# cdc_hold_ctrl

### Register map, names as in the netlist, cdc_hold_ctrl

Scale: 4 px per µm. Other sequential cells in the stronger grey, the rest of the logic in the fainter grey.
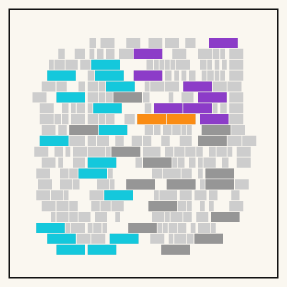

$ cat src/rtl/cdc_pkg.sv
// Shared types and helpers for the source-domain side of the four-phase
// bus synchronizer.
//   state_e             : controller states (2-bit encoded)
//   DEFAULT_SYNC_STAGES : default depth of the ack synchronizer chain
//   wdogWidth()         : bit width needed by the per-phase watchdog counter
package cdc_pkg;

  typedef enum logic [1:0] {
    IDLE    = 2'd0,
    LOAD    = 2'd1,
    REQ     = 2'd2,
    ACKWAIT = 2'd3
  } state_e;

  localparam int DEFAULT_SYNC_STAGES = 2;

  // The watchdog counter only ever has to hold values up to TIMEOUT-1.
  // A disabled (0) or tiny timeout still gets a 1-bit counter so the
  // datapath never collapses to a zero-width vector.
  function automatic int wdogWidth(input int timeout);
    if (timeout <= 2) begin
      return 1;
    end
    return $clog2(timeout);
  endfunction

endpackage

$ cat src/rtl/sync_ff_chain.sv
// Generic multi-flop synchronizer for signals crossing into the clk domain.
// Ports:
//   clk  : destination clock
//   rst  : synchronous active-high reset, clears every stage
//   d_i  : asynchronous input bits
//   q_o  : input bits after STAGES flops
module sync_ff_chain
  import cdc_pkg::*;
#(
  parameter int WIDTH  = 1,
  parameter int STAGES = DEFAULT_SYNC_STAGES
) (
  input  logic             clk,
  input  logic             rst,
  input  logic [WIDTH-1:0] d_i,
  output logic [WIDTH-1:0] q_o
);

  logic [WIDTH-1:0] stage_q [STAGES];

  // Plain shift chain; stage 0 is the only flop that may go metastable,
  // later stages give it time to resolve before the value is used.
  always_ff @(posedge clk) begin
    if (rst) begin
      for (int i = 0; i < STAGES; i++) begin
        stage_q[i] <= '0;
      end
    end else begin
      stage_q[0] <= d_i;
      for (int i = 1; i < STAGES; i++) begin
        stage_q[i] <= stage_q[i-1];
      end
    end
  end

  assign q_o = stage_q[STAGES-1];

endmodule

$ cat src/rtl/cdc_hold_ctrl.sv
// Source-domain controller for the d_latch holding register of the
// four-phase req/ack bus synchronizer. Accepts a word, pulses the latch
// enable, then runs the req/ack handshake with a per-phase watchdog and a
// completed-transfer counter.
// Ports:
//   clk, rst      : source clock, synchronous active-high reset
//   in_data/in_valid/in_ready : upstream word interface (in_ready is comb)
//   latch_data/latch_en       : drive the external d_latch
//   req_out/ack_in            : handshake toward the destination domain
//   busy          : a transfer is in progress
//   timeout_err   : sticky watchdog flag, cleared by err_clr
//   xfer_count    : completed transfers, wraps silently
module cdc_hold_ctrl
  import cdc_pkg::*;
#(
  parameter int N           = 8,
  parameter int SYNC_STAGES = DEFAULT_SYNC_STAGES,
  parameter int TIMEOUT     = 255,
  parameter int CNT_W       = 16
) (
  input  logic             clk,
  input  logic             rst,
  input  logic [N-1:0]     in_data,
  input  logic             in_valid,
  output logic             in_ready,
  output logic [N-1:0]     latch_data,
  output logic             latch_en,
  output logic             req_out,
  input  logic             ack_in,
  output logic             busy,
  output logic             timeout_err,
  input  logic             err_clr,
  output logic [CNT_W-1:0] xfer_count
);

  localparam int              WD_W        = wdogWidth(TIMEOUT);
  localparam int              TO_LAST_INT = (TIMEOUT > 0) ? TIMEOUT - 1 : 0;
  localparam logic [WD_W-1:0] TO_LAST     = WD_W'(TO_LAST_INT);
  localparam bit              WDOG_EN     = (TIMEOUT > 0);

  state_e           state_q, state_d;
  logic [N-1:0]     latchData_q, latchData_d;
  logic             latchEn_q, reqOut_q, busy_q;
  logic             timeoutErr_q, timeoutErr_d;
  logic [CNT_W-1:0] xferCount_q, xferCount_d;
  logic [WD_W-1:0]  phaseCnt_q, phaseCnt_d;
  logic             abandon_q, abandon_d;
  logic             phaseTimeout;
  logic             ackSync;

  sync_ff_chain #(
    .WIDTH (1),
    .STAGES(SYNC_STAGES)
  ) u_ackSync (
    .clk(clk),
    .rst(rst),
    .d_i(ack_in),
    .q_o(ackSync)
  );

  // State register.
  always_ff @(posedge clk) begin
    if (rst) begin
      state_q <= IDLE;
    end else begin
      state_q <= state_d;
    end
  end

  // Next-state logic. The watchdog fires when the phase counter has
  // counted TIMEOUT cycles in the current handshake phase; a real ack
  // always takes priority over a timeout in the same cycle.
  always_comb begin
    state_d      = state_q;
    phaseTimeout = 1'b0;
    case (state_q)
      IDLE: begin
        if (in_valid) begin
          state_d = LOAD;
        end
      end
      LOAD: begin
        state_d = REQ;
      end
      REQ: begin
        if (ackSync) begin
          state_d = ACKWAIT;
        end else if (WDOG_EN && (phaseCnt_q == TO_LAST)) begin
          phaseTimeout = 1'b1;
          state_d      = ACKWAIT;
        end
      end
      ACKWAIT: begin
        if (!ackSync) begin
          state_d = IDLE;
        end else if (WDOG_EN && (phaseCnt_q == TO_LAST)) begin
          phaseTimeout = 1'b1;
        end
      end
      default: begin
        state_d = IDLE;
      end
    endcase
  end

  // Datapath next values. A word whose request phase timed out is marked
  // abandoned so that closing its ACKWAIT phase does not count it.
  always_comb begin
    latchData_d  = latchData_q;
    phaseCnt_d   = phaseCnt_q;
    abandon_d    = abandon_q;
    xferCount_d  = xferCount_q;
    timeoutErr_d = timeoutErr_q;

    if ((state_q == IDLE) && (state_d == LOAD)) begin
      latchData_d = in_data;
    end

    if ((state_d != state_q) || phaseTimeout) begin
      phaseCnt_d = '0;
    end else if ((state_q == REQ) || (state_q == ACKWAIT)) begin
      phaseCnt_d = phaseCnt_q + 1'b1;
    end

    if ((state_q == REQ) && phaseTimeout) begin
      abandon_d = 1'b1;
    end else if (state_d == IDLE) begin
      abandon_d = 1'b0;
    end

    if ((state_q == ACKWAIT) && (state_d == IDLE) && !abandon_q) begin
      xferCount_d = xferCount_q + 1'b1;
    end

    if (phaseTimeout) begin
      timeoutErr_d = 1'b1;
    end else if (err_clr) begin
      timeoutErr_d = 1'b0;
    end
  end

  // Output registers. latch_en/req_out/busy are decoded from the next
  // state so they line up exactly with the state they belong to.
  always_ff @(posedge clk) begin
    if (rst) begin
      latchData_q  <= '0;
      latchEn_q    <= 1'b0;
      reqOut_q     <= 1'b0;
      busy_q       <= 1'b0;
      timeoutErr_q <= 1'b0;
      xferCount_q  <= '0;
      phaseCnt_q   <= '0;
      abandon_q    <= 1'b0;
    end else begin
      latchData_q  <= latchData_d;
      latchEn_q    <= (state_d == LOAD);
      reqOut_q     <= (state_d == REQ);
      busy_q       <= (state_d != IDLE);
      timeoutErr_q <= timeoutErr_d;
      xferCount_q  <= xferCount_d;
      phaseCnt_q   <= phaseCnt_d;
      abandon_q    <= abandon_d;
    end
  end

  assign in_ready    = (state_q == IDLE) && !rst;
  assign latch_data  = latchData_q;
  assign latch_en    = latchEn_q;
  assign req_out     = reqOut_q;
  assign busy        = busy_q;
  assign timeout_err = timeoutErr_q;
  assign xfer_count  = xferCount_q;

endmodule

$ cat config.mk
export PLATFORM = sky130hd
export DESIGN_NAME = cdc_hold_ctrl
export DESIGN_NICKNAME = d
export VERILOG_FILES = /design/src/rtl/cdc_pkg.sv /design/src/rtl/sync_ff_chain.sv /design/src/rtl/cdc_hold_ctrl.sv
export SDC_FILE = /design/constraint.sdc
export NUM_CORES = 1
export LEC_CHECK = 0
export CORE_MARGIN = 5
export CORE_UTILIZATION = 52
export CTS_CLUSTER_SIZE = 14
export DETAILED_ROUTE_END_ITERATION = 7
export PLACE_DENSITY = 0.83
export SETUP_SLACK_MARGIN = 0.15
export SYNTH_ARGS = -nofsm -noshare
export SYNTH_HDL_FRONTEND = slang
export SYNTH_SLANG_ARGS = --single-unit
$ cat constraint.sdc
create_clock -name clk -period 2.6 [get_ports clk]
set_input_delay 0.39 -clock clk [delete_from_list [all_inputs] [get_ports clk]]
set_output_delay 0.39 -clock clk [all_outputs]
set_load 0.01 [all_outputs]
# sd_mac_accumulate

<file path="src/rtl/sd_mac_pkg.sv">
// Shared definitions for the MAC datapath: default widths and accumulate-stage FSM states.
package sd_mac_pkg;
  localparam int PROD_W = 8;
  localparam int ACC_W  = 16;
  localparam int CNT_W  = 8;

  typedef enum logic [1:0] {
    ST_IDLE  = 2'd0,
    ST_ACCUM = 2'd1,
    ST_DONE  = 2'd2
  } state_e;
endpackage

</file>
<file path="src/rtl/sd_sat_add.sv">
// Combinational unsigned saturating adder: a + zero-extended b, clamped to all-ones on carry-out.
module sd_sat_add #(
  parameter int A_W = 16,
  parameter int B_W = 8
) (
  input  logic [A_W-1:0] a_i,
  input  logic [B_W-1:0] b_i,
  output logic [A_W-1:0] sum_o,
  output logic           sat_o
);
  logic [A_W:0] raw_sum;

  assign raw_sum = {1'b0, a_i} + {{(A_W+1-B_W){1'b0}}, b_i};
  assign sat_o   = raw_sum[A_W];
  assign sum_o   = sat_o ? '1 : raw_sum[A_W-1:0];
endmodule

</file>
<file path="src/rtl/sd_mac_accumulate.sv">
// Accumulate stage of the MAC: sums a run of products with saturation and hands the
// result downstream over valid/ready, together with the term count and overflow flag.
module sd_mac_accumulate #(
  parameter int PROD_W = sd_mac_pkg::PROD_W,
  parameter int ACC_W  = sd_mac_pkg::ACC_W,
  parameter int CNT_W  = sd_mac_pkg::CNT_W
) (
  input  logic              clk,
  input  logic              rst,
  input  logic [PROD_W-1:0] prod,
  input  logic              in_valid,
  input  logic              in_last,
  output logic              in_ready,
  output logic [ACC_W-1:0]  acc_out,
  output logic [CNT_W-1:0]  term_cnt,
  output logic              ovf,
  output logic              out_valid,
  input  logic              out_ready
);
  import sd_mac_pkg::*;

  state_e            state_q, state_d;
  logic [ACC_W-1:0]  acc_q, acc_d;
  logic [CNT_W-1:0]  cnt_q, cnt_d;
  logic              ovf_q, ovf_d;
  logic              rdy_q;
  logic              accept;
  logic              result_taken;
  logic [ACC_W-1:0]  add_sum;
  logic              add_sat;

  assign accept       = in_valid && rdy_q;
  assign result_taken = (state_q == ST_DONE) && out_ready;

  sd_sat_add #(
    .A_W (ACC_W),
    .B_W (PROD_W)
  ) u_sat_add (
    .a_i   (acc_q),
    .b_i   (prod),
    .sum_o (add_sum),
    .sat_o (add_sat)
  );

  // in_ready is registered so it stays low through reset and depends on state only.
  always_ff @(posedge clk or posedge rst) begin
    if (rst) begin
      state_q <= ST_IDLE;
      rdy_q   <= 1'b0;
      acc_q   <= '0;
      cnt_q   <= '0;
      ovf_q   <= 1'b0;
    end else begin
      state_q <= state_d;
      rdy_q   <= (state_d != ST_DONE);
      acc_q   <= acc_d;
      cnt_q   <= cnt_d;
      ovf_q   <= ovf_d;
    end
  end

  always_comb begin
    state_d = state_q;
    case (state_q)
      ST_IDLE:  if (accept) state_d = in_last ? ST_DONE : ST_ACCUM;
      ST_ACCUM: if (accept && in_last) state_d = ST_DONE;
      ST_DONE:  if (out_ready) state_d = ST_IDLE;
      default:  state_d = ST_IDLE;
    endcase
  end

  always_comb begin
    acc_d = acc_q;
    cnt_d = cnt_q;
    ovf_d = ovf_q;
    if (state_q == ST_IDLE && accept) begin
      acc_d = {{(ACC_W-PROD_W){1'b0}}, prod};
      cnt_d = CNT_W'(1);
      ovf_d = 1'b0;
    end else if (state_q == ST_ACCUM && accept) begin
      acc_d = add_sum;
      cnt_d = (cnt_q == '1) ? cnt_q : cnt_q + CNT_W'(1);
      ovf_d = ovf_q | add_sat;
    end else if (result_taken) begin
      acc_d = '0;
      cnt_d = '0;
      ovf_d = 1'b0;
    end
  end

  always_comb begin
    in_ready  = rdy_q;
    out_valid = (state_q == ST_DONE);
    acc_out   = acc_q;
    term_cnt  = cnt_q;
    ovf       = ovf_q;
  end
endmodule

</file>
<file path="config.mk">
export PLATFORM = sky130hd
export DESIGN_NAME = sd_mac_accumulate
export DESIGN_NICKNAME = d
export VERILOG_FILES = /design/src/rtl/sd_mac_pkg.sv /design/src/rtl/sd_sat_add.sv /design/src/rtl/sd_mac_accumulate.sv
export SDC_FILE = /design/constraint.sdc
export NUM_CORES = 1
export LEC_CHECK = 0
export ABC_AREA = 1
export CAP_MARGIN = 20
export CORE_MARGIN = 2
export CORE_UTILIZATION = 47
export DETAILED_ROUTE_END_ITERATION = 10
export GPL_ROUTABILITY_DRIVEN = 0
export PLACE_DENSITY = 0.76
export RECOVER_POWER = 25
export SETUP_SLACK_MARGIN = 0.1
export SLEW_MARGIN = 20
export SYNTH_ARGS = -nofsm -noshare
export SYNTH_HDL_FRONTEND = slang
export SYNTH_SLANG_ARGS = --single-unit
export TNS_END_PERCENT = 20
</file>
<file path="constraint.sdc">
create_clock -name clk -period 1.8 [get_ports clk]
set_input_delay 0.36 -clock clk [delete_from_list [all_inputs] [get_ports clk]]
set_output_delay 0.36 -clock clk [all_outputs]
set_load 0.02 [all_outputs]
</file>

==> screenshots <==
Routing congestion map.
shot_01.png
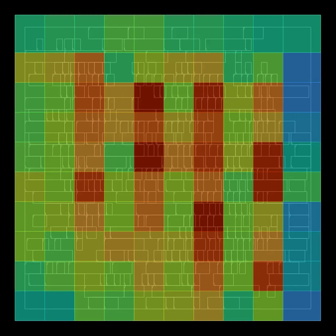
shot_02.png
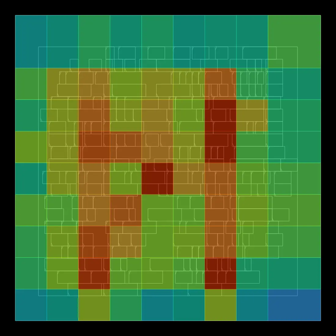
For cdc_hold_ctrl, see shot_02.png.
For sd_mac_accumulate, see shot_01.png.
Of these, most wire per cell: shot_02.png

### Gate-type map, cdc_hold_ctrl

Scale: 4 px per µm.
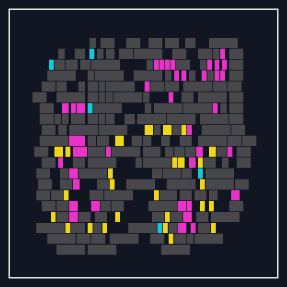
| family | colour | cells | most used |
|---|---|---|---|
| NOR gates | yellow | 26 | nor2_1 |
| NAND gates | magenta | 38 | nand2_1 |
| inverters | cyan | 5 | inv_1 |
Finished Layout Cells: 273
Comb area share: 37.2%

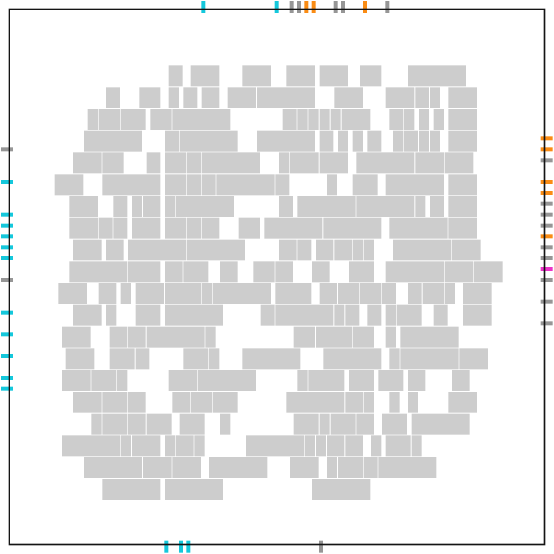
*Pin placement, cdc_hold_ctrl*
Scale: 8 px per µm. Pins as bars across the die edge, other pins in grey.
| port | colour | pins | direction | edge |
|---|---|---|---|---|
| latch_data | orange | 8 | output | 5 right, 3 top |
| xfer_count | cyan | 16 | output | 11 left, 3 bottom, 2 top |
| timeout_err | magenta | 1 | output | right |
Die H: 66.7 µm
Port-buffer cells: 41
die width: 66.7 µm

Notes on 'Register map, names as in the netlist' of cdc_hold_ctrl above:
| netlist name | colour | placed flops |
|---|---|---|
| xfer_count | cyan | 16 |
| latch_data | purple | 8 |
| state_q | orange | 2 |
fin util: 70.1%
sequential share of cell area: 38.0%
seq pwr: 0.661 mW

==> Slide: Implementation Results, cdc_hold_ctrl <==
Flow Results at a Glance

GRT
  – First-pass GRT wire length: 6350 µm
  – GRT met1 Usage: 20.2%
  – Vias in the first global route: 1,502
  – Initial antenna violation count: 0
  – Total Routing Usage GR: 18.9%
  – Grt met3 use: 5.06%
  – GRT busiest layer: met2

Logic synthesis
  – Number of enable flip-flop cells: 0
  – Post-synth top cells: dfxtp_1 (41), nand2_1 (23), nor2_1 (20)
  – Synthesized area: 1670 µm²
  – Synth top cell by count: dfxtp_1
  – Ys flops: 41
  – Yosys xor share: 8.38%
  – Synth Warn #: 0
  – Ys cells: 187
  – Average size of a mapped cell: 8.95 µm²
  – Cells after synthesis: 187

Final layout
  – FILL cells: 271
  – Largest register FFs: 16
  – ANT cells: 0
  – Finished Cell Area: 2160 µm²
  – Dominant logic cell types in the final layout: dfxtp_1 (41), clkdlybuf4s50_1 (41), nand2_1 (23), nor2_1 (20), a21oi_1 (18)
  – Register area: 821 µm²
  – Inverter count: 5
  – NonClk Buf Share: 19.4%
  – Area delta synth->final: 29.0%
  – Largest area class, layout: registers
  – Clock buffers: 5
  – Final net count: 246

Die
  – Init Core Util: 54.3%
  – IO Pins: 42
  – Die Area: 4450 µm²

Worst setup path
  – WS Path Type: reg2out
  – Critical path cell sequence: nor3_1 > clkdlybuf4s50_1
  – CP peak stage delay: 0.59 ns
  – R2R setup slack: 0.54 ns
  – Crit path arrival time: 1.72 ns
  – Setup crit end kind: output port
  – WP depth: 2

Outcome
  – Status: finished clean

Final timing
  – Final period util: 81.3%
  – Period minus WS final: 2.11 ns
  – Setup TNS: 0 ns
  – Layout Skew: 0.00914 ns

Drt
  – Post-route DRC: 0
  – DR WL/cell: 13.9 µm
  – 1st-iter DRT viols: 63
  – Met3 WL: 180 µm
  – Post-DR vias/cell: 5.26

Power
  – Clock share of power: 26.9%
  – Maximum VDD drop: 0.286 mV
  – Combinational Power: 0.108 mW
  – Power Internal: 0.797 mW
  – Combinational Power Share: 10.2%

Clock network
  – CTS H-Tree Depth: 2
  – CTS tree: yes
  – CTS root buf: clkbuf_4
  – Hold Buf Count CTS: 0
  – Clock sink total: 41

Placement
  – GP Congestion: 0.833
  – Post-DP Area: 2120 µm²
  – DP HPWL: 2760 µm
  – Pre-CTS setup slack: 0.584 ns

Min path
  – Hold path endpoint: latch_data[5]

Run
  – Maxcap violations: 0
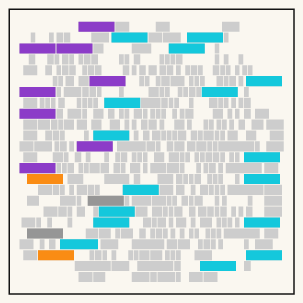
*Register map, names as in the netlist, sd_mac_accumulate*
Scale: 4 px per µm. Other sequential cells in the stronger grey, the rest of the logic in the fainter grey.
| netlist name | colour | placed flops |
|---|---|---|
| acc_out | cyan | 16 |
| term_cnt | purple | 8 |
| state_q | orange | 2 |
fin util: 68.1%
register area: 702 µm²

==> Slide: Implementation Results, sd_mac_accumulate <==
Flow Results at a Glance

Outcome
  – Status: finished clean

Power
  – Pwr Total: 3.07 mW
  – Combinational Power: 1.80 mW
  – Seq pwr: 0.902 mW
  – Clk power: 0.365 mW
  – Reg power frac: 29.4%
  – Combinational Power Share: 58.7%

Worst setup path
  – Cells on worst reg2reg path: 10
  – CP endpoint: acc_out[6]
  – Worst path bufs/invs: 0
  – CP peak stage delay: 0.44 ns
  – Crit. Startpoint: acc_out[0]
  – Kind of cell adding the most delay to the critical path: simple AND/OR/NAND/NOR gates
  – WP data required: 1.97 ns
  – Worst setup SP type: flop

GRT
  – GR Layer Usage met2: 38.9%
  – Largest net degree at the start of global routing: 29
  – Initial antenna violation count: 0
  – GRT met1 Usage: 27.0%

Final layout
  – Sequential share of cell area: 23.9%
  – Largest register FFs: 16
  – Flops: 28
  – Inverter count: 55
  – Clock buffers: 4

Die
  – Core area: 4320 µm²
  – Row cnt: 24
  – Die width: 70.8 µm

Run
  – Total tool warning count: 28

Logic synthesis
  – AO/OA Area Share: 7.57%
  – Largest type area fraction: 33.4%
  – Post-synth top area cell: dfrtp_1
  – Commonest flop: dfrtp_1
  – Number of enable flip-flop cells: 0
  – Post-synthesis mux area share: 0%
  – Ys flops: 28

Clock network
  – Clk pin slew, worst setup/hold paths: 0.10 ns
  – Post-CTS resize count: 12
  – Maximum clock path buffer count: 2

Final timing
  – Final period util: 96.3%
  – Setup TNS: 0 ns
  – Final setup fails: 0
  – Final setup margin: 0.0668 ns

Drt
  – Met3 WL: 246 µm
  – DR pass1 iterations: 4
  – Top routing layer in use: met4

Placement
  – Pre-CTS setup slack: -0.425 ns
  – Port-buffer cells: 39

# mem_port_arbiter_flat

### Gate-type map, mem_port_arbiter_flat

Scale: 4 px per µm.
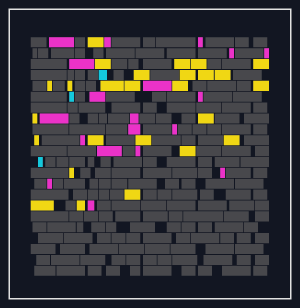

### config.mk
export PLATFORM = sky130hd
export DESIGN_NAME = mem_port_arbiter_flat
export DESIGN_NICKNAME = d
export VERILOG_FILES = /design/src/rtl/mem_port_arbiter_if.sv /design/src/rtl/mem_port_arbiter.sv /design/src/flat_wrapper.sv
export SDC_FILE = /design/constraint.sdc
export NUM_CORES = 1
export LEC_CHECK = 0
export CAP_MARGIN = 20
export CORE_AREA = 5 5 65 67
export DETAILED_ROUTE_END_ITERATION = 10
export DIE_AREA = 0 0 70 72
export PLACE_DENSITY_LB_ADDON = 0.12
export SETUP_SLACK_MARGIN = 0.1
export SLEW_MARGIN = 10
export SYNTH_ARGS = -nofsm -noshare
export SYNTH_HDL_FRONTEND = slang
export SYNTH_SLANG_ARGS = --single-unit
### constraint.sdc
create_clock -name clock -period 1.6 [get_ports clock]
set_clock_uncertainty 0.05 [all_clocks]
set_input_delay 0.24 -clock clock [delete_from_list [all_inputs] [get_ports clock]]
set_output_delay 0.24 -clock clock [all_outputs]
set_load 0.05 [all_outputs]
### src/rtl/mem_port_arbiter_if.sv
// ----------------------------------------------------------------------------
// mem_port_arbiter_if
//
// One channel of a minimal Bambu-style memory interface: the request side
// (oe/we/addr/wdata/size) and the response side (rdata/datardy/err).
//
// Modports
//   master : drives oe, we, addr, wdata, size; receives rdata, datardy, err
//   slave  : receives oe, we, addr, wdata, size; drives rdata, datardy, err
//
// The arbiter connects to each requester through the slave modport. It
// connects to the memory through the master modport. The memory side never
// drives err, so whoever sits there ties it low.
// ----------------------------------------------------------------------------
interface mem_port_arbiter_if #(
    parameter int ADDR_W = 11,
    parameter int DATA_W = 8,
    parameter int SIZE_W = 4
);
    logic              oe;
    logic              we;
    logic [ADDR_W-1:0] addr;
    logic [DATA_W-1:0] wdata;
    logic [SIZE_W-1:0] size;
    logic [DATA_W-1:0] rdata;
    logic              datardy;
    logic              err;

    modport master (
        output oe, we, addr, wdata, size,
        input  rdata, datardy, err
    );

    modport slave (
        input  oe, we, addr, wdata, size,
        output rdata, datardy, err
    );
endinterface

### src/rtl/mem_port_arbiter.sv
// ----------------------------------------------------------------------------
// mem_port_arbiter
//
// Shares one memory channel between two requesters. Each access is granted
// round-robin and then held until the slave signals DataRdy. A watchdog
// aborts an access that the slave never acknowledges.
//
// Ports
//   clock  : rising-edge clock
//   reset  : asynchronous, active-low
//   m0, m1 : requester channels (slave modport). Each requester holds its
//            request until it sees datardy.
//   s      : channel to the memory (master modport)
//   grant  : one-hot current owner (bit0 = m0); zero while idle
//   busy   : high while an access is in flight
// ----------------------------------------------------------------------------
module mem_port_arbiter #(
    parameter int ADDR_W  = 11,
    parameter int DATA_W  = 8,
    parameter int SIZE_W  = 4,
    parameter int TIMEOUT = 64
) (
    input  logic                clock,
    input  logic                reset,
    mem_port_arbiter_if.slave   m0,
    mem_port_arbiter_if.slave   m1,
    mem_port_arbiter_if.master  s,
    output logic [1:0]          grant,
    output logic                busy
);

    localparam int CNT_W = (TIMEOUT > 2) ? $clog2(TIMEOUT) : 1;
    localparam logic [CNT_W-1:0] CNT_LAST = CNT_W'(TIMEOUT - 1);

    typedef enum logic {
        IDLE = 1'b0,
        BUSY = 1'b1
    } state_t;

    state_t            r_state;
    state_t            w_nextState;
    logic [1:0]        r_grant;
    logic [1:0]        w_nextGrant;
    logic              r_lastOwner;
    logic              w_nextLastOwner;
    logic [CNT_W-1:0]  r_count;
    logic [CNT_W-1:0]  w_nextCount;

    logic              w_req0;
    logic              w_req1;
    logic              w_pickM1;
    logic              w_sel0;
    logic              w_sel1;
    logic              w_timeout;

    logic              w_sOe;
    logic              w_sWe;
    logic [ADDR_W-1:0] w_sAddr;
    logic [DATA_W-1:0] w_sWdata;
    logic [SIZE_W-1:0] w_sSize;

    assign w_req0 = m0.oe | m0.we;
    assign w_req1 = m1.oe | m1.we;

    // On a tie, the master that did not own the previous access wins.
    // r_lastOwner = 1 means m1 owned it last.
    assign w_pickM1 = (w_req0 && w_req1) ? ~r_lastOwner : w_req1;

    // The grant register is cleared whenever the arbiter leaves BUSY.
    // Qualifying with the state therefore only guards against a corrupted
    // grant value.
    assign w_sel0 = (r_state == BUSY) && r_grant[0];
    assign w_sel1 = (r_state == BUSY) && r_grant[1];

    // An acknowledgement in the final watchdog cycle still counts as a
    // normal completion.
    assign w_timeout = (r_state == BUSY) && !s.datardy && (r_count == CNT_LAST);

    // State register. Reset leaves m1 as the last owner, so m0 wins the
    // first tie after reset.
    always_ff @(posedge clock or negedge reset) begin
        if (!reset) begin
            r_state     <= IDLE;
            r_grant     <= 2'b00;
            r_lastOwner <= 1'b1;
            r_count     <= '0;
        end else begin
            r_state     <= w_nextState;
            r_grant     <= w_nextGrant;
            r_lastOwner <= w_nextLastOwner;
            r_count     <= w_nextCount;
        end
    end

    // Next-state logic. Requests are arbitrated only in IDLE. A BUSY access
    // ends on an acknowledgement or on the watchdog, whichever comes first.
    always_comb begin
        w_nextState     = r_state;
        w_nextGrant     = r_grant;
        w_nextLastOwner = r_lastOwner;
        w_nextCount     = r_count;
        case (r_state)
            IDLE: begin
                w_nextCount = '0;
                if (w_req0 || w_req1) begin
                    w_nextGrant     = w_pickM1 ? 2'b10 : 2'b01;
                    w_nextLastOwner = w_pickM1;
                    w_nextState     = BUSY;
                end
            end
            BUSY: begin
                if (s.datardy || w_timeout) begin
                    w_nextState = IDLE;
                    w_nextGrant = 2'b00;
                    w_nextCount = '0;
                end else begin
                    w_nextCount = r_count + 1'b1;
                end
            end
            default: begin
                w_nextState = IDLE;
                w_nextGrant = 2'b00;
                w_nextCount = '0;
            end
        endcase
    end

    // Output steering. The owner's request passes straight through to the
    // slave, so a master that drops its request mid-access drops the slave
    // request too. Every bus that is not selected is held at zero, because
    // the rdata buses are ORed together upstream.
    always_comb begin
        w_sOe      = 1'b0;
        w_sWe      = 1'b0;
        w_sAddr    = '0;
        w_sWdata   = '0;
        w_sSize    = '0;
        m0.rdata   = '0;
        m0.datardy = 1'b0;
        m0.err     = 1'b0;
        m1.rdata   = '0;
        m1.datardy = 1'b0;
        m1.err     = 1'b0;
        if (w_sel0) begin
            w_sOe      = m0.oe;
            w_sWe      = m0.we;
            w_sAddr    = m0.addr;
            w_sWdata   = m0.wdata;
            w_sSize    = m0.size;
            m0.datardy = s.datardy | w_timeout;
            m0.err     = w_timeout;
            if (s.datardy) begin
                m0.rdata = s.rdata;
            end
        end else if (w_sel1) begin
            w_sOe      = m1.oe;
            w_sWe      = m1.we;
            w_sAddr    = m1.addr;
            w_sWdata   = m1.wdata;
            w_sSize    = m1.size;
            m1.datardy = s.datardy | w_timeout;
            m1.err     = w_timeout;
            if (s.datardy) begin
                m1.rdata = s.rdata;
            end
        end
    end

    assign s.oe    = w_sOe;
    assign s.we    = w_sWe;
    assign s.addr  = w_sAddr;
    assign s.wdata = w_sWdata;
    assign s.size  = w_sSize;

    assign grant = r_grant;
    assign busy  = (r_state == BUSY);

endmodule

### src/flat_wrapper.sv
// flat-port wrapper written by rule: the top's interface ports become plain ports
module mem_port_arbiter_flat 
#(
    parameter int ADDR_W  = 11,
    parameter int DATA_W  = 8,
    parameter int SIZE_W  = 4,
    parameter int TIMEOUT = 64
)
  (clock, reset, grant, busy, m0_oe, m0_we, m0_addr, m0_wdata, m0_size, m0_rdata, m0_datardy, m0_err, m1_oe, m1_we, m1_addr, m1_wdata, m1_size, m1_rdata, m1_datardy, m1_err, s_oe, s_we, s_addr, s_wdata, s_size, s_rdata, s_datardy, s_err);
  mem_port_arbiter_if #(.ADDR_W(ADDR_W), .DATA_W(DATA_W), .SIZE_W(SIZE_W)) m0_i ();
  mem_port_arbiter_if #(.ADDR_W(ADDR_W), .DATA_W(DATA_W), .SIZE_W(SIZE_W)) m1_i ();
  mem_port_arbiter_if #(.ADDR_W(ADDR_W), .DATA_W(DATA_W), .SIZE_W(SIZE_W)) s_i ();
  input  logic clock;
  input  logic reset;
  output logic [1:0] grant;
  output logic busy;
  input wire logic [$bits(m0_i.oe)-1:0] m0_oe;
  input wire logic [$bits(m0_i.we)-1:0] m0_we;
  input wire logic [$bits(m0_i.addr)-1:0] m0_addr;
  input wire logic [$bits(m0_i.wdata)-1:0] m0_wdata;
  input wire logic [$bits(m0_i.size)-1:0] m0_size;
  output wire logic [$bits(m0_i.rdata)-1:0] m0_rdata;
  output wire logic [$bits(m0_i.datardy)-1:0] m0_datardy;
  output wire logic [$bits(m0_i.err)-1:0] m0_err;
  input wire logic [$bits(m1_i.oe)-1:0] m1_oe;
  input wire logic [$bits(m1_i.we)-1:0] m1_we;
  input wire logic [$bits(m1_i.addr)-1:0] m1_addr;
  input wire logic [$bits(m1_i.wdata)-1:0] m1_wdata;
  input wire logic [$bits(m1_i.size)-1:0] m1_size;
  output wire logic [$bits(m1_i.rdata)-1:0] m1_rdata;
  output wire logic [$bits(m1_i.datardy)-1:0] m1_datardy;
  output wire logic [$bits(m1_i.err)-1:0] m1_err;
  output wire logic [$bits(s_i.oe)-1:0] s_oe;
  output wire logic [$bits(s_i.we)-1:0] s_we;
  output wire logic [$bits(s_i.addr)-1:0] s_addr;
  output wire logic [$bits(s_i.wdata)-1:0] s_wdata;
  output wire logic [$bits(s_i.size)-1:0] s_size;
  input wire logic [$bits(s_i.rdata)-1:0] s_rdata;
  input wire logic [$bits(s_i.datardy)-1:0] s_datardy;
  input wire logic [$bits(s_i.err)-1:0] s_err;
  assign m0_i.oe = m0_oe;
  assign m0_i.we = m0_we;
  assign m0_i.addr = m0_addr;
  assign m0_i.wdata = m0_wdata;
  assign m0_i.size = m0_size;
  assign m0_rdata = m0_i.rdata;
  assign m0_datardy = m0_i.datardy;
  assign m0_err = m0_i.err;
  assign m1_i.oe = m1_oe;
  assign m1_i.we = m1_we;
  assign m1_i.addr = m1_addr;
  assign m1_i.wdata = m1_wdata;
  assign m1_i.size = m1_size;
  assign m1_rdata = m1_i.rdata;
  assign m1_datardy = m1_i.datardy;
  assign m1_err = m1_i.err;
  assign s_oe = s_i.oe;
  assign s_we = s_i.we;
  assign s_addr = s_i.addr;
  assign s_wdata = s_i.wdata;
  assign s_size = s_i.size;
  assign s_i.rdata = s_rdata;
  assign s_i.datardy = s_datardy;
  assign s_i.err = s_err;
  mem_port_arbiter #(.ADDR_W(ADDR_W), .DATA_W(DATA_W), .SIZE_W(SIZE_W), .TIMEOUT(TIMEOUT)) u_core (.clock(clock), .reset(reset), .m0(m0_i), .m1(m1_i), .s(s_i), .grant(grant), .busy(busy));
endmodule
# atm_session_ctrl

===== config.mk =====
export PLATFORM = sky130hd
export DESIGN_NAME = atm_session_ctrl
export DESIGN_NICKNAME = d
export VERILOG_FILES = /design/src/rtl/atm_session_ctrl.sv
export SDC_FILE = /design/constraint.sdc
export NUM_CORES = 1
export LEC_CHECK = 0
export CORE_MARGIN = 3
export CORE_UTILIZATION = 32
export CTS_CLUSTER_DIAMETER = 40
export DETAILED_ROUTE_END_ITERATION = 6
export SLEW_MARGIN = 20
export SYNTH_ARGS = -nofsm -noshare
export SYNTH_HDL_FRONTEND = slang
export SYNTH_SLANG_ARGS = --single-unit

===== constraint.sdc =====
create_clock -name clk -period 1.55 [get_ports clk]
set_input_delay 0.465 -clock clk [delete_from_list [all_inputs] [get_ports clk]]
set_output_delay 0.465 -clock clk [all_outputs]
set_load 0.05 [all_outputs]

===== src/rtl/atm_session_ctrl.sv =====
// ATM session sequencer: PIN authentication with lockout, then {sel, amt} handoff via valid/ready.
// Optional idle-timeout abort is built only when ATM_SESSION_TIMEOUT_EN is defined.
module atm_session_ctrl #(
  parameter int unsigned MAX_TRIES = 3,
  parameter int unsigned TIMEOUT   = 15
) (
  input  logic       clk,
  input  logic       rst_n,
  input  logic       card_in,
  input  logic       key_valid,
  input  logic [3:0] key_data,
  input  logic [3:0] prefed,
  input  logic       txn_ready,
  output logic [3:0] pin,
  output logic [1:0] sel,
  output logic [3:0] amt,
  output logic       txn_valid,
  output logic       auth_ok,
  output logic [2:0] tries,
  output logic       locked,
  output logic       timeout
);

  localparam logic [2:0] S_IDLE  = 3'd0;
  localparam logic [2:0] S_PIN   = 3'd1;
  localparam logic [2:0] S_SEL   = 3'd2;
  localparam logic [2:0] S_AMT   = 3'd3;
  localparam logic [2:0] S_ISSUE = 3'd4;
  localparam logic [2:0] S_LOCK  = 3'd5;

  logic [2:0] state_q, state_d;
  logic [3:0] pin_q, pin_d;
  logic [1:0] sel_q, sel_d;
  logic [3:0] amt_q, amt_d;
  logic [2:0] tries_q, tries_d;
  logic       txn_valid_q, txn_valid_d;
  logic       auth_ok_q, auth_ok_d;
  logic       locked_q, locked_d;
  logic [2:0] tries_inc;
  logic       in_session;
  logic       timeout_hit;

  assign tries_inc  = tries_q + 3'd1;
  assign in_session = (state_q == S_PIN) || (state_q == S_SEL) ||
                      (state_q == S_AMT) || (state_q == S_ISSUE);

`ifdef ATM_SESSION_TIMEOUT_EN
  logic [7:0] idle_cnt_q, idle_cnt_d;
  logic       timeout_q;
  logic       cnt_run;

  assign cnt_run     = (state_q == S_PIN) || (state_q == S_SEL) || (state_q == S_AMT);
  // Card removal and keys both take precedence over an expiring counter.
  assign timeout_hit = cnt_run && card_in && !key_valid && (idle_cnt_q == 8'(TIMEOUT - 1));

  always_comb begin
    idle_cnt_d = 8'd0;
    if (cnt_run && !key_valid && (state_d == state_q) && (idle_cnt_q != 8'hff)) begin
      idle_cnt_d = idle_cnt_q + 8'd1;
    end
  end

  always_ff @(posedge clk or negedge rst_n) begin
    if (!rst_n) begin
      idle_cnt_q <= 8'd0;
      timeout_q  <= 1'b0;
    end else begin
      idle_cnt_q <= idle_cnt_d;
      timeout_q  <= timeout_hit;
    end
  end

  assign timeout = timeout_q;
`else
  assign timeout_hit = 1'b0;
  assign timeout     = 1'b0;
`endif

  always_comb begin
    state_d   = state_q;
    pin_d     = pin_q;
    sel_d     = sel_q;
    amt_d     = amt_q;
    tries_d   = tries_q;
    auth_ok_d = auth_ok_q;
    if (in_session && !card_in) begin
      state_d   = S_IDLE;
      auth_ok_d = 1'b0;
    end else begin
      case (state_q)
        S_IDLE: begin
          auth_ok_d = 1'b0;
          if (card_in) state_d = S_PIN;
        end
        S_PIN: begin
          if (key_valid) begin
            pin_d = key_data;
            if (key_data == prefed) begin
              state_d   = S_SEL;
              auth_ok_d = 1'b1;
              tries_d   = 3'd0;
            end else begin
              tries_d = tries_inc;
              if (tries_inc == 3'(MAX_TRIES)) state_d = S_LOCK;
            end
          end
        end
        S_SEL: begin
          if (key_valid && (key_data[3:1] == 3'b000)) begin
            sel_d   = key_data[1:0];
            state_d = S_AMT;
          end
        end
        S_AMT: begin
          if (key_valid) begin
            amt_d   = key_data;
            state_d = S_ISSUE;
          end
        end
        S_ISSUE: begin
          if (txn_valid_q && txn_ready) state_d = S_SEL;
        end
        S_LOCK: ;
        default: state_d = S_IDLE;
      endcase
      if (timeout_hit) begin
        state_d   = S_IDLE;
        auth_ok_d = 1'b0;
      end
    end
    txn_valid_d = (state_d == S_ISSUE);
    locked_d    = (state_d == S_LOCK);
  end

  always_ff @(posedge clk or negedge rst_n) begin
    if (!rst_n) begin
      state_q     <= S_IDLE;
      pin_q       <= 4'd0;
      sel_q       <= 2'd0;
      amt_q       <= 4'd0;
      tries_q     <= 3'd0;
      txn_valid_q <= 1'b0;
      auth_ok_q   <= 1'b0;
      locked_q    <= 1'b0;
    end else begin
      state_q     <= state_d;
      pin_q       <= pin_d;
      sel_q       <= sel_d;
      amt_q       <= amt_d;
      tries_q     <= tries_d;
      txn_valid_q <= txn_valid_d;
      auth_ok_q   <= auth_ok_d;
      locked_q    <= locked_d;
    end
  end

  assign pin       = pin_q;
  assign sel       = sel_q;
  assign amt       = amt_q;
  assign tries     = tries_q;
  assign txn_valid = txn_valid_q;
  assign auth_ok   = auth_ok_q;
  assign locked    = locked_q;

endmodule


# edge_chip_top

==> config.mk <==
export PLATFORM = sky130hd
export DESIGN_NAME = edge_chip_top
export DESIGN_NICKNAME = d
export VERILOG_FILES = /design/src/rtl/definitions_pkg.sv /design/src/rtl/edge_uart_tx.sv /design/src/rtl/edge_chip_top.sv
export SDC_FILE = /design/constraint.sdc
export NUM_CORES = 1
export LEC_CHECK = 0
export ABC_AREA = 1
export CAP_MARGIN = 10
export CORE_MARGIN = 2
export CORE_UTILIZATION = 45
export CTS_CLUSTER_DIAMETER = 40
export DETAILED_ROUTE_END_ITERATION = 10
export GPL_ROUTABILITY_DRIVEN = 0
export PLACE_DENSITY_LB_ADDON = 0.12
export RECOVER_POWER = 100
export SLEW_MARGIN = 20
export SYNTH_ARGS = -nofsm -noshare
export SYNTH_HDL_FRONTEND = slang
export SYNTH_SLANG_ARGS = --single-unit
==> constraint.sdc <==
create_clock -name clk -period 2.8 [get_ports clk]
set_input_delay 0.84 -clock clk [delete_from_list [all_inputs] [get_ports clk]]
set_output_delay 0.84 -clock clk [all_outputs]
set_load 0.01 [all_outputs]
==> src/rtl/definitions_pkg.sv <==
`default_nettype none
// +----------------------------------------------------------------------------+
// | definitions_pkg : shared types, default constants and helpers for the       |
// |                   serial edge-detection chip.                               |
// | Revision 1.0 - initial release                                              |
// +----------------------------------------------------------------------------+
package definitions_pkg;

    typedef enum logic [1:0] {
        IDLE  = 2'd0,
        START = 2'd1,
        DATA  = 2'd2,
        STOP  = 2'd3
    } uart_state_t;

    typedef logic [7:0] pixel_t;

    localparam int c_CLKS_PER_BIT = 32;
    localparam int c_IMG_WIDTH    = 512;
    localparam int c_THRESHOLD    = 32;

    // Magnitude of a 9-bit difference; the borrow bit selects the negation.
    function automatic pixel_t abs_diff(input pixel_t a, input pixel_t b);
        logic [8:0] diff;
        diff = {1'b0, a} - {1'b0, b};
        return diff[8] ? pixel_t'(~diff[7:0] + 8'd1) : diff[7:0];
    endfunction

endpackage
`default_nettype wire

==> src/rtl/edge_uart_tx.sv <==
`default_nettype none
// +----------------------------------------------------------------------------+
// | edge_uart_tx : 8N1 UART serialiser, LSB first, idle high.                   |
// | Revision 1.0 - initial release                                              |
// +----------------------------------------------------------------------------+
module edge_uart_tx
    import definitions_pkg::*;
#(
    parameter int CLKS_PER_BIT = c_CLKS_PER_BIT
) (
    input  logic   clk,
    input  logic   rst,
    input  logic   i_start,
    input  pixel_t i_data,
    output logic   o_busy,
    output logic   o_done,
    output logic   o_tx
);

    localparam int                  c_CNT_W  = $clog2(CLKS_PER_BIT);
    localparam logic [c_CNT_W-1:0]  c_BIT_M1 = c_CNT_W'(CLKS_PER_BIT - 1);

    uart_state_t        state_q, state_d;
    logic [c_CNT_W-1:0] cnt_q, cnt_d;
    logic [2:0]         bit_q, bit_d;
    pixel_t             data_q, data_d;
    logic               tx_q, tx_d;
    logic               w_bit_end;

    assign w_bit_end = (cnt_q == c_BIT_M1);
    assign o_busy    = (state_q != IDLE);
    assign o_done    = (state_q == STOP) && w_bit_end;
    assign o_tx      = tx_q;

    always_comb begin
        state_d = state_q;
        cnt_d   = cnt_q;
        bit_d   = bit_q;
        data_d  = data_q;
        tx_d    = tx_q;

        case (state_q)
            IDLE: begin
                tx_d = 1'b1;
            end
            START: begin
                if (w_bit_end) begin
                    cnt_d   = '0;
                    bit_d   = 3'd0;
                    state_d = DATA;
                    tx_d    = data_q[0];
                end else begin
                    cnt_d = cnt_q + c_CNT_W'(1);
                end
            end
            DATA: begin
                if (w_bit_end) begin
                    cnt_d = '0;
                    if (bit_q == 3'd7) begin
                        state_d = STOP;
                        tx_d    = 1'b1;
                    end else begin
                        bit_d = bit_q + 3'd1;
                        tx_d  = data_q[bit_q + 3'd1];
                    end
                end else begin
                    cnt_d = cnt_q + c_CNT_W'(1);
                end
            end
            STOP: begin
                if (w_bit_end) begin
                    cnt_d   = '0;
                    state_d = IDLE;
                end else begin
                    cnt_d = cnt_q + c_CNT_W'(1);
                end
            end
            default: state_d = IDLE;
        endcase

        // A start on the last stop-bit cycle chains the next frame with no idle gap.
        if (i_start && ((state_q == IDLE) || o_done)) begin
            state_d = START;
            cnt_d   = '0;
            data_d  = i_data;
            tx_d    = 1'b0;
        end
    end

    always_ff @(posedge clk or posedge rst) begin
        if (rst) begin
            state_q <= IDLE;
            cnt_q   <= '0;
            bit_q   <= 3'd0;
            data_q  <= '0;
            tx_q    <= 1'b1;
        end else begin
            state_q <= state_d;
            cnt_q   <= cnt_d;
            bit_q   <= bit_d;
            data_q  <= data_d;
            tx_q    <= tx_d;
        end
    end

endmodule
`default_nettype wire

==> src/rtl/edge_chip_top.sv <==
`default_nettype none
// +----------------------------------------------------------------------------+
// | edge_chip_top : UART-in / UART-out horizontal edge detector.                |
// | Define EDGE_MAG_OUT_EN to return gradient magnitude instead of 00/FF.       |
// | Revision 1.0 - initial release                                              |
// +----------------------------------------------------------------------------+
module edge_chip_top
    import definitions_pkg::*;
#(
    parameter int CLKS_PER_BIT = c_CLKS_PER_BIT,
    parameter int IMG_WIDTH    = c_IMG_WIDTH,
    parameter int THRESHOLD    = c_THRESHOLD
) (
    input  logic clk,
    input  logic rstN,
    input  logic rx,
    output logic tx
);

    localparam int                  c_CNT_W   = $clog2(CLKS_PER_BIT);
    localparam logic [c_CNT_W-1:0]  c_BIT_M1  = c_CNT_W'(CLKS_PER_BIT - 1);
    localparam logic [c_CNT_W-1:0]  c_HALF_M1 = c_CNT_W'(CLKS_PER_BIT / 2 - 1);
    localparam int                  c_COL_W   = $clog2(IMG_WIDTH);
    localparam logic [c_COL_W-1:0]  c_COL_MAX = c_COL_W'(IMG_WIDTH - 1);

    logic               rx_meta_q, rx_sync_q;
    uart_state_t        rx_state_q, rx_state_d;
    logic [c_CNT_W-1:0] rx_cnt_q, rx_cnt_d;
    logic [2:0]         rx_bit_q, rx_bit_d;
    pixel_t             rx_shift_q, rx_shift_d;
    logic               rx_valid_q, rx_valid_d;
    pixel_t             rx_data_q, rx_data_d;

    pixel_t             prev_pix_q, prev_pix_d;
    logic [c_COL_W-1:0] col_q, col_d;
    logic               res_valid_q, res_valid_d;
    pixel_t             res_q, res_d;
    logic               pend_valid_q, pend_valid_d;
    pixel_t             pend_q, pend_d;

    pixel_t             w_grad;
    pixel_t             w_res;
    logic               w_tx_ready;
    logic               w_tx_start;
    pixel_t             w_tx_data;
    logic               w_tx_busy;
    logic               w_tx_done;

    // Receiver: sampling points are mid-bit, referenced to the synchronised falling edge.
    always_comb begin
        rx_state_d = rx_state_q;
        rx_cnt_d   = rx_cnt_q;
        rx_bit_d   = rx_bit_q;
        rx_shift_d = rx_shift_q;
        rx_valid_d = 1'b0;
        rx_data_d  = rx_data_q;

        case (rx_state_q)
            IDLE: begin
                if (!rx_sync_q) begin
                    rx_state_d = START;
                    rx_cnt_d   = '0;
                end
            end
            START: begin
                if (rx_cnt_q == c_HALF_M1) begin
                    rx_cnt_d   = '0;
                    rx_bit_d   = 3'd0;
                    rx_state_d = rx_sync_q ? IDLE : DATA;
                end else begin
                    rx_cnt_d = rx_cnt_q + c_CNT_W'(1);
                end
            end
            DATA: begin
                if (rx_cnt_q == c_BIT_M1) begin
                    rx_cnt_d   = '0;
                    rx_shift_d = {rx_sync_q, rx_shift_q[7:1]};
                    if (rx_bit_q == 3'd7) begin
                        rx_state_d = STOP;
                    end else begin
                        rx_bit_d = rx_bit_q + 3'd1;
                    end
                end else begin
                    rx_cnt_d = rx_cnt_q + c_CNT_W'(1);
                end
            end
            STOP: begin
                if (rx_cnt_q == c_BIT_M1) begin
                    rx_cnt_d   = '0;
                    rx_state_d = IDLE;
                    if (rx_sync_q) begin
                        rx_valid_d = 1'b1;
                        rx_data_d  = rx_shift_q;
                    end
                end else begin
                    rx_cnt_d = rx_cnt_q + c_CNT_W'(1);
                end
            end
            default: rx_state_d = IDLE;
        endcase
    end

    assign w_grad = abs_diff(rx_data_q, prev_pix_q);

`ifdef EDGE_MAG_OUT_EN
    assign w_res = (col_q == '0) ? 8'h00 : w_grad;
`else
    assign w_res = (col_q == '0) ? 8'h00 :
                   ((int'(w_grad) >= THRESHOLD) ? 8'hFF : 8'h00);
`endif

    always_comb begin
        res_valid_d = rx_valid_q;
        res_d       = res_q;
        prev_pix_d  = prev_pix_q;
        col_d       = col_q;
        if (rx_valid_q) begin
            res_d      = w_res;
            prev_pix_d = rx_data_q;
            col_d      = (col_q == c_COL_MAX) ? '0 : col_q + c_COL_W'(1);
        end
    end

    // A fresh result takes the transmitter ahead of a parked one; the parked byte waits.
    assign w_tx_ready = !w_tx_busy || w_tx_done;

    always_comb begin
        w_tx_start   = 1'b0;
        w_tx_data    = res_q;
        pend_valid_d = pend_valid_q;
        pend_d       = pend_q;
        if (res_valid_q) begin
            if (w_tx_ready) begin
                w_tx_start = 1'b1;
                w_tx_data  = res_q;
            end else begin
                pend_valid_d = 1'b1;
                pend_d       = res_q;
            end
        end else if (pend_valid_q && w_tx_ready) begin
            w_tx_start   = 1'b1;
            w_tx_data    = pend_q;
            pend_valid_d = 1'b0;
        end
    end

    always_ff @(posedge clk or posedge rstN) begin
        if (rstN) begin
            rx_meta_q    <= 1'b1;
            rx_sync_q    <= 1'b1;
            rx_state_q   <= IDLE;
            rx_cnt_q     <= '0;
            rx_bit_q     <= 3'd0;
            rx_shift_q   <= '0;
            rx_valid_q   <= 1'b0;
            rx_data_q    <= '0;
            prev_pix_q   <= '0;
            col_q        <= '0;
            res_valid_q  <= 1'b0;
            res_q        <= '0;
            pend_valid_q <= 1'b0;
            pend_q       <= '0;
        end else begin
            rx_meta_q    <= rx;
            rx_sync_q    <= rx_meta_q;
            rx_state_q   <= rx_state_d;
            rx_cnt_q     <= rx_cnt_d;
            rx_bit_q     <= rx_bit_d;
            rx_shift_q   <= rx_shift_d;
            rx_valid_q   <= rx_valid_d;
            rx_data_q    <= rx_data_d;
            prev_pix_q   <= prev_pix_d;
            col_q        <= col_d;
            res_valid_q  <= res_valid_d;
            res_q        <= res_d;
            pend_valid_q <= pend_valid_d;
            pend_q       <= pend_d;
        end
    end

    edge_uart_tx #(
        .CLKS_PER_BIT(CLKS_PER_BIT)
    ) u_tx (
        .clk    (clk),
        .rst    (rstN),
        .i_start(w_tx_start),
        .i_data (w_tx_data),
        .o_busy (w_tx_busy),
        .o_done (w_tx_done),
        .o_tx   (tx)
    );

endmodule
`default_nettype wire

# mux_sel_sequencer_flat

<file path="config.mk">
export PLATFORM = sky130hd
export DESIGN_NAME = mux_sel_sequencer_flat
export DESIGN_NICKNAME = d
export VERILOG_FILES = /design/src/rtl/mux_sel_sequencer_if.sv /design/src/rtl/mux_sel_sequencer.sv /design/src/flat_wrapper.sv
export SDC_FILE = /design/constraint.sdc
export NUM_CORES = 1
export LEC_CHECK = 0
export CAP_MARGIN = 10
export CELL_PAD_IN_SITES_DETAIL_PLACEMENT = 1
export CELL_PAD_IN_SITES_GLOBAL_PLACEMENT = 1
export CORE_ASPECT_RATIO = 0.6
export CORE_MARGIN = 2
export CORE_UTILIZATION = 29
export DETAILED_ROUTE_END_ITERATION = 12
export MAX_ROUTING_LAYER = met4
export PLACE_DENSITY_LB_ADDON = 0.1
export SYNTH_ARGS = -nofsm -noshare
export SYNTH_HDL_FRONTEND = slang
export SYNTH_SLANG_ARGS = --single-unit
</file>
<file path="constraint.sdc">
create_clock -name clk -period 2.1 [get_ports clk]
set_input_delay 0.63 -clock clk [delete_from_list [all_inputs] [get_ports clk]]
set_output_delay 0.63 -clock clk [all_outputs]
set_load 0.01 [all_outputs]
</file>
<file path="src/rtl/mux_sel_sequencer_if.sv">
// Bundle of the load handshake, mux drive/return and serial bit stream
// for the mux select sequencer.
interface mux_sel_sequencer_if #(
  parameter int N = 8
);
  localparam int SEL_W = $clog2(N);

  logic [N-1:0]     load_data;
  logic             load_valid;
  logic             load_ready;
  logic [N-1:0]     mux_data_in;
  logic [SEL_W-1:0] mux_sel;
  logic             mux_out;
  logic             bit_out;
  logic             bit_valid;
  logic             bit_ready;
  logic             bit_last;
  logic             busy;

  modport master (
    input  load_data, load_valid, mux_out, bit_ready,
    output load_ready, mux_data_in, mux_sel, bit_out, bit_valid, bit_last, busy
  );

  modport slave (
    output load_data, load_valid, mux_out, bit_ready,
    input  load_ready, mux_data_in, mux_sel, bit_out, bit_valid, bit_last, busy
  );
endinterface

</file>
<file path="src/rtl/mux_sel_sequencer.sv">
// Word-to-bitstream serializer: holds a loaded word on the mux inputs and
// walks the mux select across every bit, one position per accepted beat.
module mux_sel_sequencer #(
  parameter int N         = 8,
  parameter bit MSB_FIRST = 1'b0
) (
  input  logic                 clk,
  input  logic                 rst,
  mux_sel_sequencer_if.master  bus
);
  localparam int SEL_W = $clog2(N);
  localparam logic [SEL_W-1:0] START_IDX = MSB_FIRST ? SEL_W'(N - 1) : '0;
  localparam logic [SEL_W-1:0] LAST_IDX  = MSB_FIRST ? '0 : SEL_W'(N - 1);

  typedef enum logic {
    IDLE  = 1'b0,
    SHIFT = 1'b1
  } state_t;

  state_t           state_q, state_d;
  logic [N-1:0]     word_q, word_d;
  logic [SEL_W-1:0] idx_q, idx_d;

  logic shifting;
  logic at_last;
  logic beat_fire;
  logic load_ready;
  logic load_fire;

  assign shifting   = (state_q == SHIFT);
  assign at_last    = shifting && (idx_q == LAST_IDX);
  assign beat_fire  = shifting && bus.bit_ready;
  // A new word may be taken on the final beat so consecutive words abut.
  assign load_ready = !rst && (!shifting || (bus.bit_ready && at_last));
  assign load_fire  = bus.load_valid && load_ready;

  always_comb begin
    state_d = state_q;
    word_d  = word_q;
    idx_d   = idx_q;
    unique case (state_q)
      IDLE: begin
        if (load_fire) begin
          word_d  = bus.load_data;
          idx_d   = START_IDX;
          state_d = SHIFT;
        end
      end
      SHIFT: begin
        if (beat_fire) begin
          if (at_last) begin
            if (load_fire) begin
              word_d = bus.load_data;
              idx_d  = START_IDX;
            end else begin
              state_d = IDLE;
            end
          end else if (MSB_FIRST) begin
            idx_d = idx_q - SEL_W'(1);
          end else begin
            idx_d = idx_q + SEL_W'(1);
          end
        end
      end
      default: state_d = IDLE;
    endcase
  end

  always_ff @(posedge clk) begin
    if (rst) begin
      state_q <= IDLE;
      word_q  <= '0;
      idx_q   <= '0;
    end else begin
      state_q <= state_d;
      word_q  <= word_d;
      idx_q   <= idx_d;
    end
  end

  // Outputs are forced quiet while reset is asserted, even mid-word.
  assign bus.load_ready  = load_ready;
  assign bus.bit_valid   = !rst && shifting;
  assign bus.busy        = !rst && shifting;
  assign bus.bit_last    = !rst && at_last;
  assign bus.mux_sel     = rst ? '0 : idx_q;
  assign bus.mux_data_in = rst ? '0 : word_q;
  assign bus.bit_out     = bus.mux_out;
endmodule

</file>
<file path="src/flat_wrapper.sv">
// flat-port wrapper written by rule: the top's interface ports become plain ports
module mux_sel_sequencer_flat 
#(
  parameter int N         = 8,
  parameter bit MSB_FIRST = 1'b0
)
  (clk, rst, bus_load_data, bus_load_valid, bus_mux_out, bus_bit_ready, bus_load_ready, bus_mux_data_in, bus_mux_sel, bus_bit_out, bus_bit_valid, bus_bit_last, bus_busy);
  mux_sel_sequencer_if #(.N(N)) bus_i ();
  input  logic clk;
  input  logic rst;
  input wire logic [$bits(bus_i.load_data)-1:0] bus_load_data;
  input wire logic [$bits(bus_i.load_valid)-1:0] bus_load_valid;
  input wire logic [$bits(bus_i.mux_out)-1:0] bus_mux_out;
  input wire logic [$bits(bus_i.bit_ready)-1:0] bus_bit_ready;
  output wire logic [$bits(bus_i.load_ready)-1:0] bus_load_ready;
  output wire logic [$bits(bus_i.mux_data_in)-1:0] bus_mux_data_in;
  output wire logic [$bits(bus_i.mux_sel)-1:0] bus_mux_sel;
  output wire logic [$bits(bus_i.bit_out)-1:0] bus_bit_out;
  output wire logic [$bits(bus_i.bit_valid)-1:0] bus_bit_valid;
  output wire logic [$bits(bus_i.bit_last)-1:0] bus_bit_last;
  output wire logic [$bits(bus_i.busy)-1:0] bus_busy;
  assign bus_i.load_data = bus_load_data;
  assign bus_i.load_valid = bus_load_valid;
  assign bus_i.mux_out = bus_mux_out;
  assign bus_i.bit_ready = bus_bit_ready;
  assign bus_load_ready = bus_i.load_ready;
  assign bus_mux_data_in = bus_i.mux_data_in;
  assign bus_mux_sel = bus_i.mux_sel;
  assign bus_bit_out = bus_i.bit_out;
  assign bus_bit_valid = bus_i.bit_valid;
  assign bus_bit_last = bus_i.bit_last;
  assign bus_busy = bus_i.busy;
  mux_sel_sequencer #(.N(N), .MSB_FIRST(MSB_FIRST)) u_core (.clk(clk), .rst(rst), .bus(bus_i));
endmodule
</file>

==> notes/layouts.md <==
Pictures saved along the way, in no particular order.

Pin placement.
(a)
Scale: 6 px per µm. Pins as bars across the die edge, other pins in grey.
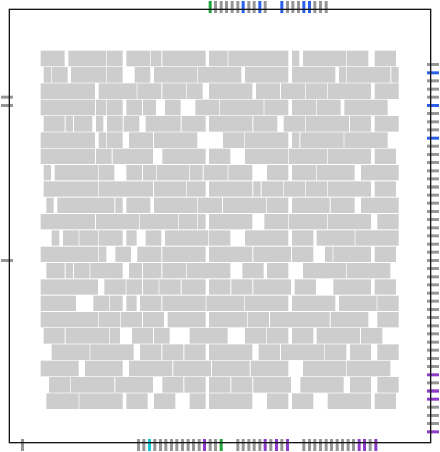
(b)
Scale: 10 px per µm. Pins as bars across the die edge, other pins in grey.
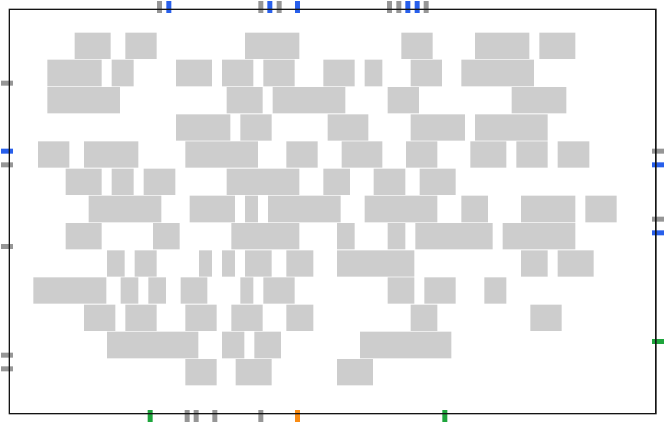
(c)
Scale: 8 px per µm. Pins as bars across the die edge, other pins in grey.
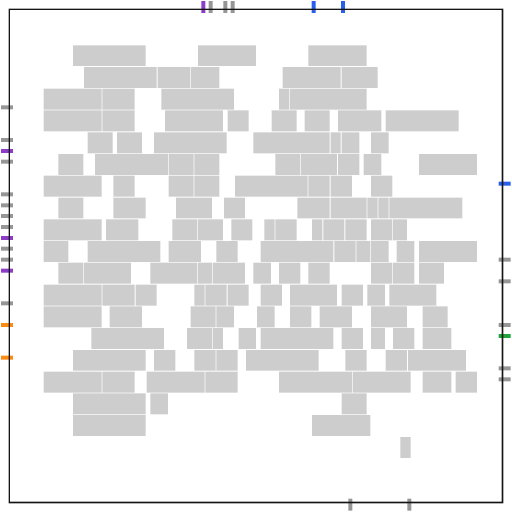
atm_session_ctrl: (c)
mem_port_arbiter_flat: (a)
mux_sel_sequencer_flat: (b)
- smallest die: (b)

### Close-up of the layout, atm_session_ctrl

Region (18, 6) to (43, 31) µm. Cells in grey, sequential cells in the stronger grey; small squares are vias.
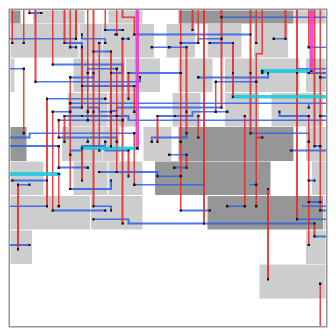
| layer | colour |
|---|---|
| met2 | red |
| met1 | blue |
| met3 | cyan |
| met4 | magenta |
most frequent: buf_4 (10), nor2b_1 (3), dfrtp_1 (3)
sequential cells in the window: 3
cells with their middle in the window: 31

==> Slide: Implementation Results, atm_session_ctrl <==
Flow Results at a Glance

Outcome
  – Status: finished with violations
  – Failing checks: negative setup slack

Final layout
  – Sequential share of cell area: 27.9%
  – Most frequent logic cell in the layout: buf_4
  – Clock buffers: 4
  – Area delta synth->final: 74.1%
  – Fin util: 60.1%
  – NonClk Buf Share: 36.4%
  – Final net count: 154
  – Finished Layout Cells: 169

Worst setup path
  – Critical Path Fanout Max: 3
  – WP data required: 1.74 ns
  – Worst path slowest cell: or4_4
  – CP endpoint: locked
  – Crit. Startpoint: state_q[2]
  – Cells on worst reg2reg path: 4
  – Reg2reg start: state_q[2]

Run
  – Total tool warning count: 30
  – Maxcap violations: 0

GRT
  – Initial antenna violation count: 0
  – Vias in the first global route: 900

Placement
  – GP Congestion: 0.773
  – Post-DP Area: 1570 µm²

Drt
  – Met3 WL: 201 µm
  – Post-route DRC: 0

Logic synthesis
  – Yosys xor share: 4.45%
  – Cells after synthesis: 86
  – Sequential area share after synthesis: 48.3%
  – Post-synth top area cell: dfrtp_1
  – Post-synthesis async set-or-reset flop share: 100%
  – Yosys Chip Area: 985 µm²

Clock network
  – Maximum clock path buffer count: 2
  – CTS root buf: clkbuf_4
  – Hold Buf Count CTS: 0
  – CTS tree: yes
  – Post-CTS resize count: 16

Final timing
  – Final setup fails: 2
  – Final setup margin: -0.0180 ns

Power
  – Top Consumer: combinational cells
  – Combinational Power: 1.91 mW
  – Clk power: 0.251 mW
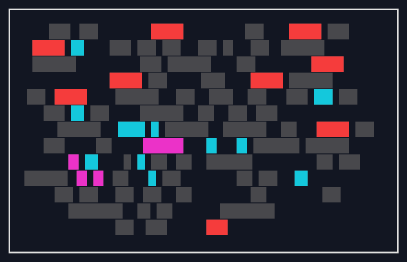
*Gate-type map, mux_sel_sequencer_flat*
Scale: 6 px per µm.
| family | colour | cells | most used |
|---|---|---|---|
| NOR gates | cyan | 11 | nor2b_1 |
| inverting AOI/OAI gates | magenta | 4 | o21ai_0 |
| multiplexers | red | 9 | mux2_4 |
Finished Layout Cells: 118
most frequent logic cell in the layout: dlygate4sd2_1

==> Slide: Implementation Results, mux_sel_sequencer_flat <==
Flow Results at a Glance

Outcome
  – Status: finished clean

Clock network
  – Clk pin slew, worst setup/hold paths: 0.07 ns
  – Latency at later pin: 0.27 ns
  – Post-CTS resize count: 27

Die
  – IO Pins: 29
  – Tap cells: 30
  – Die Area: 2600 µm²

Final layout
  – Clk cell area share: 2.24%
  – Register area: 243 µm²
  – Fin util: 47.5%
  – Final net count: 105
  – Dominant logic cell types in the final layout: dlygate4sd2_1 (15), dfxtp_1 (10), clkdlybuf4s50_1 (9), mux2_4 (8), and2b_2 (6)

Power
  – Combinational Power: 0.108 mW
  – Clock share of power: 28.4%
  – Sw power: 0.118 mW
  – Combinational Power Share: 21.8%
  – Reg power frac: 49.7%
  – Power Internal: 0.378 mW
  – Top Consumer: sequential cells

Logic synthesis
  – Ys flops: 12
  – Synth top cell by count: dfxtp_1
  – Post-synth top cells: dfxtp_1 (12), mux2_4 (8), and2b_2 (6)
  – Synth Warn #: 0
  – Number of enable flip-flop cells: 0
  – Average size of a mapped cell: 11.6 µm²
  – Unique cell types: 20

Min path
  – Class of the worst hold path: reg2reg

GRT
  – First-pass GRT wire length: 2250 µm
  – Initial antenna violation count: 0
  – GRT met1 Usage: 15.4%
  – Total Routing Usage GR: 13.0%
  – GRT busiest layer: met2
  – Grt ovf: 0

Worst setup path
  – Reg-to-reg endpoint: u_core.word_q[4]
  – Setup crit end kind: output port
  – Cells on worst reg2reg path: 7
  – Worst setup SP type: input pin
  – Critical path cell sequence: buf_2 > and2b_2 > buf_4 > dlygate4sd2_1
  – CP endpoint: bus_bit_valid
  – CP peak stage delay: 0.28 ns
  – Crit. Startpoint: rst

Drt
  – Via count: 495
  – DRT antenna net count: 0
  – Top routing layer in use: met4
  – WL final: 1460 µm

Run
  – Total tool warning count: 26
  – Maxcap violations: 0

Placement
  – Pre-CTS setup slack: -0.573 ns
  – DP HPWL: 1100 µm
  – GP Congestion: 0.693

Final timing
  – Final period util: 96.9%
  – RSZ-0062 raised after global routing: no
  – Final setup fails: 0
  – Period minus WS final: 2.04 ns
  – F_max: 491 MHz
  – Endpoints failing hold: 0
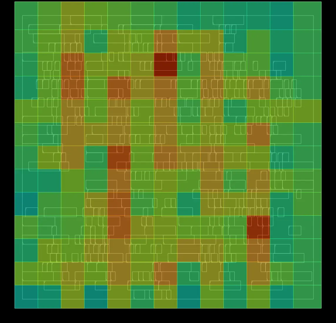
*Routing congestion map, edge_chip_top*
GR Layer Usage met2: 24.3%
GRT met1 Usage: 22.5%
grt met3 use: 4.48%

==> Slide: Implementation Results, edge_chip_top <==
Flow Results at a Glance

Power
  – Static leakage: 1.92 nW
  – Clock share of power: 31.1%
  – Top Consumer: sequential cells

Die
  – Init Core Util: 46.9%

Logic synthesis
  – Post-synthesis mux area share: 0.330%
  – AND/OR/NAND/NOR Cells, Area Fraction: 21.1%
  – Syn nets: 436

Worst setup path
  – Critical path cell sequence: dlygate4sd3_1
  – WP depth: 1
  – CP peak stage delay: 0.60 ns

Drt
  – Met3 WL: 147 µm

Outcome
  – Status: finished clean

Clock network
  – Clock sink total: 62

Final layout
  – FILL cells: 740
  – NonClk Buf Share: 1.20%
  – ANT cells: 0

Final timing
  – Setup TNS: 0 ns
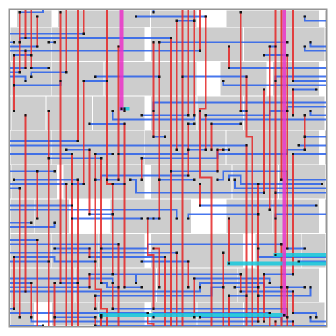
*Close-up of the layout, mem_port_arbiter_flat*
Region (22, 9) to (47, 34) µm. Cells in grey, sequential cells in the stronger grey; small squares are vias.
| layer | colour |
|---|---|
| met3 | cyan |
| met2 | red |
| met1 | blue |
| met4 | magenta |
cells with their middle in the window: 42
sequential cells in the window: 0
most frequent: clkdlybuf4s50_1 (19), a22o_4 (10), buf_12 (7)

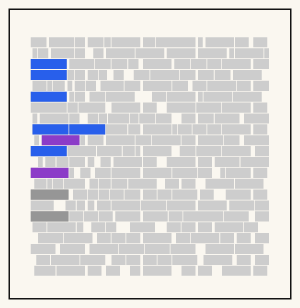
*Register map, names as in the netlist, mem_port_arbiter_flat*
Scale: 4 px per µm. Other sequential cells in the stronger grey, the rest of the logic in the fainter grey.
| netlist name | colour | placed flops |
|---|---|---|
| u_core.r_count | blue | 6 |
| u_core.grant | purple | 2 |
not coloured: 2
fin util: 92.3%
register area: 255 µm²
sequential share of cell area: 7.72%
seq pwr: 0.401 mW

## Picture notes: 'Gate-type map' of mem_port_arbiter_flat
| family | colour | cells |
|---|---|---|
| NAND gates | magenta | 19 |
| inverters | cyan | 3 |
| NOR gates | yellow | 26 |
most frequent logic cell in the layout: clkdlybuf4s50_1
Comb area share: 32.3%
Finished Layout Cells: 293

==> Slide: Implementation Results, mem_port_arbiter_flat <==
Flow Results at a Glance

Final timing
  – Final setup fails: 38
  – Final Max Slew Viols: 0
  – Final setup margin: -0.173 ns
  – Setup TNS: -4.93 ns
  – Worst hold slack: 0.220 ns
  – RSZ-0062 raised after global routing: yes

Logic synthesis
  – Largest type area fraction: 25.6%
  – Average size of a mapped cell: 8.06 µm²
  – Synth top cell by count: a22o_1
  – AND/OR/NAND/NOR Cells, Area Fraction: 25.4%
  – Post-synth top cells: a22o_1 (25), nor2_1 (22), nand2_1 (12)
  – Largest cells by area: dfrtp_1 (26%), a22o_1 (25%), nor2_1 (9.4%), nand2_1 (5.1%), dfstp_2 (3.0%)
  – AO/OA Area Share: 34.2%
  – Sequential area share after synthesis: 28.6%
  – Cells after synthesis: 109
  – Main logic family: AND-OR/OR-AND gates

Worst setup path
  – Kind of cell adding the most delay to the critical path: buffers and inverters
  – Critical Path Fanout Max: 5
  – WS Path Type: reg2out
  – Reg-to-reg endpoint: u_core.grant[0]
  – CP endpoint: m1_rdata[6]
  – Setup crit end kind: output port
  – Crit path arrival time: 1.48 ns
  – Worst path bufs/invs: 4
  – Cells on worst reg2reg path: 4

Die
  – Core area: 3580 µm²
  – Die width: 70 µm

Drt
  – DR pass1 iterations: 4
  – Met3 WL: 460 µm
  – Post-route DRC: 0
  – Via count: 1,545
  – Metal2 WL: 4110 µm

Power
  – Top Consumer: combinational cells
  – Switching part of the total power: 48.5%
  – Reg power frac: 7.8%

Clock network
  – Latency at later pin: 0.27 ns
  – Maximum clock path buffer count: 2
  – Inserted Clock Buffers: 3
  – Post-CTS resize count: 28
  – Clk pin slew, worst setup/hold paths: 0.06 ns
  – CTS root buf: clkbuf_4

GRT
  – Initial antenna violation count: 1
  – Largest net degree at the start of global routing: 15
  – Total Routing Usage GR: 26.9%
  – Grt ovf: 0
  – GR Layer Usage met2: 49.9%
  – GRT met1 Usage: 30.6%
  – Vias in the first global route: 1,666

Final layout
  – NonClk Buf Share: 56.9%
  – Clk cell area share: 0.795%
  – Largest register FFs: 6
  – Finished Cell Area: 3300 µm²
  – Comb_multi_in: 90
  – MI comb area: 1070 µm²

Run
  – Total tool warning count: 30
  – Maxcap violations: 0

Outcome
  – Failing checks: negative setup slack
  – Status: finished with violations

Placement
  – Placed insts: 271


## Gallery

Close-up of the layout.
picture 1
Region (20, 0) to (45, 25) µm. Cells in grey, sequential cells in the stronger grey; small squares are vias.
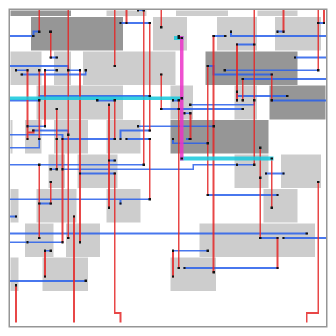
picture 2
Region (33, 15) to (58, 40) µm. Cells in grey, sequential cells in the stronger grey; small squares are vias.
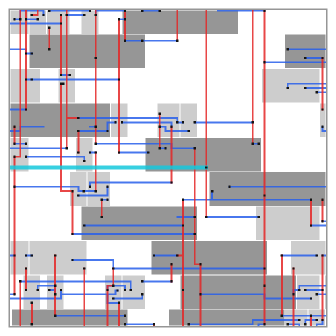
picture 3
Region (23, 9) to (48, 34) µm. Cells in grey, sequential cells in the stronger grey; small squares are vias.
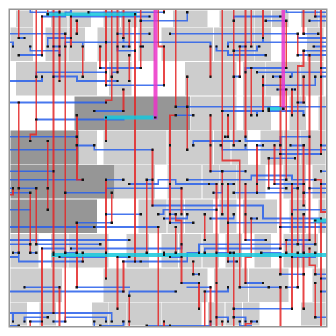
picture 4
Region (21, 8) to (46, 33) µm. Cells in grey, sequential cells in the stronger grey; small squares are vias.
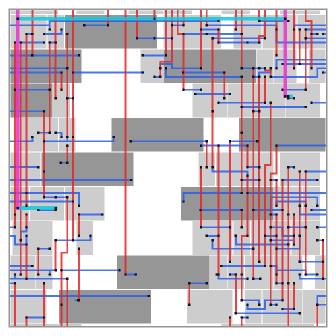
- edge_chip_top = picture 2
- cdc_hold_ctrl = picture 4
- sd_mac_accumulate = picture 3
- mux_sel_sequencer_flat = picture 1

Key to picture 2:
| layer | colour |
|---|---|
| met1 | blue |
| met2 | red |
| met3 | cyan |
most frequent: dfrtp_1 (8), nand2_1 (6), o21ai_0 (6)
sequential cells in the window: 8
netlist names of flops here include: rx_data_q (2), rx_shift_q (2), u_tx.cnt_q (2)
cells with their middle in the window: 30


==> screenshots <==
Gate-type map.
image #1
Scale: 3 px per µm.
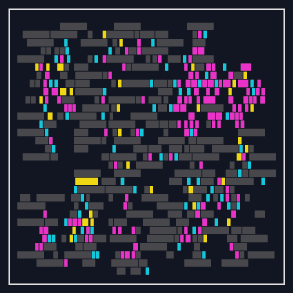
image #2
Scale: 4 px per µm.
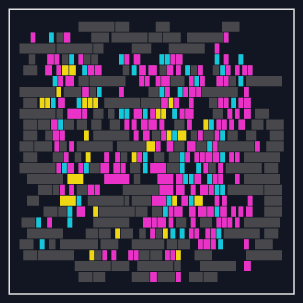
image #3
Scale: 4 px per µm.
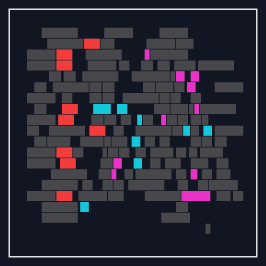
- smallest die: image #3
- largest die: image #1
Image #2 comes from sd_mac_accumulate.
Image #1 comes from edge_chip_top.
Image #3 comes from atm_session_ctrl.

Key to image #3:
| family | colour | cells | most used |
|---|---|---|---|
| NOR gates | cyan | 8 | nor2b_1 |
| multiplexers | red | 9 | mux2_2 |
| NAND gates | magenta | 10 | nand2_1 |

Power and IR drop assume default switching activity.
